# block 1

==> src/rtl/uart_core_param.sv <==
// Parametrised full-duplex UART: 16x oversampled receiver with majority voting,
// parity/framing/overrun flags, CTS-gated transmitter and RTS on a full holding register.
module uart_core_param #(
    parameter int CLK_HZ     = 50000000,
    parameter int BAUD       = 115200,
    parameter int DATA_BITS  = 8,
    parameter int PARITY     = 0,
    parameter int STOP_BITS  = 1,
    parameter int OVERSAMPLE = 16
) (
    input  logic                 CLK_50MHZ,
    input  logic                 RST,
    input  logic                 RX,
    output logic                 TX,
    input  logic [DATA_BITS-1:0] DATA_IN,
    input  logic                 TRG_WRITE,
    output logic                 TX_BUSY,
    input  logic                 FLOW,
    output logic                 RTS,
    output logic [DATA_BITS-1:0] DATA_OUT,
    output logic                 DONE,
    input  logic                 TRG_READ,
    output logic                 PARITY_ERR,
    output logic                 FRAME_ERR,
    output logic                 OVERRUN
);

    localparam int DIV_RAW = (CLK_HZ + (BAUD * OVERSAMPLE) / 2) / (BAUD * OVERSAMPLE);
    localparam int DIV     = (DIV_RAW < 1) ? 1 : DIV_RAW;
    localparam int DIV_W   = (DIV > 1) ? $clog2(DIV) : 1;
    localparam int CNT_W   = $clog2(OVERSAMPLE);
    localparam int CNT_MAX = OVERSAMPLE - 1;
    localparam int SMP_LO  = OVERSAMPLE / 2 - 1;
    localparam int SMP_MID = OVERSAMPLE / 2;
    localparam int SMP_HI  = OVERSAMPLE / 2 + 1;

    typedef enum logic [2:0] {
        ST_IDLE,
        ST_START,
        ST_DATA,
        ST_PAR,
        ST_STOP
    } state_t;

    function automatic logic maj3(input logic a, input logic b, input logic c);
        return (a & b) | (a & c) | (b & c);
    endfunction

    // Odd parity makes the total count of ones (payload + parity bit) odd.
    function automatic logic calc_parity(input logic [DATA_BITS-1:0] d);
        return (PARITY == 1) ? ~(^d) : (^d);
    endfunction

    // ---------------- shared receive tick ----------------
    logic [DIV_W-1:0] r_div_cnt;
    logic             w_tick;

    assign w_tick = (r_div_cnt == DIV_W'(DIV - 1));

    always_ff @(posedge CLK_50MHZ or negedge RST) begin
        if (!RST) begin
            r_div_cnt <= '0;
        end else if (w_tick) begin
            r_div_cnt <= '0;
        end else begin
            r_div_cnt <= r_div_cnt + DIV_W'(1);
        end
    end

    // ---------------- receiver ----------------
    state_t               r_rx_state;
    logic                 r_rx_meta;
    logic                 r_rxs;
    logic                 r_rxs_d;
    logic [CNT_W-1:0]     r_rx_cnt;
    logic [3:0]           r_rx_bit;
    logic [DATA_BITS-1:0] r_rx_shift;
    logic                 r_rx_par;
    logic                 r_v_lo;
    logic                 r_v_mid;
    logic [DATA_BITS-1:0] r_data_out;
    logic                 r_done;
    logic                 r_perr;
    logic                 r_ferr;
    logic                 r_overrun;
    logic                 w_maj;

    // Third vote is the live synchronised sample taken on the SMP_HI tick.
    assign w_maj = maj3(r_v_lo, r_v_mid, r_rxs);

    always_ff @(posedge CLK_50MHZ or negedge RST) begin
        if (!RST) begin
            r_rx_state <= ST_IDLE;
            r_rx_meta  <= 1'b1;
            r_rxs      <= 1'b1;
            r_rxs_d    <= 1'b1;
            r_rx_cnt   <= '0;
            r_rx_bit   <= '0;
            r_rx_shift <= '0;
            r_rx_par   <= 1'b0;
            r_v_lo     <= 1'b1;
            r_v_mid    <= 1'b1;
            r_data_out <= '0;
            r_done     <= 1'b0;
            r_perr     <= 1'b0;
            r_ferr     <= 1'b0;
            r_overrun  <= 1'b0;
        end else begin
            r_rx_meta <= RX;
            r_rxs     <= r_rx_meta;
            r_rxs_d   <= r_rxs;

            if (TRG_READ) begin
                r_done    <= 1'b0;
                r_overrun <= 1'b0;
                r_perr    <= 1'b0;
                r_ferr    <= 1'b0;
            end

            if (r_rx_state == ST_IDLE) begin
                if (r_rxs_d && !r_rxs) begin
                    r_rx_state <= ST_START;
                    r_rx_cnt   <= '0;
                end
            end else if (w_tick) begin
                if (r_rx_cnt == CNT_W'(SMP_LO))  r_v_lo  <= r_rxs;
                if (r_rx_cnt == CNT_W'(SMP_MID)) r_v_mid <= r_rxs;
                r_rx_cnt <= (r_rx_cnt == CNT_W'(CNT_MAX)) ? '0 : r_rx_cnt + CNT_W'(1);

                case (r_rx_state)
                    ST_START: begin
                        if (r_rx_cnt == CNT_W'(SMP_HI) && w_maj) begin
                            r_rx_state <= ST_IDLE;
                        end else if (r_rx_cnt == CNT_W'(CNT_MAX)) begin
                            r_rx_state <= ST_DATA;
                            r_rx_bit   <= '0;
                        end
                    end
                    ST_DATA: begin
                        if (r_rx_cnt == CNT_W'(SMP_HI)) begin
                            r_rx_shift <= {w_maj, r_rx_shift[DATA_BITS-1:1]};
                        end
                        if (r_rx_cnt == CNT_W'(CNT_MAX)) begin
                            if (r_rx_bit == 4'(DATA_BITS - 1)) begin
                                r_rx_state <= (PARITY != 0) ? ST_PAR : ST_STOP;
                            end else begin
                                r_rx_bit <= r_rx_bit + 4'd1;
                            end
                        end
                    end
                    ST_PAR: begin
                        if (r_rx_cnt == CNT_W'(SMP_HI)) r_rx_par <= w_maj;
                        if (r_rx_cnt == CNT_W'(CNT_MAX)) r_rx_state <= ST_STOP;
                    end
                    ST_STOP: begin
                        // Frame end overrides a same-cycle TRG_READ clear.
                        if (r_rx_cnt == CNT_W'(SMP_HI)) begin
                            r_data_out <= r_rx_shift;
                            r_done     <= 1'b1;
                            r_perr     <= (PARITY != 0) && (r_rx_par != calc_parity(r_rx_shift));
                            r_ferr     <= ~w_maj;
                            r_overrun  <= r_overrun | r_done;
                            r_rx_state <= ST_IDLE;
                        end
                    end
                    default: ;
                endcase
            end
        end
    end

    // ---------------- transmitter ----------------
    state_t               r_tx_state;
    logic                 r_tx;
    logic                 r_tx_busy;
    logic [DIV_W-1:0]     r_tx_div;
    logic [CNT_W-1:0]     r_tx_cnt;
    logic [3:0]           r_tx_bit;
    logic [1:0]           r_tx_stop;
    logic [DATA_BITS-1:0] r_tx_data;
    logic                 r_tx_parbit;
    logic                 w_tx_tick;

    assign w_tx_tick = (r_tx_div == DIV_W'(DIV - 1));

    always_ff @(posedge CLK_50MHZ or negedge RST) begin
        if (!RST) begin
            r_tx_state  <= ST_IDLE;
            r_tx        <= 1'b1;
            r_tx_busy   <= 1'b0;
            r_tx_div    <= '0;
            r_tx_cnt    <= '0;
            r_tx_bit    <= '0;
            r_tx_stop   <= '0;
            r_tx_data   <= '0;
            r_tx_parbit <= 1'b0;
        end else if (r_tx_state == ST_IDLE) begin
            r_tx <= 1'b1;
            if (TRG_WRITE && !FLOW && !r_tx_busy) begin
                r_tx_data   <= DATA_IN;
                r_tx_parbit <= calc_parity(DATA_IN);
                r_tx_busy   <= 1'b1;
                r_tx        <= 1'b0;
                r_tx_state  <= ST_START;
                r_tx_div    <= '0;
                r_tx_cnt    <= '0;
            end
        end else begin
            r_tx_div <= w_tx_tick ? '0 : r_tx_div + DIV_W'(1);
            if (w_tx_tick) begin
                r_tx_cnt <= (r_tx_cnt == CNT_W'(CNT_MAX)) ? '0 : r_tx_cnt + CNT_W'(1);
                // Bit boundary: present the next line level on the same edge.
                if (r_tx_cnt == CNT_W'(CNT_MAX)) begin
                    case (r_tx_state)
                        ST_START: begin
                            r_tx_state <= ST_DATA;
                            r_tx_bit   <= '0;
                            r_tx       <= r_tx_data[0];
                        end
                        ST_DATA: begin
                            if (r_tx_bit == 4'(DATA_BITS - 1)) begin
                                r_tx_stop <= '0;
                                if (PARITY != 0) begin
                                    r_tx_state <= ST_PAR;
                                    r_tx       <= r_tx_parbit;
                                end else begin
                                    r_tx_state <= ST_STOP;
                                    r_tx       <= 1'b1;
                                end
                            end else begin
                                r_tx_bit  <= r_tx_bit + 4'd1;
                                r_tx      <= r_tx_data[1];
                                r_tx_data <= r_tx_data >> 1;
                            end
                        end
                        ST_PAR: begin
                            r_tx_state <= ST_STOP;
                            r_tx       <= 1'b1;
                        end
                        ST_STOP: begin
                            if (r_tx_stop == 2'(STOP_BITS - 1)) begin
                                r_tx_state <= ST_IDLE;
                                r_tx_busy  <= 1'b0;
                            end else begin
                                r_tx_stop <= r_tx_stop + 2'd1;
                            end
                        end
                        default: ;
                    endcase
                end
            end
        end
    end

    assign TX         = r_tx;
    assign TX_BUSY    = r_tx_busy;
    assign RTS        = r_done;
    assign DATA_OUT   = r_data_out;
    assign DONE       = r_done;
    assign PARITY_ERR = r_perr;
    assign FRAME_ERR  = r_ferr;
    assign OVERRUN    = r_overrun;

endmodule
==> config.mk <==
export PLATFORM = sky130hd
export DESIGN_NAME = uart_core_param
export DESIGN_NICKNAME = d
export VERILOG_FILES = /design/src/rtl/uart_core_param.sv
export SDC_FILE = /design/constraint.sdc
export NUM_CORES = 1
export LEC_CHECK = 0
export ABC_AREA = 1
export CAP_MARGIN = 20
export CORE_MARGIN = 2
export CORE_UTILIZATION = 56
export CTS_BUF_LIST = sky130_fd_sc_hd__clkbuf_4
export CTS_CLUSTER_DIAMETER = 120
export DETAILED_ROUTE_END_ITERATION = 7
export HOLD_SLACK_MARGIN = 0.06
export PLACE_DENSITY_LB_ADDON = 0.08
export SETUP_SLACK_MARGIN = 0.02
export SYNTH_ARGS = -nofsm -noshare
export SYNTH_HDL_FRONTEND = slang
export SYNTH_SLANG_ARGS = --single-unit
==> constraint.sdc <==
create_clock -name CLK_50MHZ -period 2.7 [get_ports CLK_50MHZ]
set_clock_uncertainty 0.05 [all_clocks]
set_input_delay 0.81 -clock CLK_50MHZ [delete_from_list [all_inputs] [get_ports CLK_50MHZ]]
set_output_delay 0.81 -clock CLK_50MHZ [all_outputs]
set_load 0.02 [all_outputs]
==> flow_summary.yaml <==
# synthesis and place-and-route metrics
route:
  vias_per_cell: 5.16
floorplan:
  design.core.area_um2: 6240
  die_y_um: 83.6
synthesis:
  yosysMostFrequentCell: "nand2_1"
  ys_chip_area_um2: 3550
  async_flop_share_pct: 100
  ys.flop_type: "dfrtp_1"
  synth_top_area_share_pct: 44.4
  simple_gate_share_pct: 29.1
  avgSynthCellArea_um2: 8.49
power_and_ir_drop:
  power.total_mw: 2.05
  power_leakage_nw: 1.95
cells_and_area:
  utilization_pct: 64.5
  comb_share_pct: 38.7
  seq_share_pct: 43.1
timing:
  worst_slack_ps: 307
  timing.fmax_ghz: 0.418
flow_run:
  warning_count: 30
worst_setup_path:
  r2r_cells: 9
  worstPathArrival_ps: 1530
worst_hold_path:
  hold_class: "flip-flop to flip-flop"
global_routing:
  grt_pass1_vias: 2616
run_status:
  status: "completed"
clock_tree:
  clk_pin_slew_ps: 110
==> layer usage <==
layer | track usage (%) | part of all wire, % | up-vias
met2 | 31.7 | 46 | 67
li1 | - | - | 1414
met3 | 6.13 | 4.4 | 6
met5 | 0 | 0 | -
met1 | 26.9 | 49 | 1263
met4 | 6.60 | 1.1 | 0
==> power breakdown <==
| group | internal (mW) | switching [mW] |
|---|---|---|
| Clock | 0.283 | 0.361 |
| Combinational | 0.0968 | 0.200 |
| Sequential | 1.07 | 0.0411 |
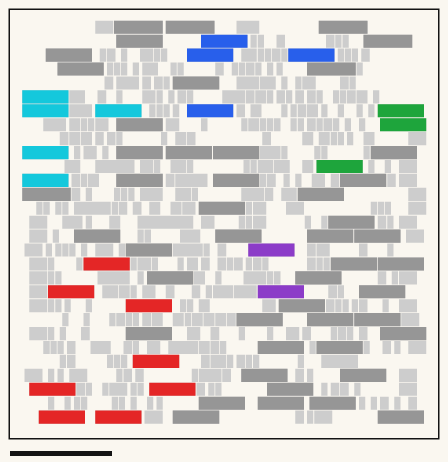
(block_1/ff_map.png)
Bar = 20 um.
- `r_tx_div`: cyan (sequential cells 5; where top left)
- `r_rx_state`: green (sequential cells 3)
- `r_tx_data`: red (sequential cells 8; where bottom left)
- `r_tx_stop`: purple (sequential cells 2)
- `r_rx_cnt`: blue (sequential cells 4; where top middle)

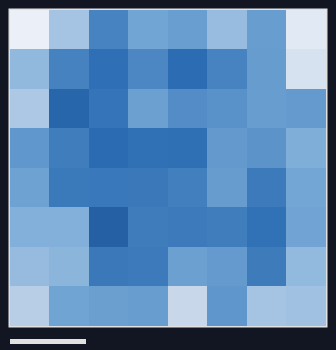
(block_1/util_map.png)
Bar = 20 um. 8 x 8 tiles, from white (low) to dark blue (high), 0 to 100% covered.
- fullest tile: 81%
- densest ninth of the die: middle
- tiles over 75% full: 6.2%
- mean over tiles: 56%


# block 2

==> block_2/util_map.png <==
Bar = 20 um. 7 x 7 tiles, from white (low) to dark blue (high), 0 to 100% covered.
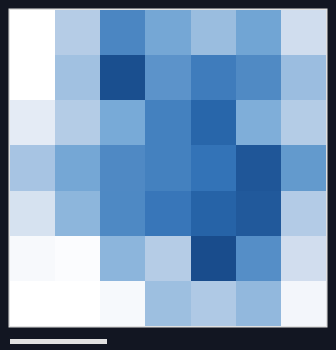
==> block_2/ff_map.png <==
Bar = 20 um.
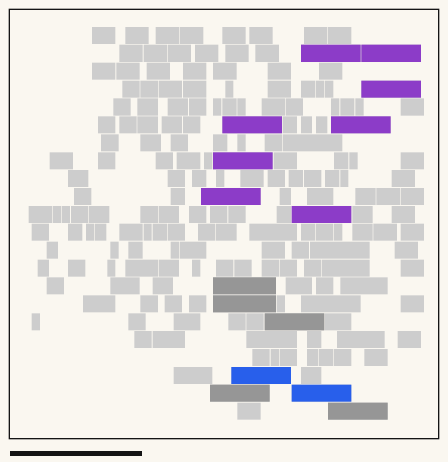
`src/rtl/cdc_hs_pkg.sv`:
```
// Shared types and constants for the four-phase handshake arbiter.
package cdc_hs_pkg;

    // Handshake controller states
    typedef enum logic [1:0] {
        IDLE   = 2'd0,
        ACK_HI = 2'd1,
        ACK_LO = 2'd2
    } hs_state_t;

    // Shallowest synchronizer considered safe for the ACK crossing
    localparam int unsigned MIN_SYNC_STAGES = 2;

endpackage

```
`src/rtl/cdc_sync_bit.sv`:
```
// Single-bit flop-chain synchronizer with asynchronous active-low reset.
// Depth requests below MIN_SYNC_STAGES are raised to MIN_SYNC_STAGES.
module cdc_sync_bit
    import cdc_hs_pkg::*;
#(
    parameter int unsigned STAGES = MIN_SYNC_STAGES
) (
    input  logic clk,
    input  logic rst_n,
    input  logic d,
    output logic q
);

    localparam int unsigned DEPTH = (STAGES < MIN_SYNC_STAGES) ? MIN_SYNC_STAGES : STAGES;

    (* ASYNC_REG = "TRUE" *) logic [DEPTH-1:0] sync_ff;

    // Shift the asynchronous input through the chain; the last stage is the safe copy
    always_ff @(posedge clk or negedge rst_n) begin
        if (!rst_n) begin
            sync_ff <= '0;
        end else begin
            sync_ff <= {sync_ff[DEPTH-2:0], d};
        end
    end

    assign q = sync_ff[DEPTH-1];

endmodule

```
`src/rtl/cdc_hs_arbiter.sv`:
```
// Round-robin arbiter feeding a four-phase REQ/ACK handshake into another
// clock domain. ACK is synchronized before use; a stale ACK blocks grants.
// Optional ACK-wait timeout is enabled by defining CDC_HS_TIMEOUT_EN.
module cdc_hs_arbiter
    import cdc_hs_pkg::*;
#(
    parameter int unsigned NUM_REQ        = 4,
    parameter int unsigned DATA_W         = 8,
    parameter int unsigned SYNC_STAGES    = 2,
    parameter int unsigned TIMEOUT_CYCLES = 255
) (
    input  logic                      CLK_100_i,
    input  logic                      RST_N_i,
    input  logic [NUM_REQ-1:0]        REQ_VALID_i,
    input  logic [NUM_REQ*DATA_W-1:0] REQ_DATA_i,
    output logic [NUM_REQ-1:0]        REQ_READY_o,
    output logic                      HS_REQ_o,
    output logic [DATA_W-1:0]         HS_DATA_o,
    input  logic                      HS_ACK_i,
    output logic                      BUSY_o,
    output logic                      TIMEOUT_o
);

    localparam int unsigned GW = $clog2(NUM_REQ);

    if (TIMEOUT_CYCLES < 1) begin : g_tmo_check
        $error("cdc_hs_arbiter: TIMEOUT_CYCLES must be at least 1");
    end

    hs_state_t         state;
    logic [GW-1:0]     last_grant;
    logic [GW-1:0]     winner;
    logic              found;
    logic              grant;
    logic              ack_s;
    logic              hs_req;
    logic [DATA_W-1:0] hs_data;
    logic [DATA_W-1:0] win_data;

    cdc_sync_bit #(
        .STAGES(SYNC_STAGES)
    ) u_ack_sync (
        .clk  (CLK_100_i),
        .rst_n(RST_N_i),
        .d    (HS_ACK_i),
        .q    (ack_s)
    );

    // Round-robin search starting one past the last grant, wrapping at NUM_REQ
    always_comb begin
        int unsigned idx;
        logic [GW-1:0] cand;
        winner = last_grant;
        found  = 1'b0;
        idx    = 0;
        cand   = '0;
        for (int unsigned k = 1; k <= NUM_REQ; k++) begin
            idx = int'(last_grant) + k;
            if (idx >= NUM_REQ) begin
                idx = idx - NUM_REQ;
            end
            cand = GW'(idx);
            if (!found && REQ_VALID_i[cand]) begin
                winner = cand;
                found  = 1'b1;
            end
        end
    end

    // Select the winning requester's payload slice
    always_comb begin
        win_data = '0;
        for (int unsigned i = 0; i < NUM_REQ; i++) begin
            if (winner == GW'(i)) begin
                win_data = REQ_DATA_i[i*DATA_W +: DATA_W];
            end
        end
    end

    assign grant       = (state == IDLE) && !ack_s && found;
    assign REQ_READY_o = grant ? (NUM_REQ'(1) << winner) : '0;
    assign HS_REQ_o    = hs_req;
    assign HS_DATA_o   = hs_data;
    assign BUSY_o      = (state != IDLE);

`ifdef CDC_HS_TIMEOUT_EN
    localparam int unsigned CNT_W = $clog2(TIMEOUT_CYCLES + 1);

    logic [CNT_W-1:0] wait_cnt;
    logic [CNT_W-1:0] wait_cnt_next;
    logic             timeout;

    assign wait_cnt_next = wait_cnt + 1'b1;
    assign TIMEOUT_o     = timeout;
`else
    assign TIMEOUT_o = 1'b0;
`endif

    // Handshake controller: grant, wait for ACK high, wait for ACK low
    always_ff @(posedge CLK_100_i or negedge RST_N_i) begin
        if (!RST_N_i) begin
            state      <= IDLE;
            hs_req     <= 1'b0;
            hs_data    <= '0;
            last_grant <= GW'(NUM_REQ - 1);
`ifdef CDC_HS_TIMEOUT_EN
            wait_cnt   <= '0;
            timeout    <= 1'b0;
`endif
        end else begin
`ifdef CDC_HS_TIMEOUT_EN
            timeout <= 1'b0;
`endif
            case (state)
                IDLE: begin
                    if (grant) begin
                        hs_data    <= win_data;
                        last_grant <= winner;
                        hs_req     <= 1'b1;
                        state      <= ACK_HI;
`ifdef CDC_HS_TIMEOUT_EN
                        wait_cnt   <= '0;
`endif
                    end
                end
                ACK_HI: begin
                    if (ack_s) begin
                        hs_req <= 1'b0;
                        state  <= ACK_LO;
                    end
`ifdef CDC_HS_TIMEOUT_EN
                    else if (wait_cnt_next == CNT_W'(TIMEOUT_CYCLES)) begin
                        timeout <= 1'b1;
                        hs_req  <= 1'b0;
                        state   <= ACK_LO;
                    end else begin
                        wait_cnt <= wait_cnt_next;
                    end
`endif
                end
                ACK_LO: begin
                    if (!ack_s) begin
                        state <= IDLE;
                    end
                end
                default: begin
                    state  <= IDLE;
                    hs_req <= 1'b0;
                end
            endcase
        end
    end

endmodule

```
`config.mk`:
```
export PLATFORM = sky130hd
export DESIGN_NAME = cdc_hs_arbiter
export DESIGN_NICKNAME = d
export VERILOG_FILES = /design/src/rtl/cdc_hs_pkg.sv /design/src/rtl/cdc_sync_bit.sv /design/src/rtl/cdc_hs_arbiter.sv
export SDC_FILE = /design/constraint.sdc
export NUM_CORES = 1
export LEC_CHECK = 0
export ABC_CLOCK_PERIOD_IN_PS = 3100
export CAP_MARGIN = 5
export CELL_PAD_IN_SITES_DETAIL_PLACEMENT = 0
export CELL_PAD_IN_SITES_GLOBAL_PLACEMENT = 1
export CORE_MARGIN = 2
export CORE_UTILIZATION = 27
export CTS_BUF_LIST = sky130_fd_sc_hd__clkbuf_16
export CTS_CLUSTER_SIZE = 25
export DETAILED_ROUTE_END_ITERATION = 12
export PLACE_DENSITY = 0.82
export SYNTH_ARGS = -nofsm -noshare
export SYNTH_HDL_FRONTEND = slang
export SYNTH_SLANG_ARGS = --single-unit
```
`constraint.sdc`:
```
create_clock -name CLK_100_i -period 3.1 [get_ports CLK_100_i]
set_clock_uncertainty 0.1 [all_clocks]
set_input_delay 0.93 -clock CLK_100_i [delete_from_list [all_inputs] [get_ports CLK_100_i]]
set_output_delay 0.93 -clock CLK_100_i [all_outputs]
set_load 0.05 [all_outputs]
```
==> flow_summary.yaml <==
# synthesis and place-and-route metrics
timing:
  finalSetupViolations: 0
  hold_violations: 0
  finalCritPeriodShare_pct: 99.3
  tns_ps: 0
cells_and_area:
  n_antenna_cell: 0
  utilization_pct: 52.3
  num-multi-input-gates: 89
  n_all_inverters: 3
clock_tree:
  ctsHoldBuffers: 0
  cts.sinks: 15
  clk_pin_slew_ps: 50
  cts_resized: 25
synthesis:
  simple_gate_share_pct: 24.2
  synth_nets: 154
  adder_share_pct: 0
  ys_sh_aoi_pct: 29.7
  top_cells_by_area: "dfrtp_1, dfstp_2, a31oi_1"
run_status:
  status: "completed"
route:
  top_layer_used: "met4"
  wl_met3_um: 137
floorplan:
  die_w_um: 65.1
power_and_ir_drop:
  powerComb_mw: 1.04
  power_frac_seq_pct: 21.7
  p_switching_uw: 718
global_routing:
  grt_max_degree: 16
  grt_use_met2_pct: 26.2
worst_setup_path:
  path_cells: "buf_4 -> nor2b_4 -> or3_4 -> and2_4 -> and3_4 -> buf_12"
  worst-path-buf-inv: 2
placed_design:
  post_dp_cell_area_um2: 1720
worst_hold_path:
  hold_depth: 0
flow_run:
  warning_count: 27
## Picture notes: block_2/util_map.png
- nearly empty tiles: 10%
- tiles over 75% full: 12%
- densest ninth of the die: middle
- fullest tile: 89%
- emptiest ninth of the die: bottom left
- mean over tiles: 44%

## Picture notes: block_2/ff_map.png
- `u_ack_sync.sync_ff`: blue (sequential cells 2)
- `HS_DATA_o`: purple (sequential cells 8)
- not coloured: 5

==> final timing paths <==
check	startpoint	to	slack (ps)
worst max register to register	last_grant[0]	HS_DATA_o[6]	1020
max in group asynchronous	RST_N_i	HS_DATA_o[1]	1470
worst min register to register	u_ack_sync.sync_ff[0]	u_ack_sync.sync_ff[1]	250
worst max-delay path	REQ_VALID_i[1]	REQ_READY_o[1]	20
worst min-delay path	u_ack_sync.sync_ff[0]	u_ack_sync.sync_ff[1]	250
min in group asynchronous	RST_N_i	state[1]	1000

# block 3

===== src/rtl/stream_byte_reverser_pkg.sv =====
// ============================================================================
// Package : stream_rev_pkg
// Shared state encoding and default sizing for the stream byte reverser.
// Rev     : 1.0
// ============================================================================
`default_nettype none

package stream_rev_pkg;

  // FILL collects a string, DRAIN replays it newest-first
  typedef enum logic [0:0] {
    FILL  = 1'b0,
    DRAIN = 1'b1
  } state_e;

  localparam int c_default_data_w = 8;
  localparam int c_default_depth  = 32;

  // Width of a counter that must represent 0..depth inclusive
  function automatic int count_width(input int depth);
    return $clog2(depth + 1);
  endfunction

endpackage

`default_nettype wire


===== src/rtl/stream_byte_reverser_if.sv =====
// ============================================================================
// Interface : stream_byte_reverser_if
// Byte stream with valid/ready handshake and an end-of-string marker.
// Rev       : 1.0
// ============================================================================
`default_nettype none

interface stream_byte_reverser_if #(
  parameter int DATA_W = 8
) ();

  logic              valid;
  logic              ready;
  logic [DATA_W-1:0] data;
  logic              last;

  modport master (
    output valid,
    output data,
    output last,
    input  ready
  );

  modport slave (
    input  valid,
    input  data,
    input  last,
    output ready
  );

endinterface

`default_nettype wire


===== src/rtl/stream_byte_reverser_lifo_buffer.sv =====
// ============================================================================
// Module : lifo_buffer
// Stack of DATA_W words with a combinational top-of-stack read.
// Rev    : 1.0
// ============================================================================
`default_nettype none

module lifo_buffer
  import stream_rev_pkg::*;
#(
  parameter int DATA_W = c_default_data_w,
  parameter int DEPTH  = c_default_depth
) (
  input  wire logic                        clk,
  input  wire logic                        rst_n,
  input  wire logic                        push,
  input  wire logic                        pop,
  input  wire logic [DATA_W-1:0]           wdata,
  output logic      [DATA_W-1:0]           rdata,
  output logic      [count_width(DEPTH)-1:0] count,
  output logic                             full,
  output logic                             empty
);

  localparam int CW = count_width(DEPTH);
  localparam int AW = (DEPTH > 1) ? $clog2(DEPTH) : 1;

  logic [DATA_W-1:0] r_mem [DEPTH];
  logic [CW-1:0]     r_count;
  logic [AW-1:0]     w_wr_idx;
  logic [AW-1:0]     w_rd_idx;
  logic              w_push_ok;
  logic              w_pop_ok;

  assign full      = (r_count == CW'(DEPTH));
  assign empty     = (r_count == '0);
  assign w_push_ok = push && !full;
  assign w_pop_ok  = pop && !empty;
  assign w_wr_idx  = AW'(r_count);
  assign w_rd_idx  = AW'(r_count - 1'b1);
  assign count     = r_count;

  // Index wraps when empty; the caller masks rdata in that case
  assign rdata = r_mem[w_rd_idx];

  // Storage is deliberately not reset; only the counter defines contents
  always_ff @(posedge clk) begin
    if (w_push_ok) begin
      r_mem[w_wr_idx] <= wdata;
    end
  end

  always_ff @(posedge clk or negedge rst_n) begin
    if (!rst_n) begin
      r_count <= '0;
    end else begin
      case ({w_push_ok, w_pop_ok})
        2'b10:   r_count <= r_count + 1'b1;
        2'b01:   r_count <= r_count - 1'b1;
        default: r_count <= r_count;
      endcase
    end
  end

endmodule

`default_nettype wire


===== src/rtl/stream_byte_reverser.sv =====
// ============================================================================
// Module : stream_byte_reverser
// Buffers a last-terminated byte string and replays it in reverse order.
// Rev    : 1.0
// ============================================================================
`default_nettype none

module stream_byte_reverser
  import stream_rev_pkg::*;
#(
  parameter int DATA_W = c_default_data_w,
  parameter int DEPTH  = c_default_depth
) (
  input  wire logic               clk,
  input  wire logic               rst_n,
  stream_byte_reverser_if.slave   s,
  stream_byte_reverser_if.master  m,
  output logic                    overflow
);

  localparam int CW = count_width(DEPTH);

  state_e            r_state;
  state_e            w_state_nxt;
  logic              w_s_ready;
  logic              w_m_valid;
  logic              w_s_hs;
  logic              w_m_hs;
  logic              w_push;
  logic              w_pop;
  logic              w_last;
  logic              w_full;
  logic              w_empty;
  logic [DATA_W-1:0] w_rdata;
  logic [CW-1:0]     w_count;
  logic              r_overflow;

  lifo_buffer #(
    .DATA_W (DATA_W),
    .DEPTH  (DEPTH)
  ) u_lifo (
    .clk   (clk),
    .rst_n (rst_n),
    .push  (w_push),
    .pop   (w_pop),
    .wdata (s.data),
    .rdata (w_rdata),
    .count (w_count),
    .full  (w_full),
    .empty (w_empty)
  );

  assign w_s_hs = s.valid && w_s_ready;
  assign w_m_hs = w_m_valid && m.ready;
  assign w_last = (w_count == CW'(1));
  // Bytes beyond DEPTH are accepted but dropped
  assign w_push = w_s_hs && !w_full;
  assign w_pop  = w_m_hs;

  always_ff @(posedge clk or negedge rst_n) begin
    if (!rst_n) begin
      r_state <= FILL;
    end else begin
      r_state <= w_state_nxt;
    end
  end

  // Handshake readiness depends on the state register only
  always_comb begin
    w_state_nxt = r_state;
    w_s_ready   = 1'b0;
    w_m_valid   = 1'b0;
    case (r_state)
      FILL: begin
        w_s_ready = 1'b1;
        if (w_s_hs && s.last) begin
          w_state_nxt = DRAIN;
        end
      end
      DRAIN: begin
        w_m_valid = 1'b1;
        if (w_m_hs && w_last) begin
          w_state_nxt = FILL;
        end
      end
      default: begin
        w_state_nxt = FILL;
      end
    endcase
  end

  // Sticky until the first byte of the following string is accepted
  always_ff @(posedge clk or negedge rst_n) begin
    if (!rst_n) begin
      r_overflow <= 1'b0;
    end else if (w_s_hs) begin
      if (w_full) begin
        r_overflow <= 1'b1;
      end else if (w_empty) begin
        r_overflow <= 1'b0;
      end
    end
  end

  assign s.ready  = w_s_ready;
  assign m.valid  = w_m_valid;
  assign m.data   = w_m_valid ? w_rdata : '0;
  assign m.last   = w_m_valid && w_last;
  assign overflow = r_overflow;

endmodule

`default_nettype wire


===== src/flat_wrapper.sv =====
// flat-port wrapper written by rule: the top's interface ports become plain ports
module stream_byte_reverser_flat import stream_rev_pkg::*;
#(
  parameter int DATA_W = c_default_data_w,
  parameter int DEPTH  = c_default_depth
)
  (clk, rst_n, overflow, s_valid, s_data, s_last, s_ready, m_valid, m_data, m_last, m_ready);
  stream_byte_reverser_if #(.DATA_W(DATA_W)) s_i ();
  stream_byte_reverser_if #(.DATA_W(DATA_W)) m_i ();
  input  wire logic clk;
  input  wire logic rst_n;
  output logic overflow;
  input wire logic [$bits(s_i.valid)-1:0] s_valid;
  input wire logic [$bits(s_i.data)-1:0] s_data;
  input wire logic [$bits(s_i.last)-1:0] s_last;
  output wire logic [$bits(s_i.ready)-1:0] s_ready;
  output wire logic [$bits(m_i.valid)-1:0] m_valid;
  output wire logic [$bits(m_i.data)-1:0] m_data;
  output wire logic [$bits(m_i.last)-1:0] m_last;
  input wire logic [$bits(m_i.ready)-1:0] m_ready;
  assign s_i.valid = s_valid;
  assign s_i.data = s_data;
  assign s_i.last = s_last;
  assign s_ready = s_i.ready;
  assign m_valid = m_i.valid;
  assign m_data = m_i.data;
  assign m_last = m_i.last;
  assign m_i.ready = m_ready;
  stream_byte_reverser #(.DATA_W(DATA_W), .DEPTH(DEPTH)) u_core (.clk(clk), .rst_n(rst_n), .s(s_i), .m(m_i), .overflow(overflow));
endmodule

===== config.mk =====
export PLATFORM = sky130hd
export DESIGN_NAME = stream_byte_reverser_flat
export DESIGN_NICKNAME = d
export VERILOG_FILES = /design/src/rtl/stream_byte_reverser_pkg.sv /design/src/rtl/stream_byte_reverser_if.sv /design/src/rtl/stream_byte_reverser_lifo_buffer.sv /design/src/rtl/stream_byte_reverser.sv /design/src/flat_wrapper.sv
export SDC_FILE = /design/constraint.sdc
export NUM_CORES = 1
export LEC_CHECK = 0
export ABC_AREA = 1
export CORE_ASPECT_RATIO = 1.2
export CORE_MARGIN = 4
export CORE_UTILIZATION = 40
export DETAILED_ROUTE_END_ITERATION = 7
export GPL_ROUTABILITY_DRIVEN = 0
export PLACE_DENSITY = 0.62
export SETUP_SLACK_MARGIN = 0.05
export SYNTH_ARGS = -nofsm -noshare
export SYNTH_HDL_FRONTEND = slang
export SYNTH_SLANG_ARGS = --single-unit

===== constraint.sdc =====
create_clock -name clk -period 2.8 [get_ports clk]
set_input_delay 0.42 -clock clk [delete_from_list [all_inputs] [get_ports clk]]
set_output_delay 0.42 -clock clk [all_outputs]
set_load 0.005 [all_outputs]

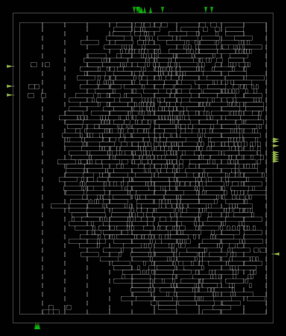
(block_3/placed.png)
core box area: 27,300 um2
sequential cells: 264

==> flow_summary.yaml <==
# synthesis and place-and-route metrics
run_status:
  status: "finished, violations left"
  violations: "setup timing"
cells_and_area:
  dominant_cells: "registers"
  utilization_pct: 51.6
  n_antenna_cell: 0
  layout.nonclk_buf_share_pct: 9.89
  stdcell_area_um2: 14100
  regArea_um2: 7890
  n_all_buffers: 121
  drive_gt1_share_pct: 26.4
  clkbuf_count: 32
  largest_reg_flops: 256
  fillerInstances: 2285
  top_register: "u_core.u_lifo.r_mem"
synthesis:
  top_logic_kind: "simple AND/OR/NAND/NOR gates"
  async_flop_share_pct: 3.03
  synth_nets: 990
  ys.flops: 264
  ys_chip_area_um2: 11200
  yosysWarnings: 0
  edf_count: 256
  yosysUniqueCellTypes: 31
  ys_seq_share_pct: 70.7
global_routing:
  grtUsageMet1_pct: 24.9
  grt_overflow: 0
  grt_use_met2_pct: 35.4
  grt_pass1_vias: 7808
  antenna_found_initial: 0
power_and_ir_drop:
  power_density_nw_per_um2: 1230
  clock_power_share_pct: 17.5
  combPwrFrac_pct: 56.2
  p_int_mw: 10.0
  power-top-group: "combinational cells"
  power_frac_seq_pct: 26.3
  max-vdd-ir-drop_mv: 0.758
timing:
  finalCritPeriodShare_pct: 103
  tightest_slew_ps: 618
  timing.fmax_ghz: 0.347
  hold_violations: 0
  relSlewSlack_pct: 58.8
  worst_slack_ps: -80.8
  hold_ws_ps: 195
  final_max_slew_viol_count: 0
  finalSetupViolations: 6
clock_tree:
  clk_pin_slew_ps: 70
  cts_buffer_depth: 3
  numCtsBuffers: 25
  h-tree-depth: 1
worst_setup_path:
  path_cells: "inv_6 -> ha_4 -> nand2_4 -> nand2_4 -> inv_4 -> buf_12 -> buf_12 -> buf_4 -> nand3_1 -> nand3_1 -> a21oi_1 -> nor2_2 -> buf_2"
  cp_slowest_cell: "dfrtp_4"
  cp.depth: 13
  startpoint_type: "flip-flop"
  worst-path-buf-inv: 6
  r2r-start: "u_core.u_lifo.count[2]"
  r2r_cells: 12
  worstReg2RegEnd: "u_core.u_lifo.count[4]"
route:
  wl_mm: 31.6
  wl_met1_mm: 12.0
  first_iter_violations: 779
  vias_per_cell: 5.41
  wl_met3_mm: 1.98
placed_design:
  io_buffers: 24
flow_run:
  warning_count: 32
floorplan:
  n_tap_cell: 374
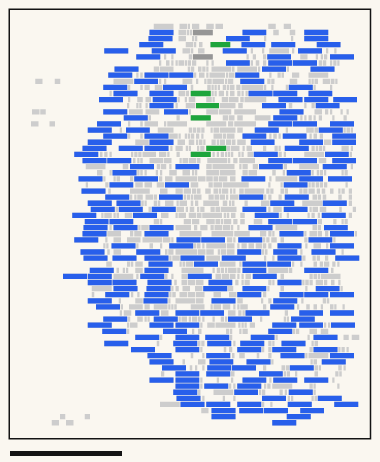
(block_3/ff_map.png)
Bar = 50 um.
- `u_core.u_lifo.r_mem`: blue (sequential cells 256)
- `u_core.u_lifo.count`: green (sequential cells 6; where top middle)
- not coloured: 2

cell usage after synthesis, types with 2 or more instances:
master / n / area share [%]
buf_1: 4 / 0.13
nand3_1: 237 / 11
ha_1: 6 / 0.67
dfrtp_1: 8 / 1.8
nor2_1: 43 / 1.4
inv_1: 18 / 0.61
inv_4: 2 / 0.11
buf_2: 25 / 1.1
xnor2_1: 2 / 0.16
nand2_2: 9 / 0.50
inv_2: 3 / 0.10
clkbuf_1: 4 / 0.13
nand2_1: 302 / 10
edfxtp_1: 256 / 69
buf_4: 15 / 1.0
o21ai_0: 7 / 0.31
a21oi_1: 10 / 0.45
buf_6: 7 / 0.71

# block 4

==> block_4/util_map.png <==
Bar = 20 um. 11 x 11 tiles, from white (low) to dark blue (high), 0 to 100% covered.
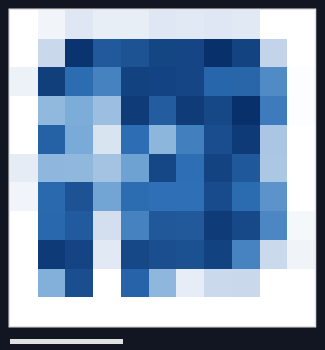
==> block_4/port_trees.png <==
Bar = 20 um.
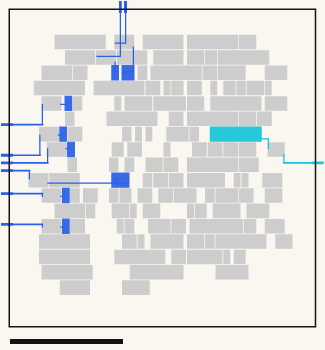
## config.mk

```make
export PLATFORM = sky130hd
export DESIGN_NAME = mod3_frame_tx
export DESIGN_NICKNAME = d
export VERILOG_FILES = /design/src/rtl/mod3_pkg.sv /design/src/rtl/mod3_residue_acc.sv /design/src/rtl/mod3_frame_tx.sv
export SDC_FILE = /design/constraint.sdc
export NUM_CORES = 1
export LEC_CHECK = 0
export CAP_MARGIN = 20
export CORE_AREA = 3 3 51 53
export DETAILED_ROUTE_END_ITERATION = 10
export DIE_AREA = 0 0 54 56
export GPL_TIMING_DRIVEN = 0
export PLACE_DENSITY = 0.78
export SYNTH_ARGS = -nofsm -noshare
export SYNTH_HDL_FRONTEND = slang
export SYNTH_HIERARCHICAL = 1
export SYNTH_SLANG_ARGS = --single-unit
```

## constraint.sdc

```tcl
create_clock -name clk -period 1.5 [get_ports clk]
set_input_delay 0.225 -clock clk [delete_from_list [all_inputs] [get_ports clk]]
set_output_delay 0.225 -clock clk [all_outputs]
set_load 0.05 [all_outputs]
```

## src/rtl/mod3_pkg.sv

```systemverilog
// Residue definitions shared by the mod-3 frame transmitter and the checker side.
package mod3_pkg;

  typedef enum logic [1:0] {
    IDLE  = 2'b00,
    DATA  = 2'b01,
    TRAIL = 2'b10
  } state_t;

  typedef enum logic [1:0] {
    R0 = 2'b00,
    R1 = 2'b01,
    R2 = 2'b10
  } residue_t;

  // r' = (2r + b) mod 3; an unused encoding recovers to R0.
  function automatic residue_t next_residue(input residue_t r, input logic b);
    residue_t n;
    n = R0;
    case (r)
      R0:      n = b ? R1 : R0;
      R1:      n = b ? R0 : R2;
      R2:      n = b ? R2 : R1;
      default: n = R0;
    endcase
    return n;
  endfunction

  // Two-bit trailer T = (3 - r) mod 3, sent MSB first.
  function automatic logic [1:0] trailer(input residue_t r);
    logic [1:0] t;
    t = 2'b00;
    case (r)
      R1:      t = 2'b10;
      R2:      t = 2'b01;
      default: t = 2'b00;
    endcase
    return t;
  endfunction

endpackage

```

## src/rtl/mod3_residue_acc.sv

```systemverilog
// Running mod-3 residue of a serial MSB-first bit stream.
module mod3_residue_acc
  import mod3_pkg::*;
(
  input  logic     clk,
  input  logic     rst,
  input  logic     clear,
  input  logic     enable,
  input  logic     data_bit,
  output residue_t residue
);

  // Clear wins over enable so a new frame always starts from R0.
  always_ff @(posedge clk or posedge rst) begin
    if (rst) begin
      residue <= R0;
    end else if (clear) begin
      residue <= R0;
    end else if (enable) begin
      residue <= next_residue(residue, data_bit);
    end
  end

endmodule

```

## src/rtl/mod3_frame_tx.sv

```systemverilog
// Serial frame transmitter: MSB-first payload followed by a 2-bit trailer
// that makes the whole frame value divisible by 3.
module mod3_frame_tx
  import mod3_pkg::*;
#(
  parameter int WIDTH = 8
) (
  input  logic             clk,
  input  logic             rst,
  input  logic [WIDTH-1:0] data_in,
  input  logic             data_valid,
  output logic             data_ready,
  output logic             tx_bit,
  output logic             tx_en,
  output logic             tx_last
);

  localparam int CW = $clog2(WIDTH);

  state_t           state, state_n;
  logic [WIDTH-1:0] sr, sr_n;
  logic [CW-1:0]    cnt, cnt_n;
  logic             bit_n, en_n, last_n;
  logic             acc_clear, acc_en;
  logic             accept;
  residue_t         residue;
  logic [1:0]       trl_final;
  logic [1:0]       trl_cur;

  // Ready in IDLE and in the second trailer cycle (TRAIL with cnt == 0).
  assign data_ready = !rst && ((state == IDLE) || ((state == TRAIL) && (cnt == '0)));
  assign accept     = data_valid && data_ready;

  // The accumulator only absorbs the last payload bit at the DATA->TRAIL edge,
  // so the first trailer bit is looked ahead through next_residue to avoid a bubble.
  assign trl_final = trailer(next_residue(residue, sr[WIDTH-1]));
  assign trl_cur   = trailer(residue);

  mod3_residue_acc u_acc (
    .clk      (clk),
    .rst      (rst),
    .clear    (acc_clear),
    .enable   (acc_en),
    .data_bit (sr[WIDTH-1]),
    .residue  (residue)
  );

  // State, shift register, counter and registered serial outputs.
  always_ff @(posedge clk or posedge rst) begin
    if (rst) begin
      state   <= IDLE;
      sr      <= '0;
      cnt     <= '0;
      tx_bit  <= 1'b0;
      tx_en   <= 1'b0;
      tx_last <= 1'b0;
    end else begin
      state   <= state_n;
      sr      <= sr_n;
      cnt     <= cnt_n;
      tx_bit  <= bit_n;
      tx_en   <= en_n;
      tx_last <= last_n;
    end
  end

  // Next-state and next-output decode; outputs describe the following cycle.
  always_comb begin
    state_n   = state;
    sr_n      = sr;
    cnt_n     = cnt;
    bit_n     = 1'b0;
    en_n      = 1'b0;
    last_n    = 1'b0;
    acc_clear = 1'b0;
    acc_en    = 1'b0;
    case (state)
      IDLE: begin
        if (accept) begin
          state_n   = DATA;
          sr_n      = data_in;
          cnt_n     = CW'(WIDTH - 1);
          bit_n     = data_in[WIDTH-1];
          en_n      = 1'b1;
          acc_clear = 1'b1;
        end
      end
      DATA: begin
        acc_en = 1'b1;
        en_n   = 1'b1;
        if (cnt == '0) begin
          state_n = TRAIL;
          cnt_n   = CW'(1);
          bit_n   = trl_final[1];
        end else begin
          sr_n  = {sr[WIDTH-2:0], 1'b0};
          cnt_n = cnt - CW'(1);
          bit_n = sr[WIDTH-2];
        end
      end
      TRAIL: begin
        if (cnt != '0) begin
          cnt_n  = '0;
          bit_n  = trl_cur[0];
          en_n   = 1'b1;
          last_n = 1'b1;
        end else if (accept) begin
          state_n   = DATA;
          sr_n      = data_in;
          cnt_n     = CW'(WIDTH - 1);
          bit_n     = data_in[WIDTH-1];
          en_n      = 1'b1;
          acc_clear = 1'b1;
        end else begin
          state_n = IDLE;
        end
      end
      default: begin
        state_n = IDLE;
        sr_n    = '0;
        cnt_n   = '0;
      end
    endcase
  end

endmodule

```

==> flow_summary.yaml <==
# synthesis and place-and-route metrics
run_status:
  status: "finished, violations left"
  violations: "setup timing"
floorplan:
  dieArea_um2: 3020
  rows: 17
  ios: 15
clock_tree:
  cts_resized: 30
  cts_tree: "done"
  ctsHoldBuffers: 1
  numCtsBuffers: 3
  clockRootBuffer: "clkbuf_4"
cells_and_area:
  clockNetworkAreaShare_pct: 2.52
  clkbuf_count: 4
  n_all_inverters: 13
  regArea_um2: 453
  nNetsFinal: 147
  n_sequential_cell: 18
  lay_top_cells: "dfrtp_1, inv_1, buf_4, clkdlybuf4s50_1, o21ai_0"
  dominant_cells: "combinational gates"
  layout_top_cell: "dfrtp_1"
  areaGrowthSynthToFinish_pct: 44.2
  seq_share_pct: 31.4
global_routing:
  grt_max_degree: 17
  track_usage_pct: 17.7
  grt_use_met2_pct: 29.9
  grt_pass1_vias: 871
  antenna_found_initial: 0
route:
  wl_met1_mm: 1.01
  top_layer_used: "met4"
  met2_length_mm: 1.19
  dr_total_vias: 855
  wl_per_cell_um: 14.2
  antenna_left: 0
power_and_ir_drop:
  power_leakage_nw: 0.676
  p_switching_mw: 1.28
  power.total_mw: 3.24
  combPwrFrac_pct: 62.5
  p_int_mw: 1.96
synthesis:
  yosys.area_share.xor_xnor_pct: 1.75
  avgSynthCellArea_um2: 9.80
  adder_share_pct: 0
  mux_share_pct: 7.88
  ys_chip_area_um2: 1000
  yosysTopAreaCell: "dfrtp_1"
  yosysUniqueCellTypes: 34
  top_cells_by_area: "dfrtp_1, mux2_2, inv_1"
  ys_sh_aoi_pct: 15.4
  edf_count: 0
  synthesis.area_um2: 1000
  synth_top_area_share_pct: 45.1
  netlist_top_cells_count: "dfrtp_1, inv_1, o21ai_0, a21oi_1, mux2_2"
worst_setup_path:
  worstPathArrival_ps: 1450
  cp_top_family: "flip-flops"
  worstSetupEndpointType: "output port"
  r2r_cells: 6
  crit_type: "flip-flop to output port"
  worst-path-buf-inv: 1
  startpoint_type: "flip-flop"
  worstReg2RegEnd: "sr[2]"
  crit_end: "data_ready"
  cp.depth: 3
timing:
  finalSetupViolations: 10
  worst_slack_ps: -172
  rsz0062_at_grt: "yes"
  final_max_slew_viol_count: 0
  tightest_slew_ps: 607
  timing.fmax_ghz: 0.598
flow_run:
  warning_count: 29
  cap_violations: 0
worst_hold_path:
  hold_class: "input port to async pin"
## Picture notes: block_4/util_map.png
- emptiest ninth of the die: bottom right
- nearly empty tiles: 24%
- tiles over 75% full: 37%

## Picture notes: block_4/port_trees.png
- `tx_last`: cyan (bits 1; direction output; edge right; end cells 1; buffers 1; wire 9.90 um)
- `data_in`: blue (bits 8; direction input; edge 6 left, 2 top; end cells 9; buffers 8; wire 90.7 um)

-- flip-flops by register name, summed over array words and instances, names as in the netlist --
register       count
tx_last            1
state              2
cnt                3
u_acc/residue      2
sr                 8
tx_bit             1
tx_en              1
-- metrics by stage --
step / cell area [um2] / setup slack, ps / utilization [%] / cells
6_report: 1440 / -172 / 65.8 / 163
5_1_grt: 1440 / -233 / 65.8 / 163
4_1_cts: 1430 / -151 / 65.0 / 163
3_5_place_dp: 1210 / -660 / 55.1 / 144
3_3_place_gp: 1210 / -562 / 55.1 / 144
2_1_floorplan: 1030 / -44.8 / - / 102

# block 5

[src/rtl/hazard_unit.sv]
// hazard_unit: pipeline hazard control for a five-stage in-order core.
//   - operand forwarding selects for the execute-stage ALU inputs
//   - load-use / RAW stall and bubble insertion
//   - branch flush
//   - data-memory wait stall with a sticky timeout flag
//   - saturating count of stalled fetch cycles
// Build option: define HAZARD_FORWARDING_EN to enable forwarding. Without it,
// the forward selects are tied to 00. Any RAW dependency on E/M/W then stalls decode.
module hazard_unit #(
    parameter int MEM_TIMEOUT = 256,
    parameter int CNT_W       = 32
) (
    input  logic             clk,
    input  logic             rst,
    input  logic [4:0]       Rs1_D,
    input  logic [4:0]       Rs2_D,
    input  logic [4:0]       Rs1_E,
    input  logic [4:0]       Rs2_E,
    input  logic [4:0]       RD_E,
    input  logic [4:0]       RD_M,
    input  logic [4:0]       RD_W,
    input  logic             regwrite_en_E,
    input  logic             regwrite_en_M,
    input  logic             regwrite_en_W,
    input  logic [1:0]       wb_src_E,
    input  logic             pc_src_E,
    input  logic             dmem_req_M,
    input  logic             dmem_ready,
    output logic             stall_F,
    output logic             stall_D,
    output logic             stall_E,
    output logic             stall_M,
    output logic             flush_D,
    output logic             flush_E,
    output logic             flush_W,
    output logic [1:0]       forward_A_E,
    output logic [1:0]       forward_B_E,
    output logic             mem_timeout,
    output logic [CNT_W-1:0] stall_cycles
);

    // The wait counter only needs to reach MEM_TIMEOUT-1.
    localparam int WCNT_W = (MEM_TIMEOUT > 1) ? $clog2(MEM_TIMEOUT) : 1;
    localparam logic [WCNT_W-1:0] WAIT_LAST = WCNT_W'(MEM_TIMEOUT - 1);

    typedef enum logic [0:0] {
        ST_RUN  = 1'b0,
        ST_WAIT = 1'b1
    } state_t;

    // A producer at register rd with write enable we feeds a consumer reading rs.
    // x0 is never a real dependency.
    function automatic logic raw_match(input logic [4:0] rs, input logic [4:0] rd,
                                       input logic we);
        return we && (rd != 5'd0) && (rd == rs);
    endfunction

    // Operand select: the memory stage holds the newer value, so it wins over writeback.
    function automatic logic [1:0] fwd_sel(input logic [4:0] rs,
                                           input logic [4:0] rd_m, input logic we_m,
                                           input logic [4:0] rd_w, input logic we_w);
        logic [1:0] sel;
        if (raw_match(rs, rd_m, we_m)) begin
            sel = 2'b10;
        end else if (raw_match(rs, rd_w, we_w)) begin
            sel = 2'b01;
        end else begin
            sel = 2'b00;
        end
        return sel;
    endfunction

    state_t             state_q, state_d;
    logic [WCNT_W-1:0]  wcnt_q, wcnt_d;
    logic               timeout_q, timeout_d;
    logic [CNT_W-1:0]   stall_cnt_q, stall_cnt_d;

    logic               mw_s;
    logic               lu_s;
    logic [1:0]         fwd_a_s;
    logic [1:0]         fwd_b_s;

`ifdef HAZARD_FORWARDING_EN
    // Forwarding build: only a load in execute forces a stall. Every other hazard is bypassed.
    always_comb begin
        fwd_a_s = fwd_sel(Rs1_E, RD_M, regwrite_en_M, RD_W, regwrite_en_W);
        fwd_b_s = fwd_sel(Rs2_E, RD_M, regwrite_en_M, RD_W, regwrite_en_W);
        lu_s    = (wb_src_E == 2'b01) &&
                  (raw_match(Rs1_D, RD_E, regwrite_en_E) ||
                   raw_match(Rs2_D, RD_E, regwrite_en_E));
    end
`else
    // These ports only matter for forwarding; fold them so they are not left dangling.
    logic unused_fwd_s;
    assign unused_fwd_s = ^{Rs1_E, Rs2_E, wb_src_E};

    // Non-forwarding build: any in-flight producer of a decode operand stalls decode.
    always_comb begin
        fwd_a_s = 2'b00;
        fwd_b_s = 2'b00;
        lu_s    = raw_match(Rs1_D, RD_E, regwrite_en_E) ||
                  raw_match(Rs2_D, RD_E, regwrite_en_E) ||
                  raw_match(Rs1_D, RD_M, regwrite_en_M) ||
                  raw_match(Rs2_D, RD_M, regwrite_en_M) ||
                  raw_match(Rs1_D, RD_W, regwrite_en_W) ||
                  raw_match(Rs2_D, RD_W, regwrite_en_W);
    end
`endif

    assign mw_s = dmem_req_M && !dmem_ready;

    // Hazard priority: a memory wait freezes everything, then a branch, then a load-use.
    // Outputs depend only on current inputs, so a ready cycle releases the stalls at once.
    always_comb begin
        stall_F     = 1'b0;
        stall_D     = 1'b0;
        stall_E     = 1'b0;
        stall_M     = 1'b0;
        flush_D     = 1'b0;
        flush_E     = 1'b0;
        flush_W     = 1'b0;
        forward_A_E = 2'b00;
        forward_B_E = 2'b00;
        if (rst) begin
            stall_F = 1'b0;
        end else begin
            forward_A_E = fwd_a_s;
            forward_B_E = fwd_b_s;
            if (mw_s) begin
                stall_F = 1'b1;
                stall_D = 1'b1;
                stall_E = 1'b1;
                stall_M = 1'b1;
                flush_W = 1'b1;
            end else if (pc_src_E) begin
                flush_D = 1'b1;
                flush_E = 1'b1;
            end else if (lu_s) begin
                stall_F = 1'b1;
                stall_D = 1'b1;
                flush_E = 1'b1;
            end else begin
                stall_F = 1'b0;
            end
        end
    end

    // Next-state logic for the memory-wait FSM, timeout flag and stall counter.
    always_comb begin
        state_d     = state_q;
        wcnt_d      = wcnt_q;
        timeout_d   = timeout_q;
        stall_cnt_d = stall_cnt_q;
        case (state_q)
            ST_RUN: begin
                if (mw_s) begin
                    state_d = ST_WAIT;
                    wcnt_d  = '0;
                end else begin
                    state_d = ST_RUN;
                end
            end
            ST_WAIT: begin
                if (!mw_s) begin
                    state_d = ST_RUN;
                end else if (wcnt_q == WAIT_LAST) begin
                    state_d   = ST_WAIT;
                    timeout_d = 1'b1;
                end else begin
                    state_d = ST_WAIT;
                    wcnt_d  = wcnt_q + WCNT_W'(1);
                end
            end
            default: begin
                state_d = ST_RUN;
                wcnt_d  = '0;
            end
        endcase
        if (stall_F && (stall_cnt_q != {CNT_W{1'b1}})) begin
            stall_cnt_d = stall_cnt_q + CNT_W'(1);
        end else begin
            stall_cnt_d = stall_cnt_q;
        end
    end

    // State registers with synchronous reset.
    always_ff @(posedge clk) begin
        if (rst) begin
            state_q     <= ST_RUN;
            wcnt_q      <= '0;
            timeout_q   <= 1'b0;
            stall_cnt_q <= '0;
        end else begin
            state_q     <= state_d;
            wcnt_q      <= wcnt_d;
            timeout_q   <= timeout_d;
            stall_cnt_q <= stall_cnt_d;
        end
    end

    assign mem_timeout  = timeout_q;
    assign stall_cycles = stall_cnt_q;

endmodule

[config.mk]
export PLATFORM = sky130hd
export DESIGN_NAME = hazard_unit
export DESIGN_NICKNAME = d
export VERILOG_FILES = /design/src/rtl/hazard_unit.sv
export SDC_FILE = /design/constraint.sdc
export NUM_CORES = 1
export LEC_CHECK = 0
export CAP_MARGIN = 10
export CORE_MARGIN = 1
export CORE_UTILIZATION = 46
export DETAILED_ROUTE_END_ITERATION = 10
export PLACE_DENSITY = 0.92
export SLEW_MARGIN = 20
export SYNTH_ARGS = -nofsm -noshare
export SYNTH_HDL_FRONTEND = slang
export SYNTH_SLANG_ARGS = --single-unit
[constraint.sdc]
create_clock -name clk -period 2.9 [get_ports clk]
set_input_delay 0.58 -clock clk [delete_from_list [all_inputs] [get_ports clk]]
set_output_delay 0.58 -clock clk [all_outputs]
set_load 0.01 [all_outputs]
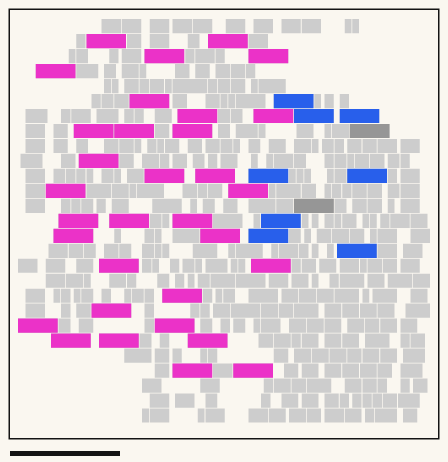
(block_5/ff_map.png)
Bar = 20 um.
- `wcnt_q`: blue (sequential cells 8)
- `stall_cycles`: magenta (sequential cells 32)
- not coloured: 2

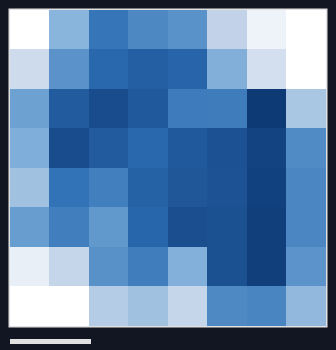
(block_5/util_map.png)
Bar = 20 um. 8 x 8 tiles, from white (low) to dark blue (high), 0 to 100% covered.
- tiles over 75% full: 36%
- fullest tile: 96%
- mean over tiles: 59%
- nearly empty tiles: 7.8%

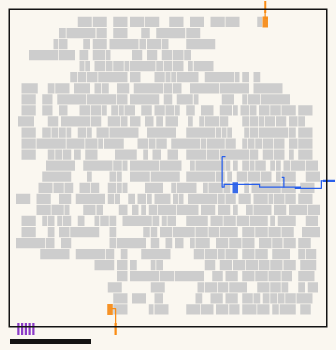
(block_5/port_trees.png)
Bar = 20 um.
- `forward_B_E`: orange (bits 2; direction output; edge 1 bottom, 1 top; end cells 2; buffers 0; wire 7.10 um)
- `stall_E`: blue (bits 1; direction output; edge right; end cells 1; buffers 1; wire 40.8 um)
- `Rs1_E`: purple (bits 5; direction input; edge bottom; end cells 0; buffers 0)

==> flow_summary.yaml <==
# synthesis and place-and-route metrics
run_status:
  status: "completed"
global_routing:
  track_usage_pct: 24.3
  busiest_layer: "met2"
  grtUsageMet1_pct: 28.5
  use_met3_pct: 3.53
  grt_pass1_wl_mm: 11.7
synthesis:
  top_cells_by_area: "dfxtp_1, xnor2_1, a21oi_1"
  synthesis.area_um2: 2640
  async_flop_share_pct: 0
  edf_count: 0
  yosysUniqueCellTypes: 49
  yosysWarnings: 0
  yosysMostFrequentCell: "dfxtp_1"
  synth_top_area_share_pct: 31.9
  ys_chip_area_um2: 2640
  ys.flop_type: "dfxtp_1"
cells_and_area:
  comb_share_pct: 45.4
  n_sequential_cell: 42
  lay_top_cells: "clkdlybuf4s50_1, dfxtp_1, xnor2_1, buf_4, nand2_1"
  seq_share_pct: 23.1
  n_all_buffers: 103
  fillerInstances: 438
  areaGrowthSynthToFinish_pct: 37.9
  layout_top_cell: "clkdlybuf4s50_1"
  n_antenna_cell: 0
  num-multi-input-gates: 247
clock_tree:
  h-tree-depth: 2
  cts.sinks: 42
  numCtsBuffers: 5
power_and_ir_drop:
  max-vdd-ir-drop_mv: 0.226
  p_switching_uw: 317
  power_leakage_nw: 1.29
  power_frac_seq_pct: 48.5
route:
  wl_met1_mm: 3.10
  first_iter_violations: 91
  vias_per_cell: 5.63
  top_layer_used: "met4"
  drc: 0
  antenna_left: 0
placed_design:
  io_buffers: 72
  post_dp_cell_area_um2: 3480
  dpl.cell_count: 467
  dp_hpwl_mm: 5.12
worst_setup_path:
  cp_slowest_cell: "or4_4"
  crit_fanout: 3
  critPathMostFrequentCell: "buf_6"
  crit_type: "input port to output port"
  worst-path-buf-inv: 5
  required_ps: 2320
  worstReg2RegEnd: "stall_cycles[30]"
  path_cells: "buf_6 -> or4_4 -> o21ai_2 -> inv_1 -> a222oi_1 -> buf_4 -> o21a_4 -> inv_4 -> buf_6"
  r2r_cells: 7
  r2r-start: "stall_cycles[3]"
  slowest_delay_ps: 540
timing:
  finClkSkew_ps: 6.28
  hold_violations: 0
  tns_ps: 0
  finalCritPeriodShare_pct: 100
  relSlewSlack_pct: 61.4
floorplan:
  n_tap_cell: 72
  die_y_um: 77.7
  design.core.area_um2: 5510
worst_hold_path:
  hold_depth: 2
  hp-start: "stall_cycles[20]"
  holdPathEnd: "stall_cycles[20]"
flow_run:
  cap_violations: 0
[repair_timing]
| action | 4_1_cts | 5_1_grt |
|---|---|---|
| buffers inserted | 7 | 1 |
| resized | 60 | 16 |
| pin swaps | 8 | 9 |
| endpoints found under the setup margin | 27 | 23 |
| endpoints found under the hold margin | 0 | 0 |
[cells by family after synthesis]
logic type / synth area share [%]
AND-OR/OR-AND: 15.8
adder cells (fa/ha/maj): 0.948
XOR/XNOR: 11.9
flip-flops: 31.9
multiplexers: 4.36
other: 0.142
AND/OR/NAND/NOR: 27.5
buffers and inverters: 7.44

# block 6

==> block_6/floorplan.png <==
Bar = 10 um. Pins as bars on the die edge. Tap cells in grey.
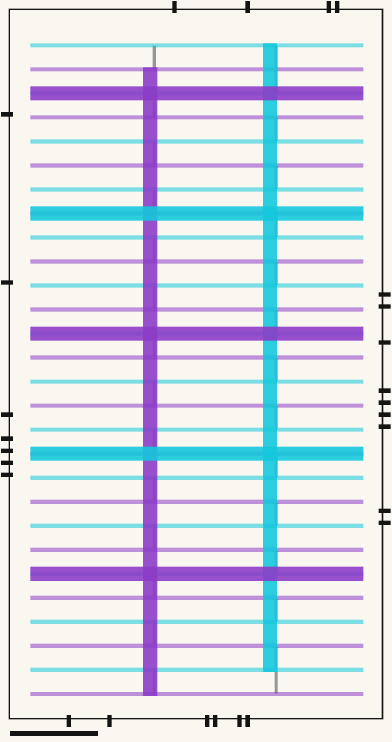
==> block_6/gates.png <==
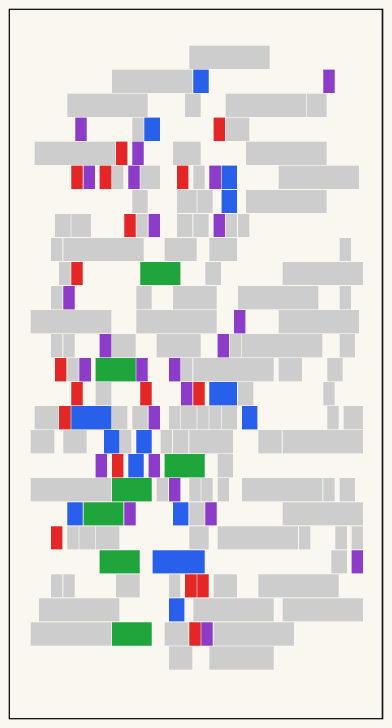
File: src/rtl/fft_bfly_sched.sv
// fft_bfly_sched: in-place radix-2 FFT butterfly scheduler.
// Walks LOG2_N stages of N/2 butterflies, issuing operand reads, a two-cycle
// butterfly enable pair and two in-place writes per butterfly. A two-cycle
// DRAIN between stages lets the last writes land before the next stage reads.
// Optional feature macro: FFT_SCHED_ABORT_EN (adds i_abort, graceful stop).
module fft_bfly_sched #(
   parameter int DATA_FFT_SIZE = 16,
   parameter int LOG2_N        = 4,
   localparam int TW_W         = (LOG2_N > 1) ? LOG2_N - 1 : 1,
   localparam int STG_W        = $clog2(LOG2_N) + 1
) (
   input  logic              i_clk,
   input  logic              i_rst,
   input  logic              i_start,
`ifdef FFT_SCHED_ABORT_EN
   input  logic              i_abort,
`endif
   output logic              o_busy,
   output logic              o_done,
   output logic              o_rd_en,
   output logic [LOG2_N-1:0] o_rd_addr0,
   output logic [LOG2_N-1:0] o_rd_addr1,
   output logic              o_bfly_en,
   output logic              o_wr_en,
   output logic [LOG2_N-1:0] o_wr_addr,
   output logic [TW_W-1:0]   o_tw_addr,
   output logic [STG_W-1:0]  o_stage
);

   // Sample width rides along for integration only; scaled by zero so it can
   // never influence the schedule.
   localparam int                N          = (1 << LOG2_N) + 0 * DATA_FFT_SIZE;
   localparam logic [LOG2_N-1:0] ONE        = LOG2_N'(1);
   localparam logic [STG_W-1:0]  STG_ONE    = STG_W'(1);
   localparam logic [LOG2_N-1:0] LAST_BFLY  = LOG2_N'(N / 2 - 1);
   localparam logic [STG_W-1:0]  LAST_STAGE = STG_W'(LOG2_N - 1);

   typedef enum logic [1:0] {IDLE, RUN, DRAIN} state_t;

   state_t              state, state_next;
   logic [STG_W-1:0]    stage;
   logic [LOG2_N-1:0]   bfly;
   logic                phase;      // 0: read cycle T, 1: hold cycle T+1
   logic                drain_cnt;
   logic                abort_q;
   logic                done_q;
   logic                rd_en, hold;
   logic                rd_q1, rd_q2, rd_q3;
   logic [LOG2_N-1:0]   a0_d1, a1_d1, a1_d2;
   logic [LOG2_N-1:0]   span, pos, addr0, addr1;
   logic                last_bfly, last_stage;

   assign last_bfly  = (bfly == LAST_BFLY);
   assign last_stage = (stage == LAST_STAGE);

   // Butterfly operand addresses: span is a power of two, so mod/div reduce to masks.
   always_comb begin
      span  = ONE << (LAST_STAGE - stage);
      pos   = bfly & (span - ONE);
      addr0 = ((bfly & ~(span - ONE)) << 1) | pos;
      addr1 = addr0 | span;
   end

   // Next-state decode and read-side strobes.
   // NOTE: every signal gets a default first so no path leaves it unassigned (no latch).
   always_comb begin
      state_next = state;
      rd_en      = 1'b0;
      hold       = 1'b0;
      case (state)
         IDLE: begin
            if (i_start) state_next = RUN;
         end
         RUN: begin
            rd_en = ~phase;
            hold  = 1'b1;
            if (phase && (last_bfly || abort_q)) state_next = DRAIN;
         end
         DRAIN: begin
            if (drain_cnt) state_next = (last_stage || abort_q) ? IDLE : RUN;
         end
         default: state_next = IDLE;
      endcase
   end

   assign o_rd_en    = rd_en;
   assign o_rd_addr0 = hold ? addr0 : '0;
   assign o_rd_addr1 = hold ? addr1 : '0;
   assign o_tw_addr  = hold ? TW_W'(pos << stage) : '0;
   assign o_stage    = stage;
   assign o_busy     = (state != IDLE);
   assign o_bfly_en  = rd_q1 | rd_q2;
   assign o_wr_en    = rd_q2 | rd_q3;
   assign o_wr_addr  = rd_q2 ? a0_d1 : (rd_q3 ? a1_d2 : '0);
   assign o_done     = done_q;

   // State register.
   // NOTE: sequential state uses non-blocking assignments so every flop samples pre-edge values.
   always_ff @(posedge i_clk or posedge i_rst) begin
      if (i_rst) state <= IDLE;
      else       state <= state_next;
   end

   // Stage/butterfly counters plus the read-to-butterfly-to-write pipeline.
   always_ff @(posedge i_clk or posedge i_rst) begin
      if (i_rst) begin
         stage     <= '0;
         bfly      <= '0;
         phase     <= 1'b0;
         drain_cnt <= 1'b0;
         done_q    <= 1'b0;
         rd_q1     <= 1'b0;
         rd_q2     <= 1'b0;
         rd_q3     <= 1'b0;
         a0_d1     <= '0;
         a1_d1     <= '0;
         a1_d2     <= '0;
      end else begin
         rd_q1     <= rd_en;
         rd_q2     <= rd_q1;
         rd_q3     <= rd_q2;
         a0_d1     <= o_rd_addr0;
         a1_d1     <= o_rd_addr1;
         a1_d2     <= a1_d1;
         done_q    <= (state == DRAIN) && drain_cnt && last_stage && !abort_q;
         drain_cnt <= (state == DRAIN) ? ~drain_cnt : 1'b0;
         case (state)
            IDLE: begin
               stage <= '0;
               bfly  <= '0;
               phase <= 1'b0;
            end
            RUN: begin
               phase <= ~phase;
               if (phase) bfly <= last_bfly ? '0 : bfly + ONE;
            end
            DRAIN: begin
               if (drain_cnt) stage <= (state_next == IDLE) ? '0 : stage + STG_ONE;
            end
            default: ;
         endcase
      end
   end

`ifdef FFT_SCHED_ABORT_EN
   // Latch an abort seen in RUN; it stops reads at the next butterfly boundary.
   always_ff @(posedge i_clk or posedge i_rst) begin
      if (i_rst)                      abort_q <= 1'b0;
      else if (state == IDLE)         abort_q <= 1'b0;
      else if (state == RUN && i_abort) abort_q <= 1'b1;
   end
`else
   assign abort_q = 1'b0;
`endif

endmodule

File: config.mk
export PLATFORM = sky130hd
export DESIGN_NAME = fft_bfly_sched
export DESIGN_NICKNAME = d
export VERILOG_FILES = /design/src/rtl/fft_bfly_sched.sv
export SDC_FILE = /design/constraint.sdc
export NUM_CORES = 1
export LEC_CHECK = 0
export ABC_AREA = 1
export CORE_ASPECT_RATIO = 2
export CORE_MARGIN = 2
export CORE_UTILIZATION = 45
export CTS_CLUSTER_SIZE = 24
export DETAILED_ROUTE_END_ITERATION = 8
export DONT_BUFFER_PORTS = 1
export PLACE_DENSITY_LB_ADDON = 0.05
export SLEW_MARGIN = 40
export SYNTH_ARGS = -nofsm -noshare
export SYNTH_HDL_FRONTEND = slang
export SYNTH_SLANG_ARGS = --single-unit
export TNS_END_PERCENT = 10
File: constraint.sdc
create_clock -name i_clk -period 3.2 [get_ports i_clk]
set_input_delay 0.64 -clock i_clk [delete_from_list [all_inputs] [get_ports i_clk]]
set_output_delay 0.64 -clock i_clk [all_outputs]
set_load 0.05 [all_outputs]
==> flow_summary.yaml <==
# synthesis and place-and-route metrics
synthesis:
  yosysMostFrequentCell: "nand2_1"
  simple_gate_share_pct: 26.7
  top_cells_by_area: "dfrtp_1, nand2_1, nand3_1"
  synthesis.area_um2: 1310
route:
  wl_mm: 2.62
  antenna_left: 0
power_and_ir_drop:
  p_int_uw: 428
timing:
  hold_ws_ps: 293
  relSlewSlack_pct: 56.3
  rsz0062_at_grt: "no"
placed_design:
  dpl_worst_slack_ps: 632
worst_setup_path:
  crit_type: "flip-flop to output port"
run_status:
  status: "completed"
cells_and_area:
  seq_share_pct: 44.9
  fillerInstances: 275
  drive_gt1_share_pct: 16.4
floorplan:
  rows: 27
global_routing:
  grt_overflow: 0
About block_6/floorplan.png:
- VDD: cyan
- VSS: purple
- met5 straps: 5
- met1 rails: 28

About block_6/gates.png:
- inv cells: purple (cells 24; most used inv_1)
- nor cells: red (cells 17; most used nor2_1)
- aoi and oai cells: blue (cells 14; most used o21ai_0)
- fa/ha/maj cells: green (cells 7; most used ha_1)

-- metal layers --
layer / global-route usage (%) / share of wire, % / vias up
met5: 0 / 0 / -
met4: 5.94 / 1.8 / 0
met3: 2.02 / 3.7 / 6
met2: 34.5 / 59 / 23
met1: 18.7 / 35 / 493
li1: - / - / 519
-- sequential cells by signal, indices dropped and copies added, names as in the netlist --
signal and cells:
rd_q3 1, rd_q2 1, rd_q1 1, phase 1, drain_cnt 1, state 2
a0_d1 4, a1_d2 4, o_done 1, a1_d1 4, bfly 4, o_stage 3

# block 7

==> block_7/port_trees.png <==
Bar = 50 um.
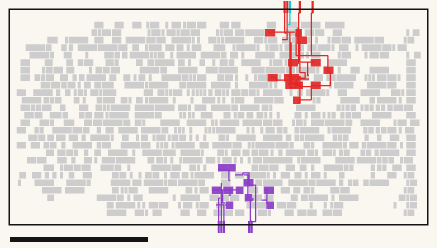
==> block_7/floorplan.png <==
Bar = 50 um. Pins as bars on the die edge. Tap cells in grey.
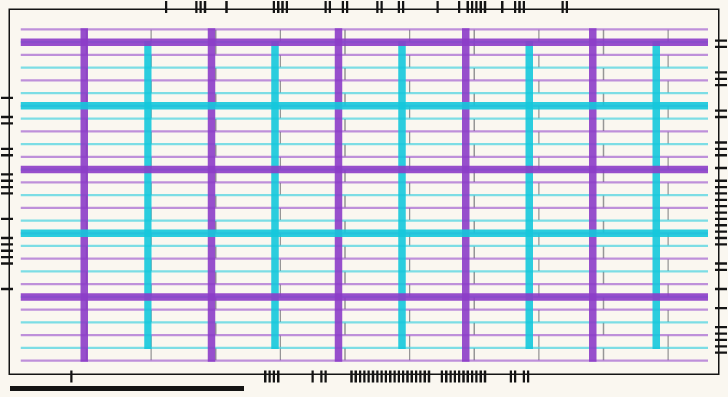
<file path="config.mk">
export PLATFORM = sky130hd
export DESIGN_NAME = ins_encoder
export DESIGN_NICKNAME = d
export VERILOG_FILES = /design/src/rtl/ins_encoder.sv
export SDC_FILE = /design/constraint.sdc
export NUM_CORES = 1
export LEC_CHECK = 0
export ABC_CLOCK_PERIOD_IN_PS = 6100
export CORE_ASPECT_RATIO = 0.5
export CORE_MARGIN = 2
export CORE_UTILIZATION = 50
export CTS_BUF_LIST = sky130_fd_sc_hd__clkbuf_8
export DETAILED_ROUTE_END_ITERATION = 12
export GPL_TIMING_DRIVEN = 0
export PLACE_DENSITY = 0.79
export SLEW_MARGIN = 20
export SYNTH_ARGS = -nofsm -noshare
export SYNTH_HDL_FRONTEND = slang
export SYNTH_SLANG_ARGS = --single-unit
</file>
<file path="constraint.sdc">
create_clock -name clk -period 6.1 [get_ports clk]
set_input_delay 0.915 -clock clk [delete_from_list [all_inputs] [get_ports clk]]
set_output_delay 0.915 -clock clk [all_outputs]
set_load 0.1 [all_outputs]
</file>
<file path="src/rtl/ins_encoder.sv">
// ins_encoder
//   Packs an instruction field bundle into a 32-bit instruction word, tags it
//   with a running 16-bit word address and queues it in a 2-entry FIFO that
//   feeds an instruction-memory write port.
//
//   Optional feature: define INS_ENC_CHECK_EN to enable illegal-bundle
//   detection (bundle dropped, sticky err, saturating err_cnt). Without it,
//   every bundle is encoded and err/err_cnt are tied to 0.
//
// Ports
//   clk, rst_n            clock, synchronous active-low reset
//   in_valid / in_ready   field bundle handshake
//   opcode, funct, mem_rd instruction fields
//   rd, ra, rb, imm       register and immediate fields
//   addr_load, addr_base  load the word address counter
//   out_valid / out_ready encoded word handshake (FIFO head)
//   out_ins, out_addr     encoded word and its word address
//   err, err_cnt          sticky illegal flag, dropped-bundle count
module ins_encoder (
    input  logic        clk,
    input  logic        rst_n,
    input  logic        in_valid,
    output logic        in_ready,
    input  logic [3:0]  opcode,
    input  logic [2:0]  funct,
    input  logic        mem_rd,
    input  logic [4:0]  rd,
    input  logic [4:0]  ra,
    input  logic [4:0]  rb,
    input  logic [15:0] imm,
    input  logic        addr_load,
    input  logic [15:0] addr_base,
    output logic        out_valid,
    input  logic        out_ready,
    output logic [31:0] out_ins,
    output logic [15:0] out_addr,
    output logic        err,
    output logic [7:0]  err_cnt
);

    localparam logic [3:0] OP_CAL    = 4'd0;
    localparam logic [3:0] OP_CALI   = 4'd1;
    localparam logic [3:0] OP_SHIFT  = 4'd2;
    localparam logic [3:0] OP_LOADI  = 4'd3;
    localparam logic [3:0] OP_MEMOP  = 4'd4;
    localparam logic [3:0] OP_BRANCH = 4'd5;
    localparam logic [3:0] OP_EXC    = 4'd6;
    localparam logic [3:0] OP_MULTI  = 4'd7;

    localparam int ENTRY_W = 48;  // {addr[15:0], ins[31:0]}

    logic [31:0] ins_enc;
    logic        bundle_legal;
    logic        accept;
    logic        push;
    logic        pop;
    logic        fifo_full;
    logic [15:0] tag_addr;

    logic [1:0]  count_q,  count_d;
    logic        wr_ptr_q, wr_ptr_d;
    logic        rd_ptr_q, rd_ptr_d;
    logic [15:0] addr_q,   addr_d;
    logic [ENTRY_W-1:0] head;

    // ------------------------------------------------------------------
    // Field packing. ra[3:0] shares bits 25:22 with imm[15:12] in the
    // I-type and BRANCH formats, so only ra[4] gets its own bit (26).
    // ------------------------------------------------------------------
    always_comb begin
        ins_enc          = '0;
        ins_enc[4:1]     = opcode;
        ins_enc[7:5]     = funct;
        ins_enc[31:27]   = rd;
        case (opcode)
            OP_CAL, OP_SHIFT: begin
                ins_enc[26:22] = ra;
                ins_enc[21:17] = rb;
            end
            OP_CALI, OP_LOADI: begin
                ins_enc[26]    = ra[4];
                ins_enc[25:10] = imm;
            end
            OP_MEMOP: begin
                ins_enc[26]    = ra[4];
                ins_enc[25:10] = imm;
                ins_enc[8]     = mem_rd;
                // A store has no destination; its data register goes on top.
                if (!mem_rd) begin
                    ins_enc[31:27] = rb;
                end
            end
            OP_BRANCH: begin
                ins_enc[31:27] = rb;
                ins_enc[26]    = ra[4];
                ins_enc[25:10] = imm;
            end
            default: begin
                // EXC, MULTI and unknown opcodes carry only rd/funct/opcode.
            end
        endcase
    end

`ifdef INS_ENC_CHECK_EN
    logic       err_q,     err_d;
    logic [7:0] err_cnt_q, err_cnt_d;

    always_comb begin
        bundle_legal = 1'b1;
        case (opcode)
            OP_CAL, OP_SHIFT, OP_EXC: begin
                bundle_legal = 1'b1;
            end
            OP_CALI, OP_LOADI, OP_MEMOP: begin
                if (ra[3:0] != imm[15:12]) bundle_legal = 1'b0;
            end
            OP_BRANCH: begin
                if (funct == 3'b100 || funct == 3'b101 || funct == 3'b110)
                    bundle_legal = 1'b0;
                if (ra[3:0] != imm[15:12]) bundle_legal = 1'b0;
            end
            OP_MULTI: begin
                if (!(funct == 3'b111 || funct == 3'b101 ||
                      funct == 3'b010 || funct == 3'b000))
                    bundle_legal = 1'b0;
            end
            default: begin
                bundle_legal = 1'b0;
            end
        endcase
    end

    always_comb begin
        err_d     = err_q;
        err_cnt_d = err_cnt_q;
        if (accept && !bundle_legal) begin
            err_d = 1'b1;
            if (err_cnt_q != 8'hFF) err_cnt_d = err_cnt_q + 8'd1;
        end
    end

    always_ff @(posedge clk) begin
        if (!rst_n) begin
            err_q     <= 1'b0;
            err_cnt_q <= '0;
        end else begin
            err_q     <= err_d;
            err_cnt_q <= err_cnt_d;
        end
    end

    assign err     = err_q;
    assign err_cnt = err_cnt_q;
`else
    // imm[15:12] silently wins over ra[3:0]; nothing is ever dropped.
    assign bundle_legal = 1'b1;
    assign err          = 1'b0;
    assign err_cnt      = '0;
`endif

    // ------------------------------------------------------------------
    // Handshake and address counter
    // ------------------------------------------------------------------
    assign fifo_full = (count_q == 2'd2);
    assign out_valid = (count_q != 2'd0);
    assign pop       = out_valid & out_ready;
    // A full FIFO can still accept when the head leaves in the same cycle.
    // rst_n gating keeps in_ready low while reset is held.
    assign in_ready  = rst_n & (!fifo_full | out_ready);
    assign accept    = in_valid & in_ready;
    assign push      = accept & bundle_legal;
    // A same-cycle load tags the accepted word with the new base.
    assign tag_addr  = addr_load ? addr_base : addr_q;

    always_comb begin
        count_d  = count_q + {1'b0, push} - {1'b0, pop};
        wr_ptr_d = wr_ptr_q ^ push;
        rd_ptr_d = rd_ptr_q ^ pop;
        addr_d   = addr_q;
        if (push) begin
            addr_d = tag_addr + 16'd1;  // wraps 0xFFFF -> 0x0000
        end else if (addr_load) begin
            addr_d = addr_base;
        end
    end

    always_ff @(posedge clk) begin
        if (!rst_n) begin
            count_q  <= '0;
            wr_ptr_q <= 1'b0;
            rd_ptr_q <= 1'b0;
            addr_q   <= '0;
        end else begin
            count_q  <= count_d;
            wr_ptr_q <= wr_ptr_d;
            rd_ptr_q <= rd_ptr_d;
            addr_q   <= addr_d;
        end
    end

    // ------------------------------------------------------------------
    // FIFO storage, one register per entry
    // ------------------------------------------------------------------
    genvar gi;
    generate
        for (gi = 0; gi < 2; gi++) begin : g_entry
            logic [ENTRY_W-1:0] entry_q, entry_d;

            always_comb begin
                entry_d = entry_q;
                if (push && (wr_ptr_q == 1'(gi))) begin
                    entry_d = {tag_addr, ins_enc};
                end
            end

            always_ff @(posedge clk) begin
                if (!rst_n) begin
                    entry_q <= '0;
                end else begin
                    entry_q <= entry_d;
                end
            end
        end
    endgenerate

    assign head     = rd_ptr_q ? g_entry[1].entry_q : g_entry[0].entry_q;
    // Outputs read zero whenever nothing is queued.
    assign out_ins  = out_valid ? head[31:0]  : '0;
    assign out_addr = out_valid ? head[47:32] : '0;

endmodule

</file>
==> flow_summary.yaml <==
# synthesis and place-and-route metrics
power_and_ir_drop:
  power_frac_seq_pct: 38.9
  power.total_mw: 2.09
  power_density_nw_per_um2: 304
  p_int_mw: 1.23
cells_and_area:
  layout.nonclk_buf_share_pct: 19.6
  seq_share_pct: 32.5
  dominant_cells: "combinational gates"
  nNetsFinal: 807
  areaGrowthSynthToFinish_pct: 27.3
  layout.cells.non_filler: 886
  drive_gt1_share_pct: 5.50
  regArea_um2: 2240
synthesis:
  yosysMostFrequentCell: "nor2_1"
  ys_seq_share_pct: 41.4
  yosysTopAreaCell: "dfxtp_1"
  top_cells_by_area: "dfxtp_1, mux2i_1, nor2_1"
floorplan:
  die_w_um: 151
  n_tap_cell: 140
  fp_util_pct: 52.2
  ios: 119
  die_y_um: 77.6
timing:
  tns_ps: 0
  relSlewSlack_pct: 32.4
  min_period_ps: 4110
route:
  vias_per_cell: 5.55
  top_layer_used: "met4"
  met2_length_mm: 6.90
  first_pass_iters: 5
  first_iter_violations: 364
worst_setup_path:
  startpoint_type: "flip-flop"
  slowest_delay_ps: 1160
  worstSetupEndpointType: "output port"
  r2r_cells: 8
  path_cells: "clkbuf_1 -> buf_2 -> mux2i_1 -> nor2_1 -> clkdlybuf4s50_1"
  worst-path-buf-inv: 3
  required_ps: 5180
global_routing:
  grt_pass1_wl_mm: 22.8
  grt_pass1_vias: 4601
  grt_max_degree: 17
  grtUsageMet1_pct: 32.1
  track_usage_pct: 25.0
flow_run:
  warning_count: 27
run_status:
  status: "completed"
clock_tree:
  cts.sinks: 112
  cts_buffer_depth: 2
  ctsHoldBuffers: 0
placed_design:
  gp_congestion: 0.901
## Picture notes: block_7/port_trees.png
- `mem_rd`: cyan (bits 1; direction input; edge top; end cells 1; buffers 1; wire 7.40 um)
- `opcode`: red (bits 4; direction input; edge top; end cells 13; buffers 4; wire 227 um)
- `rb`: purple (bits 5; direction input; edge bottom; end cells 10; buffers 5; wire 119 um)

## Picture notes: block_7/floorplan.png
- VSS: purple
- VDD: cyan
- rows: 26
- met5 straps: 5
- met4 straps: 10
- signal pins: 119

-- cells by family (layout without fill, tap and decap cells) --
logic type	count (synthesis)	in the layout	share of synthesized area [%]
and+or+nand+nor	222	222	19.7
AOI/OAI and AO/OA	116	116	15.2
DFF	112	112	41.4
muxes	86	86	15.9
buffers and inverters	67	189	5.75
adders and majority gates	5	5	1.16
xor gates and xnor gates	5	5	0.809
other	1	11	0.0692
-- registers in the layout, indices dropped and copies added, names as in the netlist --
register and flops:
count_q 2, addr_q 16, g_entry.entry_q 92, rd_ptr_q 1, wr_ptr_q 1

# block 8

==> block_8/ff_map.png <==
Bar = 20 um.
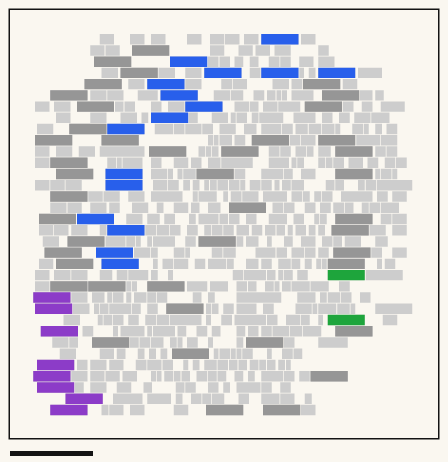
==> block_8/util_map.png <==
Bar = 20 um. 10 x 10 tiles, from white (low) to dark blue (high), 0 to 100% covered.
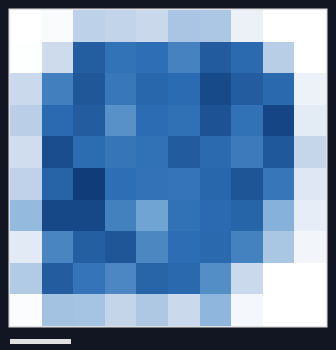
`src/rtl/ptg_pkg.sv`:
```
// Shared types and default widths for the pulse train generator.
package ptg_pkg;

    localparam int PTG_CNT_W = 16;
    localparam int PTG_NUM_W = 8;

    typedef enum logic [1:0] {
        IDLE = 2'd0,
        HIGH = 2'd1,
        LOW  = 2'd2
    } ptg_state_t;

endpackage

```
`src/rtl/ptg_sync2.sv`:
```
// Two-flop synchronizer for asynchronous control requests; flops reset to 0.
module ptg_sync2 #(
    parameter int W = 1
) (
    input  logic         clk50m,
    input  logic         rst_n,
    input  logic [W-1:0] d,
    output logic [W-1:0] q
);

    logic [W-1:0] meta_r;
    logic [W-1:0] sync_r;

    // two-stage capture of the incoming requests
    always_ff @(posedge clk50m or negedge rst_n) begin
        if (!rst_n) begin
            meta_r <= '0;
            sync_r <= '0;
        end else begin
            meta_r <= d;
            sync_r <= meta_r;
        end
    end

    assign q = sync_r;

endmodule

```
`src/rtl/pulse_train_gen.sv`:
```
// Programmable pulse train generator (IDLE/HIGH/LOW FSM, registered outputs).
// Define PULSE_TRAIN_GEN_SYNC_EN to pass start/abort through ptg_sync2.
module pulse_train_gen
    import ptg_pkg::*;
#(
    parameter int CNT_W = PTG_CNT_W,
    parameter int NUM_W = PTG_NUM_W
) (
    input  logic             clk50m,
    input  logic             rst_n,
    input  logic             start,
    input  logic             abort,
    input  logic [CNT_W-1:0] high_cycles,
    input  logic [CNT_W-1:0] low_cycles,
    input  logic [NUM_W-1:0] n_pulses,
    output logic             pulse_out,
    output logic             busy,
    output logic             done
);

    localparam logic [CNT_W-1:0] CNT_ONE = {{(CNT_W-1){1'b0}}, 1'b1};
    localparam logic [CNT_W-1:0] CNT_TWO = {{(CNT_W-2){1'b0}}, 2'b10};
    localparam logic [NUM_W-1:0] NUM_ONE = {{(NUM_W-1){1'b0}}, 1'b1};

    // A zero phase length behaves as a single clock.
    function automatic logic [CNT_W-1:0] at_least_one(input logic [CNT_W-1:0] v);
        if (v == '0) begin
            return CNT_ONE;
        end else begin
            return v;
        end
    endfunction

    ptg_state_t       state_r;
    logic [CNT_W-1:0] cnt_r;
    logic [CNT_W-1:0] high_lat_r;
    logic [CNT_W-1:0] low_lat_r;
    logic [NUM_W-1:0] n_lat_r;
    logic [NUM_W-1:0] rem_r;
    logic             pulse_out_r;
    logic             busy_r;
    logic             done_r;

    logic             start_s;
    logic             abort_s;
    logic             counted_s;
    logic [NUM_W-1:0] rem_dec_s;
    logic [CNT_W-1:0] high_len_s;
    logic [CNT_W-1:0] low_len_s;
    logic [CNT_W-1:0] start_len_s;

`ifdef PULSE_TRAIN_GEN_SYNC_EN
    ptg_sync2 #(.W(2)) u_sync (
        .clk50m (clk50m),
        .rst_n  (rst_n),
        .d      ({start, abort}),
        .q      ({start_s, abort_s})
    );
`else
    assign start_s = start;
    assign abort_s = abort;
`endif

    assign counted_s   = (n_lat_r != '0);
    assign rem_dec_s   = counted_s ? (rem_r - NUM_ONE) : rem_r;
    assign high_len_s  = at_least_one(high_lat_r);
    assign low_len_s   = at_least_one(low_lat_r);
    assign start_len_s = at_least_one(high_cycles);

    // FSM; done is raised on entry to the final LOW clock of a counted train
    always_ff @(posedge clk50m or negedge rst_n) begin
        if (!rst_n) begin
            state_r     <= IDLE;
            cnt_r       <= '0;
            high_lat_r  <= '0;
            low_lat_r   <= '0;
            n_lat_r     <= '0;
            rem_r       <= '0;
            pulse_out_r <= 1'b0;
            busy_r      <= 1'b0;
            done_r      <= 1'b0;
        end else begin
            case (state_r)
                IDLE: begin
                    done_r <= 1'b0;
                    if (start_s && !abort_s) begin
                        high_lat_r  <= high_cycles;
                        low_lat_r   <= low_cycles;
                        n_lat_r     <= n_pulses;
                        rem_r       <= n_pulses;
                        cnt_r       <= start_len_s;
                        state_r     <= HIGH;
                        pulse_out_r <= 1'b1;
                        busy_r      <= 1'b1;
                    end else begin
                        pulse_out_r <= 1'b0;
                        busy_r      <= 1'b0;
                    end
                end
                HIGH: begin
                    if (abort_s) begin
                        state_r     <= IDLE;
                        cnt_r       <= '0;
                        pulse_out_r <= 1'b0;
                        busy_r      <= 1'b0;
                        done_r      <= 1'b0;
                    end else if (cnt_r == CNT_ONE) begin
                        state_r     <= LOW;
                        cnt_r       <= low_len_s;
                        rem_r       <= rem_dec_s;
                        pulse_out_r <= 1'b0;
                        done_r      <= counted_s && (rem_dec_s == '0) && (low_len_s == CNT_ONE);
                    end else begin
                        cnt_r  <= cnt_r - CNT_ONE;
                        done_r <= 1'b0;
                    end
                end
                LOW: begin
                    if (abort_s) begin
                        state_r     <= IDLE;
                        cnt_r       <= '0;
                        pulse_out_r <= 1'b0;
                        busy_r      <= 1'b0;
                        done_r      <= 1'b0;
                    end else if (cnt_r == CNT_ONE) begin
                        done_r <= 1'b0;
                        if (counted_s && (rem_r == '0)) begin
                            state_r     <= IDLE;
                            cnt_r       <= '0;
                            pulse_out_r <= 1'b0;
                            busy_r      <= 1'b0;
                        end else begin
                            state_r     <= HIGH;
                            cnt_r       <= high_len_s;
                            pulse_out_r <= 1'b1;
                        end
                    end else begin
                        cnt_r  <= cnt_r - CNT_ONE;
                        done_r <= counted_s && (rem_r == '0) && (cnt_r == CNT_TWO);
                    end
                end
                default: begin
                    state_r     <= IDLE;
                    cnt_r       <= '0;
                    pulse_out_r <= 1'b0;
                    busy_r      <= 1'b0;
                    done_r      <= 1'b0;
                end
            endcase
        end
    end

    assign pulse_out = pulse_out_r;
    assign busy      = busy_r;
    assign done      = done_r;

endmodule
```
`config.mk`:
```
export PLATFORM = sky130hd
export DESIGN_NAME = pulse_train_gen
export DESIGN_NICKNAME = d
export VERILOG_FILES = /design/src/rtl/ptg_pkg.sv /design/src/rtl/ptg_sync2.sv /design/src/rtl/pulse_train_gen.sv
export SDC_FILE = /design/constraint.sdc
export NUM_CORES = 1
export LEC_CHECK = 0
export CORE_MARGIN = 5
export CORE_UTILIZATION = 45
export CTS_CLUSTER_DIAMETER = 150
export CTS_CLUSTER_SIZE = 25
export DETAILED_ROUTE_END_ITERATION = 8
export PLACE_DENSITY = 0.69
export SYNTH_ARGS = -nofsm -noshare
export SYNTH_HDL_FRONTEND = slang
export SYNTH_SLANG_ARGS = --single-unit
```
`constraint.sdc`:
```
create_clock -name clk50m -period 2 [get_ports clk50m]
set_input_delay 0.5 -clock clk50m [delete_from_list [all_inputs] [get_ports clk50m]]
set_output_delay 0.5 -clock clk50m [all_outputs]
set_load 0.01 [all_outputs]
```
==> flow_summary.yaml <==
# synthesis and place-and-route metrics
run_status:
  status: "finished, violations left"
  violations: "setup timing"
clock_tree:
  clockRootBuffer: "clkbuf_8"
  ctsHoldBuffers: 0
  cts_tree: "done"
  cts_resized: 17
  clk_pin_slew_ps: 80
  h-tree-depth: 3
worst_setup_path:
  crit_start: "rem_r[1]"
  worstSetupEndpointType: "flip-flop"
  worstPathArrival_ps: 2290
  ff2ff_setup_slack_ps: -60
  crit_fanout: 5
route:
  met2_length_mm: 5.74
  drc: 0
  top_layer_used: "met4"
synthesis:
  yosys.area_share.xor_xnor_pct: 2.44
  avgSynthCellArea_um2: 10.3
  top_logic_kind: "simple AND/OR/NAND/NOR gates"
  ys.flops: 69
  ys_seq_share_pct: 43.8
  ys_chip_area_um2: 3950
  simple_gate_share_pct: 18.3
  ys_sh_aoi_pct: 17.8
  yosysUniqueCellTypes: 63
  netlist_top_cells_count: "dfrtp_1, mux2_2, nand2_1, nor2_1, nor4_1"
  async_flop_share_pct: 100
  synthesis.area_um2: 3950
cells_and_area:
  comb_share_pct: 41.5
  n_all_inverters: 9
  regArea_um2: 1730
  lay_top_cells: "buf_4, dfrtp_1, clkdlybuf4s50_1, mux2_2, nand2_1"
flow_run:
  warning_count: 34
  cap_violations: 0
power_and_ir_drop:
  clock_power_share_pct: 15.3
  p_switching_mw: 3.32
  combPwrFrac_pct: 52.4
  max-vdd-ir-drop_mv: 0.769
worst_hold_path:
  hold_class: "input port to async pin"
global_routing:
  track_usage_pct: 22.9
  busiest_layer: "met2"
timing:
  worst_slack_ps: -56.9
  min_period_ps: 2060
  timing.fmax_ghz: 0.486
  finalSetupViolations: 3
  hold_violations: 0
placed_design:
  dpl.cell_count: 611
  io_buffers: 46
  post_dp_cell_area_um2: 5170
floorplan:
  rows: 34
  dieArea_um2: 10700
  die_w_um: 104
  fp_util_pct: 45.7
About block_8/ff_map.png:
- `state_r`: green (sequential cells 2)
- `high_lat_r`: blue (sequential cells 16)
- `n_lat_r`: purple (sequential cells 8; where bottom left)

About block_8/util_map.png:
- mean over tiles: 52%
- emptiest ninth of the die: bottom right
- tiles over 75% full: 36%
- nearly empty tiles: 10%

[critical path: stages (launching register included)]
cell	delay, ps
dfrtp_1	390
inv_1	60
ha_2	170
a21bo_4	240
o41a_4	390
a222oi_1	340
nand2_1	90
a32o_1	250
[cell families (layout without fill, tap and decap cells)]
logic type	after synthesis	after routing
AND/OR/NAND/NOR	128	128
AND-OR/OR-AND	98	99
flip-flops	69	69
multiplexers	42	42
buffers and inverters	28	172
XOR/XNOR	11	11
adder cells (fa/ha/maj)	8	8

# block 9

==> src/rtl/md_pkg.sv <==
// ============================================================================
// md_pkg : shared encodings for the multiply/divide unit and hazard control
// Revision: 1.0
// ============================================================================
`default_nettype none

package md_pkg;

  localparam int MD_WIDTH = 32;

  localparam logic [1:0] MD_MULT  = 2'b00;
  localparam logic [1:0] MD_MULTU = 2'b01;
  localparam logic [1:0] MD_DIV   = 2'b10;
  localparam logic [1:0] MD_DIVU  = 2'b11;

  typedef enum logic [1:0] {
    S_IDLE = 2'd0,
    S_RUN  = 2'd1,
    S_FIX  = 2'd2
  } md_state_t;

endpackage

`default_nettype wire

==> src/rtl/md_div_step.sv <==
// ============================================================================
// md_div_step : one combinational restoring-division step on magnitudes
// Revision: 1.0
// ============================================================================
`default_nettype none

module md_div_step #(
  parameter int WIDTH = 32
) (
  input  logic [WIDTH-1:0] i_rem,
  input  logic [WIDTH-1:0] i_quo,
  input  logic [WIDTH-1:0] i_dvs,
  output logic [WIDTH-1:0] o_rem,
  output logic [WIDTH-1:0] o_quo
);

  logic [WIDTH:0] w_shift;
  logic [WIDTH:0] w_diff;
  logic           w_borrow;

  // The remainder stays below the divisor, so the shifted value fits in WIDTH+1
  // bits and a negative trial result always shows up in the top bit.
  assign w_shift  = {i_rem, i_quo[WIDTH-1]};
  assign w_diff   = w_shift - {1'b0, i_dvs};
  assign w_borrow = w_diff[WIDTH];

  assign o_rem = w_borrow ? w_shift[WIDTH-1:0] : w_diff[WIDTH-1:0];
  assign o_quo = {i_quo[WIDTH-2:0], ~w_borrow};

endmodule

`default_nettype wire

==> src/rtl/mdu_ctrl.sv <==
// ============================================================================
// mdu_ctrl : iterative multiply/divide sequencer owning the HI/LO registers
// Optional single-cycle multiply when MDU_FAST_MULT_EN is defined.
// Revision: 1.0
// ============================================================================
`default_nettype none

module mdu_ctrl
  import md_pkg::*;
#(
  parameter int WIDTH = MD_WIDTH
) (
  input  logic             clk,
  input  logic             reset_n,
  input  logic             start,
  input  logic [1:0]       op,
  input  logic [WIDTH-1:0] a,
  input  logic [WIDTH-1:0] b,
  input  logic             mthi,
  input  logic             mtlo,
  input  logic [WIDTH-1:0] wdata,
  output logic             busy,
  output logic             done,
  output logic [WIDTH-1:0] hi,
  output logic [WIDTH-1:0] lo
);

  localparam int CW = (WIDTH > 1) ? $clog2(WIDTH) : 1;

  md_state_t        r_state;
  md_state_t        w_state_nxt;
  logic [CW-1:0]    r_cnt;
  logic [1:0]       r_op;
  logic             r_sa;
  logic             r_sb;
  logic             r_dz;
  logic             r_done;
  logic [WIDTH-1:0] r_rem;
  logic [WIDTH-1:0] r_quo;
  logic [WIDTH-1:0] r_dvs;
  logic [WIDTH-1:0] r_hi;
  logic [WIDTH-1:0] r_lo;

  logic             w_signed;
  logic             w_div_zero;
  logic             w_fast;
  logic [WIDTH-1:0] w_mag_a;
  logic [WIDTH-1:0] w_mag_b;
  logic [WIDTH:0]   w_mul_sum;
  logic [WIDTH-1:0] w_div_rem;
  logic [WIDTH-1:0] w_div_quo;
  logic [2*WIDTH-1:0] w_acc;
  logic [2*WIDTH-1:0] w_fix_prod;
  logic [WIDTH-1:0] w_fix_quo;
  logic [WIDTH-1:0] w_fix_rem;
  logic [WIDTH-1:0] w_fix_hi;
  logic [WIDTH-1:0] w_fix_lo;

  assign w_signed   = ~op[0];
  assign w_div_zero = op[1] && (b == '0);
  assign w_mag_a    = (w_signed && a[WIDTH-1]) ? -a : a;
  assign w_mag_b    = (w_signed && b[WIDTH-1]) ? -b : b;

`ifdef MDU_FAST_MULT_EN
  logic [2*WIDTH-1:0] w_prod;
  assign w_fast = ~op[1];
  assign w_prod = {{WIDTH{1'b0}}, w_mag_a} * {{WIDTH{1'b0}}, w_mag_b};
`else
  assign w_fast = 1'b0;
`endif

  // Multiply accumulator lives in {r_rem, r_quo}: the multiplier shifts out of
  // the low half while partial sums accumulate in the high half.
  assign w_mul_sum = {1'b0, r_rem} + {1'b0, (r_quo[0] ? r_dvs : {WIDTH{1'b0}})};

  md_div_step #(.WIDTH(WIDTH)) u_div_step (
    .i_rem (r_rem),
    .i_quo (r_quo),
    .i_dvs (r_dvs),
    .o_rem (w_div_rem),
    .o_quo (w_div_quo)
  );

  assign w_acc      = {r_rem, r_quo};
  assign w_fix_prod = (r_op == MD_MULT && (r_sa ^ r_sb)) ? -w_acc : w_acc;
  assign w_fix_quo  = (r_op == MD_DIV && (r_sa ^ r_sb)) ? -r_quo : r_quo;
  assign w_fix_rem  = (r_op == MD_DIV && r_sa) ? -r_rem : r_rem;

  always_comb begin
    w_fix_hi = w_fix_prod[2*WIDTH-1:WIDTH];
    w_fix_lo = w_fix_prod[WIDTH-1:0];
    if (r_dz) begin
      w_fix_hi = r_rem;
      w_fix_lo = '1;
    end else if (r_op[1]) begin
      w_fix_hi = w_fix_rem;
      w_fix_lo = w_fix_quo;
    end
  end

  always_ff @(posedge clk or negedge reset_n) begin
    if (!reset_n) r_state <= S_IDLE;
    else          r_state <= w_state_nxt;
  end

  always_comb begin
    w_state_nxt = r_state;
    case (r_state)
      S_IDLE:  if (start) w_state_nxt = (w_div_zero || w_fast) ? S_FIX : S_RUN;
      S_RUN:   if (r_cnt == CW'(WIDTH - 1)) w_state_nxt = S_FIX;
      S_FIX:   w_state_nxt = S_IDLE;
      default: w_state_nxt = S_IDLE;
    endcase
  end

  always_ff @(posedge clk or negedge reset_n) begin
    if (!reset_n) begin
      r_cnt  <= '0;
      r_op   <= '0;
      r_sa   <= 1'b0;
      r_sb   <= 1'b0;
      r_dz   <= 1'b0;
      r_done <= 1'b0;
      r_rem  <= '0;
      r_quo  <= '0;
      r_dvs  <= '0;
      r_hi   <= '0;
      r_lo   <= '0;
    end else begin
      r_done <= 1'b0;
      case (r_state)
        S_IDLE: begin
          if (start) begin
            r_op  <= op;
            r_sa  <= w_signed & a[WIDTH-1];
            r_sb  <= w_signed & b[WIDTH-1];
            r_dz  <= w_div_zero;
            r_cnt <= '0;
            if (w_div_zero) begin
              r_rem <= a;
              r_quo <= '0;
              r_dvs <= '0;
            end else if (op[1]) begin
              r_rem <= '0;
              r_quo <= w_mag_a;
              r_dvs <= w_mag_b;
            end else begin
`ifdef MDU_FAST_MULT_EN
              r_rem <= w_prod[2*WIDTH-1:WIDTH];
              r_quo <= w_prod[WIDTH-1:0];
`else
              r_rem <= '0;
              r_quo <= w_mag_b;
`endif
              r_dvs <= w_mag_a;
            end
          end else begin
            if (mthi) r_hi <= wdata;
            if (mtlo) r_lo <= wdata;
          end
        end
        S_RUN: begin
          r_cnt <= r_cnt + 1'b1;
          if (r_op[1]) begin
            r_rem <= w_div_rem;
            r_quo <= w_div_quo;
          end else begin
            {r_rem, r_quo} <= {w_mul_sum, r_quo[WIDTH-1:1]};
          end
        end
        S_FIX: begin
          r_hi   <= w_fix_hi;
          r_lo   <= w_fix_lo;
          r_done <= 1'b1;
        end
        default: ;
      endcase
    end
  end

  assign busy = (r_state != S_IDLE);
  assign done = r_done;
  assign hi   = r_hi;
  assign lo   = r_lo;

endmodule

`default_nettype wire

==> config.mk <==
export PLATFORM = sky130hd
export DESIGN_NAME = mdu_ctrl
export DESIGN_NICKNAME = d
export VERILOG_FILES = /design/src/rtl/md_pkg.sv /design/src/rtl/md_div_step.sv /design/src/rtl/mdu_ctrl.sv
export SDC_FILE = /design/constraint.sdc
export NUM_CORES = 1
export LEC_CHECK = 0
export CORE_MARGIN = 5
export CORE_UTILIZATION = 33
export CTS_BUF_LIST = sky130_fd_sc_hd__clkbuf_4 sky130_fd_sc_hd__clkbuf_8
export CTS_CLUSTER_DIAMETER = 30
export CTS_CLUSTER_SIZE = 12
export DETAILED_ROUTE_END_ITERATION = 8
export PLACE_DENSITY_LB_ADDON = 0.05
export SKIP_CTS_REPAIR_TIMING = 1
export SLEW_MARGIN = 10
export SYNTH_ARGS = -nofsm -noshare
export SYNTH_HDL_FRONTEND = slang
export SYNTH_HIERARCHICAL = 1
export SYNTH_SLANG_ARGS = --single-unit
==> constraint.sdc <==
create_clock -name clk -period 7.4 [get_ports clk]
set_input_delay 2.22 -clock clk [delete_from_list [all_inputs] [get_ports clk]]
set_output_delay 2.22 -clock clk [all_outputs]
set_load 0.01 [all_outputs]
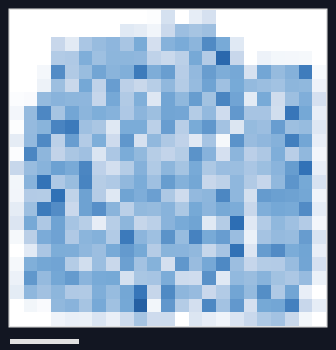
(block_9/util_map.png)
Bar = 50 um. 23 x 23 tiles, from white (low) to dark blue (high), 0 to 100% covered.
- tiles over 75% full: 0.40%
- mean over tiles: 33%
- nearly empty tiles: 12%

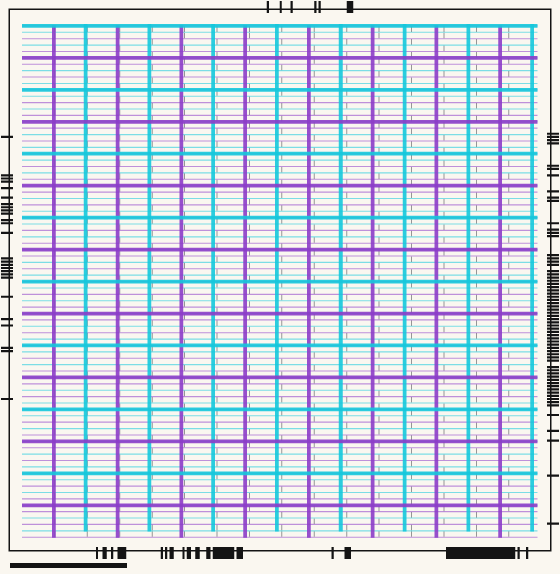
(block_9/floorplan.png)
Bar = 50 um. Pins as bars on the die edge. Tap cells in grey.
- VDD: cyan
- VSS: purple
- signal pins: 169
- tap cells: 615
- rows: 80
- met5 straps: 16

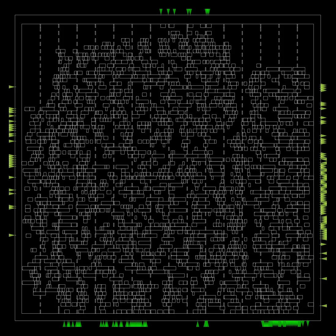
(block_9/placed.png)
Tap Count: 615
final non-filler cell total: 2,680
Layout fillers: 4,993

==> flow_summary.yaml <==
# synthesis and place-and-route metrics
run_status:
  status: "completed"
flow_run:
  warning_count: 26
  cap_violations: 0
floorplan:
  rows: 80
  ios: 169
  design.core.area_um2: 47700
  die_w_um: 230
timing:
  finalCritPeriodShare_pct: 75.8
  hold_ws_ps: 488
  worst_slack_ps: 1790
  final_max_slew_viol_count: 0
  min_period_ps: 5610
  relSlewSlack_pct: 24.3
  rsz0062_at_grt: "no"
clock_tree:
  cts_buffer_depth: 2
  cts.sinks: 173
  clk_latency_ps: 530
  h-tree-depth: 4
  cts_tree: "done"
  clockRootBuffer: "clkbuf_8"
  clk_pin_slew_ps: 110
worst_setup_path:
  worstReg2RegEnd: "r_rem[21]"
  required_ps: 7840
  cp_top_family: "simple AND/OR/NAND/NOR gates"
  r2r-start: "r_quo[31]"
  startpoint_type: "input port"
  r2r_cells: 17
  crit_end: "r_rem[21]"
  slowest_delay_ps: 750
  worst-path-buf-inv: 3
  ff2ff_setup_slack_ps: 2560
  cp_slowest_cell: "and2_1"
power_and_ir_drop:
  powerComb_mw: 7.18
  p_int_mw: 4.96
  max-vdd-ir-drop_mv: 0.254
  power_density_nw_per_um2: 556
  swShare_pct: 51.3
  power_leakage_nw: 7.47
  power-top-group: "combinational cells"
  clock_power_share_pct: 7.6
  power_frac_seq_pct: 21.8
synthesis:
  yosysTopAreaCell: "dfrtp_1"
  synth_top_area_share_pct: 27.2
  synthesis.area_um2: 15900
  ys_sh_aoi_pct: 25.5
  ys.flop_type: "dfrtp_1"
  adder_share_pct: 5.74
  yosysUniqueCellTypes: 98
  yosysWarnings: 6
  edf_count: 0
  netlist_top_cells_count: "nand2_1, dfrtp_1, a21oi_1, o21ai_0, nor2_1"
  simple_gate_share_pct: 20.0
  top_logic_kind: "AND-OR/OR-AND gates"
  ys_cells: 1985
  ys_seq_share_pct: 27.2
route:
  vias_per_cell: 5.80
  top_layer_used: "met4"
  drc: 0
  antenna_left: 0
global_routing:
  track_usage_pct: 24.1
  grt_pass1_wl_mm: 97.8
  grtUsageMet1_pct: 32.6
  busiest_layer: "met2"
worst_hold_path:
  hold_depth: 2
placed_design:
  post_dp_cell_area_um2: 17900
cells_and_area:
  stdcell_area_um2: 18300
-- area by class of cell --
| class | instances | area (um2) | share of cell area, % |
|---|---|---|---|
| clock inverter | 13 | 179 | 0.977 |
| timing repair buffer | 198 | 1920 | 10.5 |
| antenna | 1 | 2.50 | 0.0137 |
| tap | 615 | 769 | 4.20 |
| inverter | 65 | 251 | 1.37 |
| clock buffer | 19 | 249 | 1.36 |
| multi-input combinational | 1596 | 10600 | 58.0 |
| sequential | 173 | 4330 | 23.7 |

# block 10

$ cat config.mk
export PLATFORM = sky130hd
export DESIGN_NAME = pattern_match_counter
export DESIGN_NICKNAME = d
export VERILOG_FILES = /design/src/rtl/pattern_match_counter.sv
export SDC_FILE = /design/constraint.sdc
export NUM_CORES = 1
export LEC_CHECK = 0
export CELL_PAD_IN_SITES_DETAIL_PLACEMENT = 0
export CELL_PAD_IN_SITES_GLOBAL_PLACEMENT = 1
export CORE_ASPECT_RATIO = 1.5
export CORE_MARGIN = 5
export CORE_UTILIZATION = 39
export DETAILED_ROUTE_END_ITERATION = 16
export PLACE_DENSITY_LB_ADDON = 0.1
export REMOVE_ABC_BUFFERS = 1
export SLEW_MARGIN = 5
export SYNTH_ARGS = -nofsm -noshare
export SYNTH_HDL_FRONTEND = slang
export SYNTH_SLANG_ARGS = --single-unit
$ cat constraint.sdc
create_clock -name clk -period 2.62 [get_ports clk]
set_input_delay 0.524 -clock clk [delete_from_list [all_inputs] [get_ports clk]]
set_output_delay 0.524 -clock clk [all_outputs]
set_load 0.05 [all_outputs]
$ cat src/rtl/pattern_match_counter.sv
// Counts rising edges of the 1101 detector output over fixed windows and publishes each window
// count on a valid/ready report port. Define PMC_STICKY_ALARM_EN to add alarm_clr/alarm_sticky.
module pattern_match_counter #(
    parameter int WINDOW_LEN = 16,
    parameter int CNT_W      = 8,
    parameter int THRESH     = 3
) (
    input  logic             clk,
    input  logic             reset,
    input  logic             enable,
    input  logic             match_in,
    input  logic             report_ready,
`ifdef PMC_STICKY_ALARM_EN
    input  logic             alarm_clr,
    output logic             alarm_sticky,
`endif
    output logic             report_valid,
    output logic [CNT_W-1:0] report_count,
    output logic             report_alarm,
    output logic             report_partial,
    output logic             overrun
);

    localparam int               WIN_W    = $clog2(WINDOW_LEN);
    localparam logic [WIN_W-1:0] WIN_LAST = WIN_W'(WINDOW_LEN - 1);
    localparam logic [CNT_W-1:0] CNT_MAX  = '1;
    localparam logic [CNT_W-1:0] THRESH_V = CNT_W'(THRESH);

    localparam logic [0:0] ST_IDLE = 1'b0;
    localparam logic [0:0] ST_RUN  = 1'b1;

    logic [0:0]       state_q, state_d;
    logic [WIN_W-1:0] win_q, win_d;
    logic [CNT_W-1:0] cnt_q, cnt_d;
    logic             match_q;
    logic             valid_q, valid_d;
    logic [CNT_W-1:0] count_q, count_d;
    logic             alarm_q, alarm_d;
    logic             partial_q, partial_d;
    logic             overrun_q, overrun_d;

    logic             event_w;
    logic [CNT_W-1:0] cnt_inc;
    logic             close_w;
    logic             close_partial;
    logic             load_w;
    logic             drop_w;
    logic             alarm_new;

    // One count per detector S4 entry, saturating instead of wrapping.
    assign event_w   = match_in & ~match_q;
    assign cnt_inc   = (cnt_q == CNT_MAX) ? cnt_q : cnt_q + CNT_W'(event_w);
    assign alarm_new = (cnt_inc >= THRESH_V);

    always_comb begin
        state_d       = state_q;
        win_d         = win_q;
        cnt_d         = cnt_q;
        close_w       = 1'b0;
        close_partial = 1'b0;
        case (state_q)
            ST_IDLE: begin
                win_d = '0;
                cnt_d = '0;
                if (enable) state_d = ST_RUN;
            end
            ST_RUN: begin
                if (!enable) begin
                    close_w       = 1'b1;
                    close_partial = 1'b1;
                    state_d       = ST_IDLE;
                    win_d         = '0;
                    cnt_d         = '0;
                end else if (win_q == WIN_LAST) begin
                    close_w = 1'b1;
                    win_d   = '0;
                    cnt_d   = '0;
                end else begin
                    win_d = win_q + WIN_W'(1);
                    cnt_d = cnt_inc;
                end
            end
            default: state_d = ST_IDLE;
        endcase
    end

    // Report handshake: report_* are held stable while report_valid is high and transfer on
    // report_valid & report_ready; a close may reload in that same cycle, otherwise it is dropped.
    assign load_w = close_w & (~valid_q | report_ready);
    assign drop_w = close_w & valid_q & ~report_ready;

    always_comb begin
        valid_d   = valid_q;
        count_d   = count_q;
        alarm_d   = alarm_q;
        partial_d = partial_q;
        if (load_w) begin
            valid_d   = 1'b1;
            count_d   = cnt_inc;
            alarm_d   = alarm_new;
            partial_d = close_partial;
        end else if (valid_q && report_ready) begin
            valid_d = 1'b0;
        end
    end

`ifdef PMC_STICKY_ALARM_EN
    logic sticky_q, sticky_d;

    always_comb begin
        sticky_d  = sticky_q;
        overrun_d = overrun_q;
        if (load_w && alarm_new) sticky_d = 1'b1;
        else if (alarm_clr)      sticky_d = 1'b0;
        if (drop_w)         overrun_d = 1'b1;
        else if (alarm_clr) overrun_d = 1'b0;
    end

    always_ff @(posedge clk) begin
        if (reset) sticky_q <= 1'b0;
        else       sticky_q <= sticky_d;
    end

    assign alarm_sticky = sticky_q;
`else
    assign overrun_d = overrun_q | drop_w;
`endif

    always_ff @(posedge clk) begin
        if (reset) begin
            state_q   <= ST_IDLE;
            win_q     <= '0;
            cnt_q     <= '0;
            match_q   <= 1'b0;
            valid_q   <= 1'b0;
            count_q   <= '0;
            alarm_q   <= 1'b0;
            partial_q <= 1'b0;
            overrun_q <= 1'b0;
        end else begin
            state_q   <= state_d;
            win_q     <= win_d;
            cnt_q     <= cnt_d;
            match_q   <= match_in;
            valid_q   <= valid_d;
            count_q   <= count_d;
            alarm_q   <= alarm_d;
            partial_q <= partial_d;
            overrun_q <= overrun_d;
        end
    end

    assign report_valid   = valid_q;
    assign report_count   = count_q;
    assign report_alarm   = alarm_q;
    assign report_partial = partial_q;
    assign overrun        = overrun_q;

endmodule

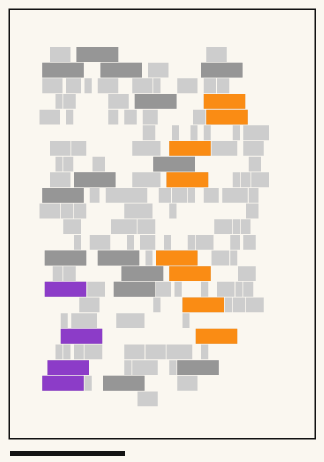
(block_10/ff_map.png)
Bar = 20 um.
- `win_q`: purple (sequential cells 4; where bottom left)
- `cnt_q`: orange (sequential cells 8)

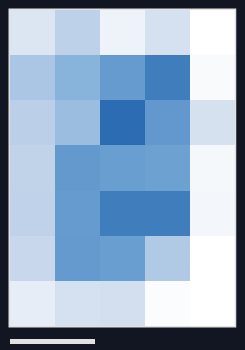
(block_10/util_map.png)
Bar = 20 um. 5 x 7 tiles, from white (low) to dark blue (high), 0 to 100% covered.
- fullest tile: 76%
- emptiest ninth of the die: bottom right
- densest ninth of the die: middle

==> flow_summary.yaml <==
# synthesis and place-and-route metrics
global_routing:
  grt_max_degree: 15
  use_met3_pct: 2.40
  grt_overflow: 0
  grt_pass1_vias: 833
  grtUsageMet1_pct: 13.3
  grt_use_met2_pct: 20.9
  busiest_layer: "met2"
cells_and_area:
  dominant_cells: "registers"
  layout.nonclk_buf_share_pct: 14.1
  n_all_buffers: 18
  fillerInstances: 272
  regArea_um2: 520
  num-multi-input-gates: 82
  lay_top_cells: "nor2_1, dfxtp_1, clkdlybuf4s50_1"
  stdcell_area_um2: 1330
  combGateArea_um2: 515
  comb_share_pct: 38.7
  clkbuf_count: 4
  clockNetworkAreaShare_pct: 4.13
timing:
  rsz0062_at_grt: "no"
  finClkSkew_ps: 3.54
  tightest_slew_ps: 508
  hold_ws_ps: 458
  worst_slack_ps: 418
  tns_ps: 0
power_and_ir_drop:
  powerComb_uw: 74.2
  combPwrFrac_pct: 10.1
  power-top-group: "registers"
  power_density_nw_per_um2: 551
  powerSeq_uw: 409
  max-vdd-ir-drop_mv: 0.318
  clock_power_share_pct: 34.2
  p_switching_uw: 166
synthesis:
  synthesis.area_um2: 1080
  ys.flops: 26
  async_flop_share_pct: 0
  edf_count: 0
  ys_seq_share_pct: 48.3
  yosysUniqueCellTypes: 31
  ys.flop_type: "dfxtp_1"
  yosysWarnings: 0
  synth_top_area_share_pct: 48.3
  ys_cells: 114
worst_hold_path:
  hold_class: "flip-flop to flip-flop"
  hold_depth: 1
clock_tree:
  clk_latency_ps: 270
  cts_buffer_depth: 2
  cts_setup_buffers: 0
  cts_tree: "done"
  clockRootBuffer: "clkbuf_8"
  cts.sinks: 26
route:
  wl_per_cell_um: 11.8
  wl_met1_um: 825
  met2_length_mm: 1.04
  first_pass_iters: 2
  antenna_left: 0
run_status:
  status: "completed"
worst_setup_path:
  startpoint_type: "input port"
  required_ps: 2760
  crit_start: "match_in"
  worstSetupEndpointType: "flip-flop"
  crit_end: "report_alarm"
  worstReg2RegEnd: "report_alarm"
placed_design:
  dpl.cell_count: 165
  post_dp_cell_area_um2: 1280
  gp_congestion: 0.683
  dp_hpwl_mm: 1.60
floorplan:
  die_w_um: 52.9
  design.core.area_um2: 2680
flow_run:
  cap_violations: 0
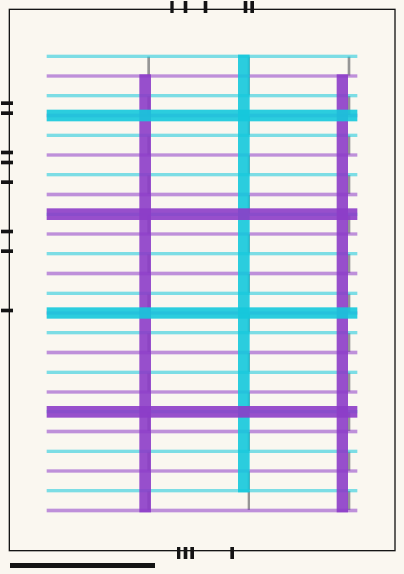
(block_10/floorplan.png)
Bar = 20 um. Pins as bars on the die edge. Tap cells in grey.
- VDD: cyan
- VSS: purple
- signal pins: 17
- rows: 23
- tap cells: 37
- met1 rails: 24
- met5 straps: 4

==> cell families (layout without fill, tap and decap cells) <==
kind of cell             after synthesis  in the layout  share of synthesized area, %
adder cells (fa/ha/maj)                3              3                          3.48
AND-OR/OR-AND                         18             18                          13.1
AND/OR/NAND/NOR                       54             54                          25.3
multiplexers                           2              2                          1.86
XOR/XNOR                               5              5                          4.07
flip-flops                            26             26                          48.3
buffers and inverters                  6             24                          3.83
==> worst max-delay path, delay by kind of cell <==
family | cells | cell delay, ps
AND-OR/OR-AND | 4 | 600
buffers and inverters | 1 | 460
adder cells (fa/ha/maj) | 2 | 460
AND/OR/NAND/NOR | 2 | 310

# block 11

==> block_11/port_trees.png <==
Bar = 50 um.
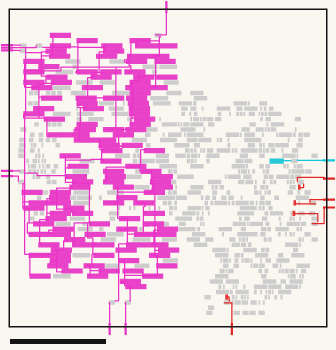
==> block_11/placed.png <==
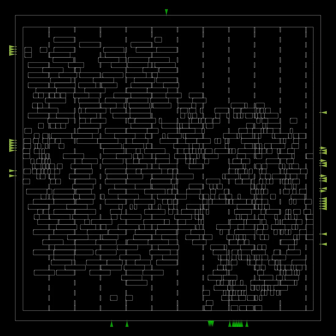
==> src/rtl/msg_uart_tx.sv <==
// Message UART transmitter: serialises a host-written character buffer on tx
// with a runtime frame format and baud divisor, one-shot or repeating.
module msg_uart_tx #(
  parameter int unsigned DIV_W     = 12,
  parameter int unsigned DATA_BITS = 8,
  parameter int unsigned ADDR_W    = 4
) (
  input  logic                 wb_clk_i,
  input  logic                 wb_rst_i,
  input  logic [DIV_W-1:0]     baud_div,
  input  logic                 cfg_parity_en,
  input  logic                 cfg_parity_odd,
  input  logic                 cfg_two_stop,
  input  logic                 cfg_repeat,
  input  logic [ADDR_W-1:0]    msg_last,
  input  logic                 wr_en,
  input  logic [ADDR_W-1:0]    wr_addr,
  input  logic [DATA_BITS-1:0] wr_data,
  input  logic                 start,
  input  logic                 stop_req,
  output logic                 tx,
  output logic                 busy,
  output logic                 done,
  output logic [ADDR_W-1:0]    char_idx
);
  localparam int unsigned DEPTH = 2**ADDR_W;
  localparam int unsigned SH_W  = DATA_BITS + 3;
  localparam int unsigned CNT_W = $clog2(DATA_BITS + 4);
  localparam logic [CNT_W-1:0] BASE_BITS = CNT_W'(DATA_BITS + 1);

  typedef enum logic [1:0] {IDLE, LOAD, SEND} state_t;

  state_t               state;
  logic [DATA_BITS-1:0] mem [DEPTH];
  logic [DIV_W-1:0]     div_q;
  logic [DIV_W-1:0]     baud_cnt;
  logic                 par_en_q, par_odd_q, two_stop_q, repeat_q;
  logic [ADDR_W-1:0]    last_q;
  logic                 stop_flag;
  logic [SH_W-1:0]      shreg;
  logic [CNT_W-1:0]     bits_left;
  logic [DATA_BITS-1:0] cur_char;
  logic                 par_bit;
  logic                 last_char;
  logic                 abort;

  always_ff @(posedge wb_clk_i) begin
    if (wr_en) mem[wr_addr] <= wr_data;
  end

  always_comb begin
    cur_char  = mem[char_idx];
    par_bit   = par_en_q ? (^cur_char ^ par_odd_q) : 1'b1;
    last_char = (char_idx == last_q);
    abort     = stop_flag | stop_req;
  end

  always_ff @(posedge wb_clk_i) begin
    if (wb_rst_i) begin
      state      <= IDLE;
      tx         <= 1'b1;
      busy       <= 1'b0;
      done       <= 1'b0;
      char_idx   <= '0;
      stop_flag  <= 1'b0;
      baud_cnt   <= '0;
      bits_left  <= '0;
      shreg      <= '1;
      div_q      <= '0;
      par_en_q   <= 1'b0;
      par_odd_q  <= 1'b0;
      two_stop_q <= 1'b0;
      repeat_q   <= 1'b0;
      last_q     <= '0;
    end else begin
      done <= 1'b0;
      if (busy && stop_req) stop_flag <= 1'b1;
      unique case (state)
        IDLE: begin
          tx <= 1'b1;
          if (start) begin
            busy       <= 1'b1;
            div_q      <= baud_div;
            par_en_q   <= cfg_parity_en;
            par_odd_q  <= cfg_parity_odd;
            two_stop_q <= cfg_two_stop;
            repeat_q   <= cfg_repeat;
            last_q     <= msg_last;
            char_idx   <= '0;
            stop_flag  <= stop_req;
            state      <= LOAD;
          end
        end
        LOAD: begin
          // Shift register holds everything after the start bit; unused
          // stop/parity slots are pre-filled with 1 so shifting in 1s is safe.
          tx        <= 1'b0;
          shreg     <= {2'b11, par_bit, cur_char};
          bits_left <= BASE_BITS + CNT_W'(par_en_q) + CNT_W'(two_stop_q);
          baud_cnt  <= '0;
          state     <= SEND;
        end
        SEND: begin
          if (baud_cnt != div_q) begin
            baud_cnt <= baud_cnt + DIV_W'(1);
          end else begin
            baud_cnt <= '0;
            if (bits_left != '0) begin
              tx        <= shreg[0];
              shreg     <= {1'b1, shreg[SH_W-1:1]};
              bits_left <= bits_left - CNT_W'(1);
            end else if (abort || (last_char && !repeat_q)) begin
              state     <= IDLE;
              busy      <= 1'b0;
              done      <= 1'b1;
              stop_flag <= 1'b0;
              char_idx  <= '0;
            end else begin
              char_idx <= last_char ? '0 : char_idx + ADDR_W'(1);
              state    <= LOAD;
            end
          end
        end
        default: state <= IDLE;
      endcase
    end
  end
endmodule

==> config.mk <==
export PLATFORM = sky130hd
export DESIGN_NAME = msg_uart_tx
export DESIGN_NICKNAME = d
export VERILOG_FILES = /design/src/rtl/msg_uart_tx.sv
export SDC_FILE = /design/constraint.sdc
export NUM_CORES = 1
export LEC_CHECK = 0
export CORE_MARGIN = 4
export CORE_UTILIZATION = 32
export CTS_BUF_LIST = sky130_fd_sc_hd__clkbuf_16
export DETAILED_ROUTE_END_ITERATION = 8
export PLACE_DENSITY = 0.48
export SKIP_LAST_GASP = 1
export SLEW_MARGIN = 20
export SYNTH_ARGS = -nofsm -noshare
export SYNTH_HDL_FRONTEND = slang
export SYNTH_SLANG_ARGS = --single-unit
==> constraint.sdc <==
create_clock -name wb_clk_i -period 2.75 [get_ports wb_clk_i]
set_clock_uncertainty 0.15 [all_clocks]
set_input_delay 0.55 -clock wb_clk_i [delete_from_list [all_inputs] [get_ports wb_clk_i]]
set_output_delay 0.55 -clock wb_clk_i [all_outputs]
set_load 0.005 [all_outputs]
==> flow_summary.yaml <==
# synthesis and place-and-route metrics
route:
  wl_per_cell_um: 17.6
  first_pass_iters: 5
  dr_total_vias: 4613
  drc: 0
  met2_length_mm: 8.61
cells_and_area:
  layout_top_cell: "edfxtp_1"
  layout.nonclk_buf_share_pct: 9.31
  areaGrowthSynthToFinish_pct: 22.4
  fillerInstances: 2191
  utilization_pct: 40.2
  stdcell_area_um2: 9540
  dominant_cells: "registers"
  n_all_inverters: 12
  n_all_buffers: 99
global_routing:
  busiest_layer: "met2"
  track_usage_pct: 13.2
  grt_overflow: 0
  grt_pass1_vias: 4807
  grtUsageMet1_pct: 17.5
timing:
  hold_violations: 0
  worst_slack_ps: 56.0
  timing.fmax_ghz: 0.371
synthesis:
  ys_chip_area_um2: 7800
  edf_count: 128
  synthesis.area_um2: 7800
  yosysTopAreaCell: "edfxtp_1"
  yosys.area_share.xor_xnor_pct: 4.33
  netlist_instances: 543
  yosysMostFrequentCell: "edfxtp_1"
  yosysWarnings: 0
  yosysUniqueCellTypes: 49
  simple_gate_share_pct: 10.1
  mux_share_pct: 12.7
placed_design:
  dpl.cell_count: 927
  io_buffers: 43
  dp_hpwl_mm: 12.1
  post_dp_cell_area_um2: 8850
floorplan:
  die_w_um: 164
  fp_util_pct: 32.8
  rows: 56
power_and_ir_drop:
  p_int_mw: 5.04
  powerComb_mw: 1.25
  combPwrFrac_pct: 17.9
  pg_clk_mw: 2.45
  max-vdd-ir-drop_mv: 0.334
  power_density_nw_per_um2: 733
  swShare_pct: 28.0
  power_leakage_nw: 3.28
  power_frac_seq_pct: 47.1
clock_tree:
  cts_buffer_depth: 2
  h-tree-depth: 4
  numCtsBuffers: 17
  ctsHoldBuffers: 0
flow_run:
  cap_violations: 0
worst_setup_path:
  worst-path-buf-inv: 1
  cp_top_family: "XOR/XNOR gates"
  slowest_delay_ps: 550
  cp_slowest_cell: "mux4_1"
  worstSetupEndpointType: "flip-flop"
  path_cells: "buf_12 -> mux4_1 -> a22oi_1 -> and3_1 -> xnor3_1 -> xnor3_1 -> o32a_1"
  required_ps: 2890
run_status:
  status: "completed"
## Picture notes: block_11/port_trees.png
- `wr_data`: magenta (bits 8; direction input; edge 5 left, 2 bottom, 1 top; end cells 128; buffers 8; wire 1,420 um)
- `done`: cyan (bits 1; direction output; edge right; end cells 1; buffers 1; wire 19.0 um)
- `msg_last`: red (bits 4; direction input; edge 3 right, 1 bottom; end cells 4; buffers 4; wire 92.2 um)

## Picture notes: block_11/placed.png
Seq/total area: 52.7%
sequential cells: 187
final non-filler cell total: 969
Tap Count: 319

-- cell families after synthesis --
family	after synthesis
buf+inv	36
simple gates	171
flops	187
mux	50
compound gates	56
fa+ha+maj	10
xor+xnor	33
-- worst paths after layout --
path         startpoint    endpoint  slack (ps)  depth (start not counted)
max           flip-flop    shreg[8]          60                          7
max reg2reg   flip-flop    shreg[8]          60                          7
min          two_stop_q  two_stop_q         320                          2
min reg2reg  two_stop_q  two_stop_q         320                          2
-- flip-flops by register name, summed over array words and instances, names as in the netlist, 2 cells and up, named ones only --
signal	count
char_idx	4
shreg	9
baud_cnt	12
state	2
mem	128
last_q	4
bits_left	4
div_q	12


## Gallery

Placement view.
panel A
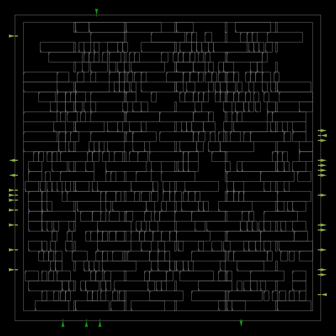
panel B
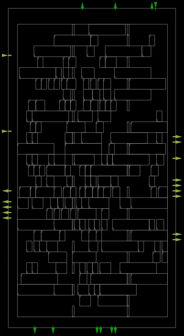
panel C
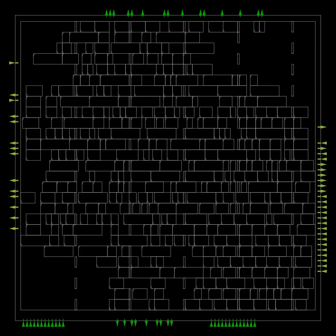
panel D
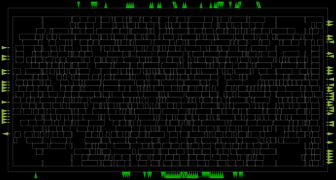
panel E
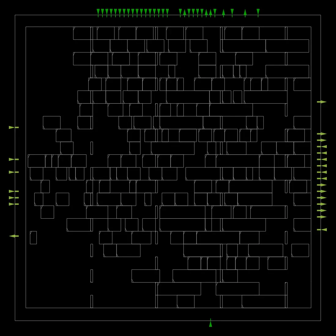
panel F
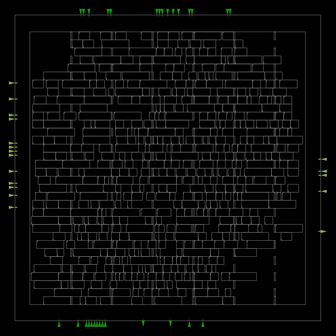
The one with the fewest cells is panel B.
Block 8 is panel F.
Block 7 is panel D.
Block 1 is panel A.
Block 2 is panel E.
Block 6 is panel B.
Block 5 is panel C.


==> screenshots <==
Sequential cells coloured by netlist name.
shot_01.png
Bar = 50 um.
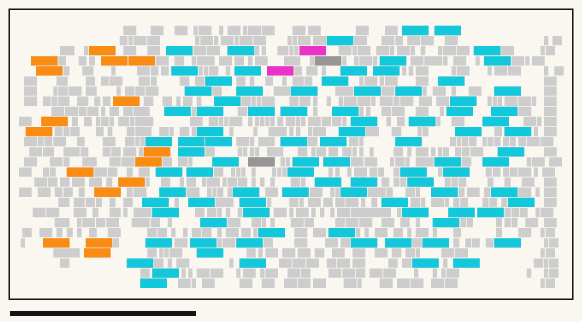
shot_02.png
Bar = 10 um.
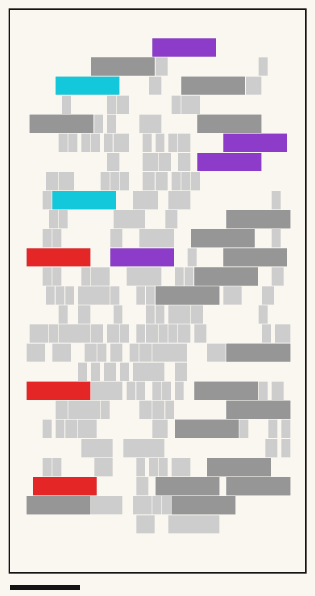
shot_03.png
Bar = 20 um.
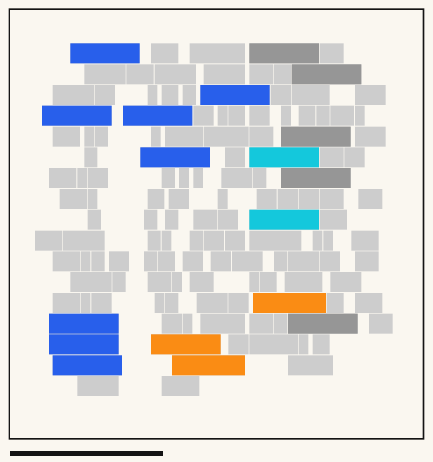
shot_04.png
Bar = 50 um.
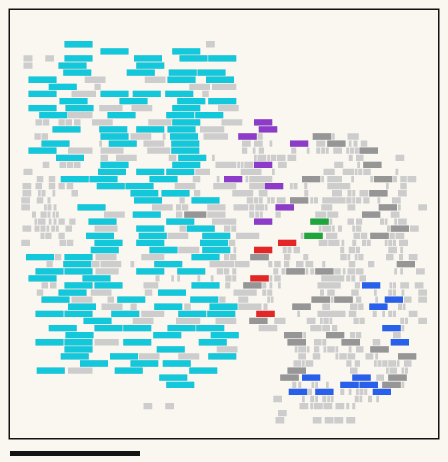
shot_02.png comes from block 6.
shot_04.png comes from block 11.
shot_03.png comes from block 4.
shot_01.png comes from block 7.
Of these, most sequential cells: shot_04.png
Of these, largest die: shot_04.png

Key to shot_04.png:
- `state`: green (sequential cells 2)
- `shreg`: purple (sequential cells 9)
- `mem`: cyan (sequential cells 128)
- `char_idx`: red (sequential cells 4; where middle)
- `div_q`: blue (sequential cells 12; where bottom right)

No activity file was given, so power comes from the tool's default toggle rates.
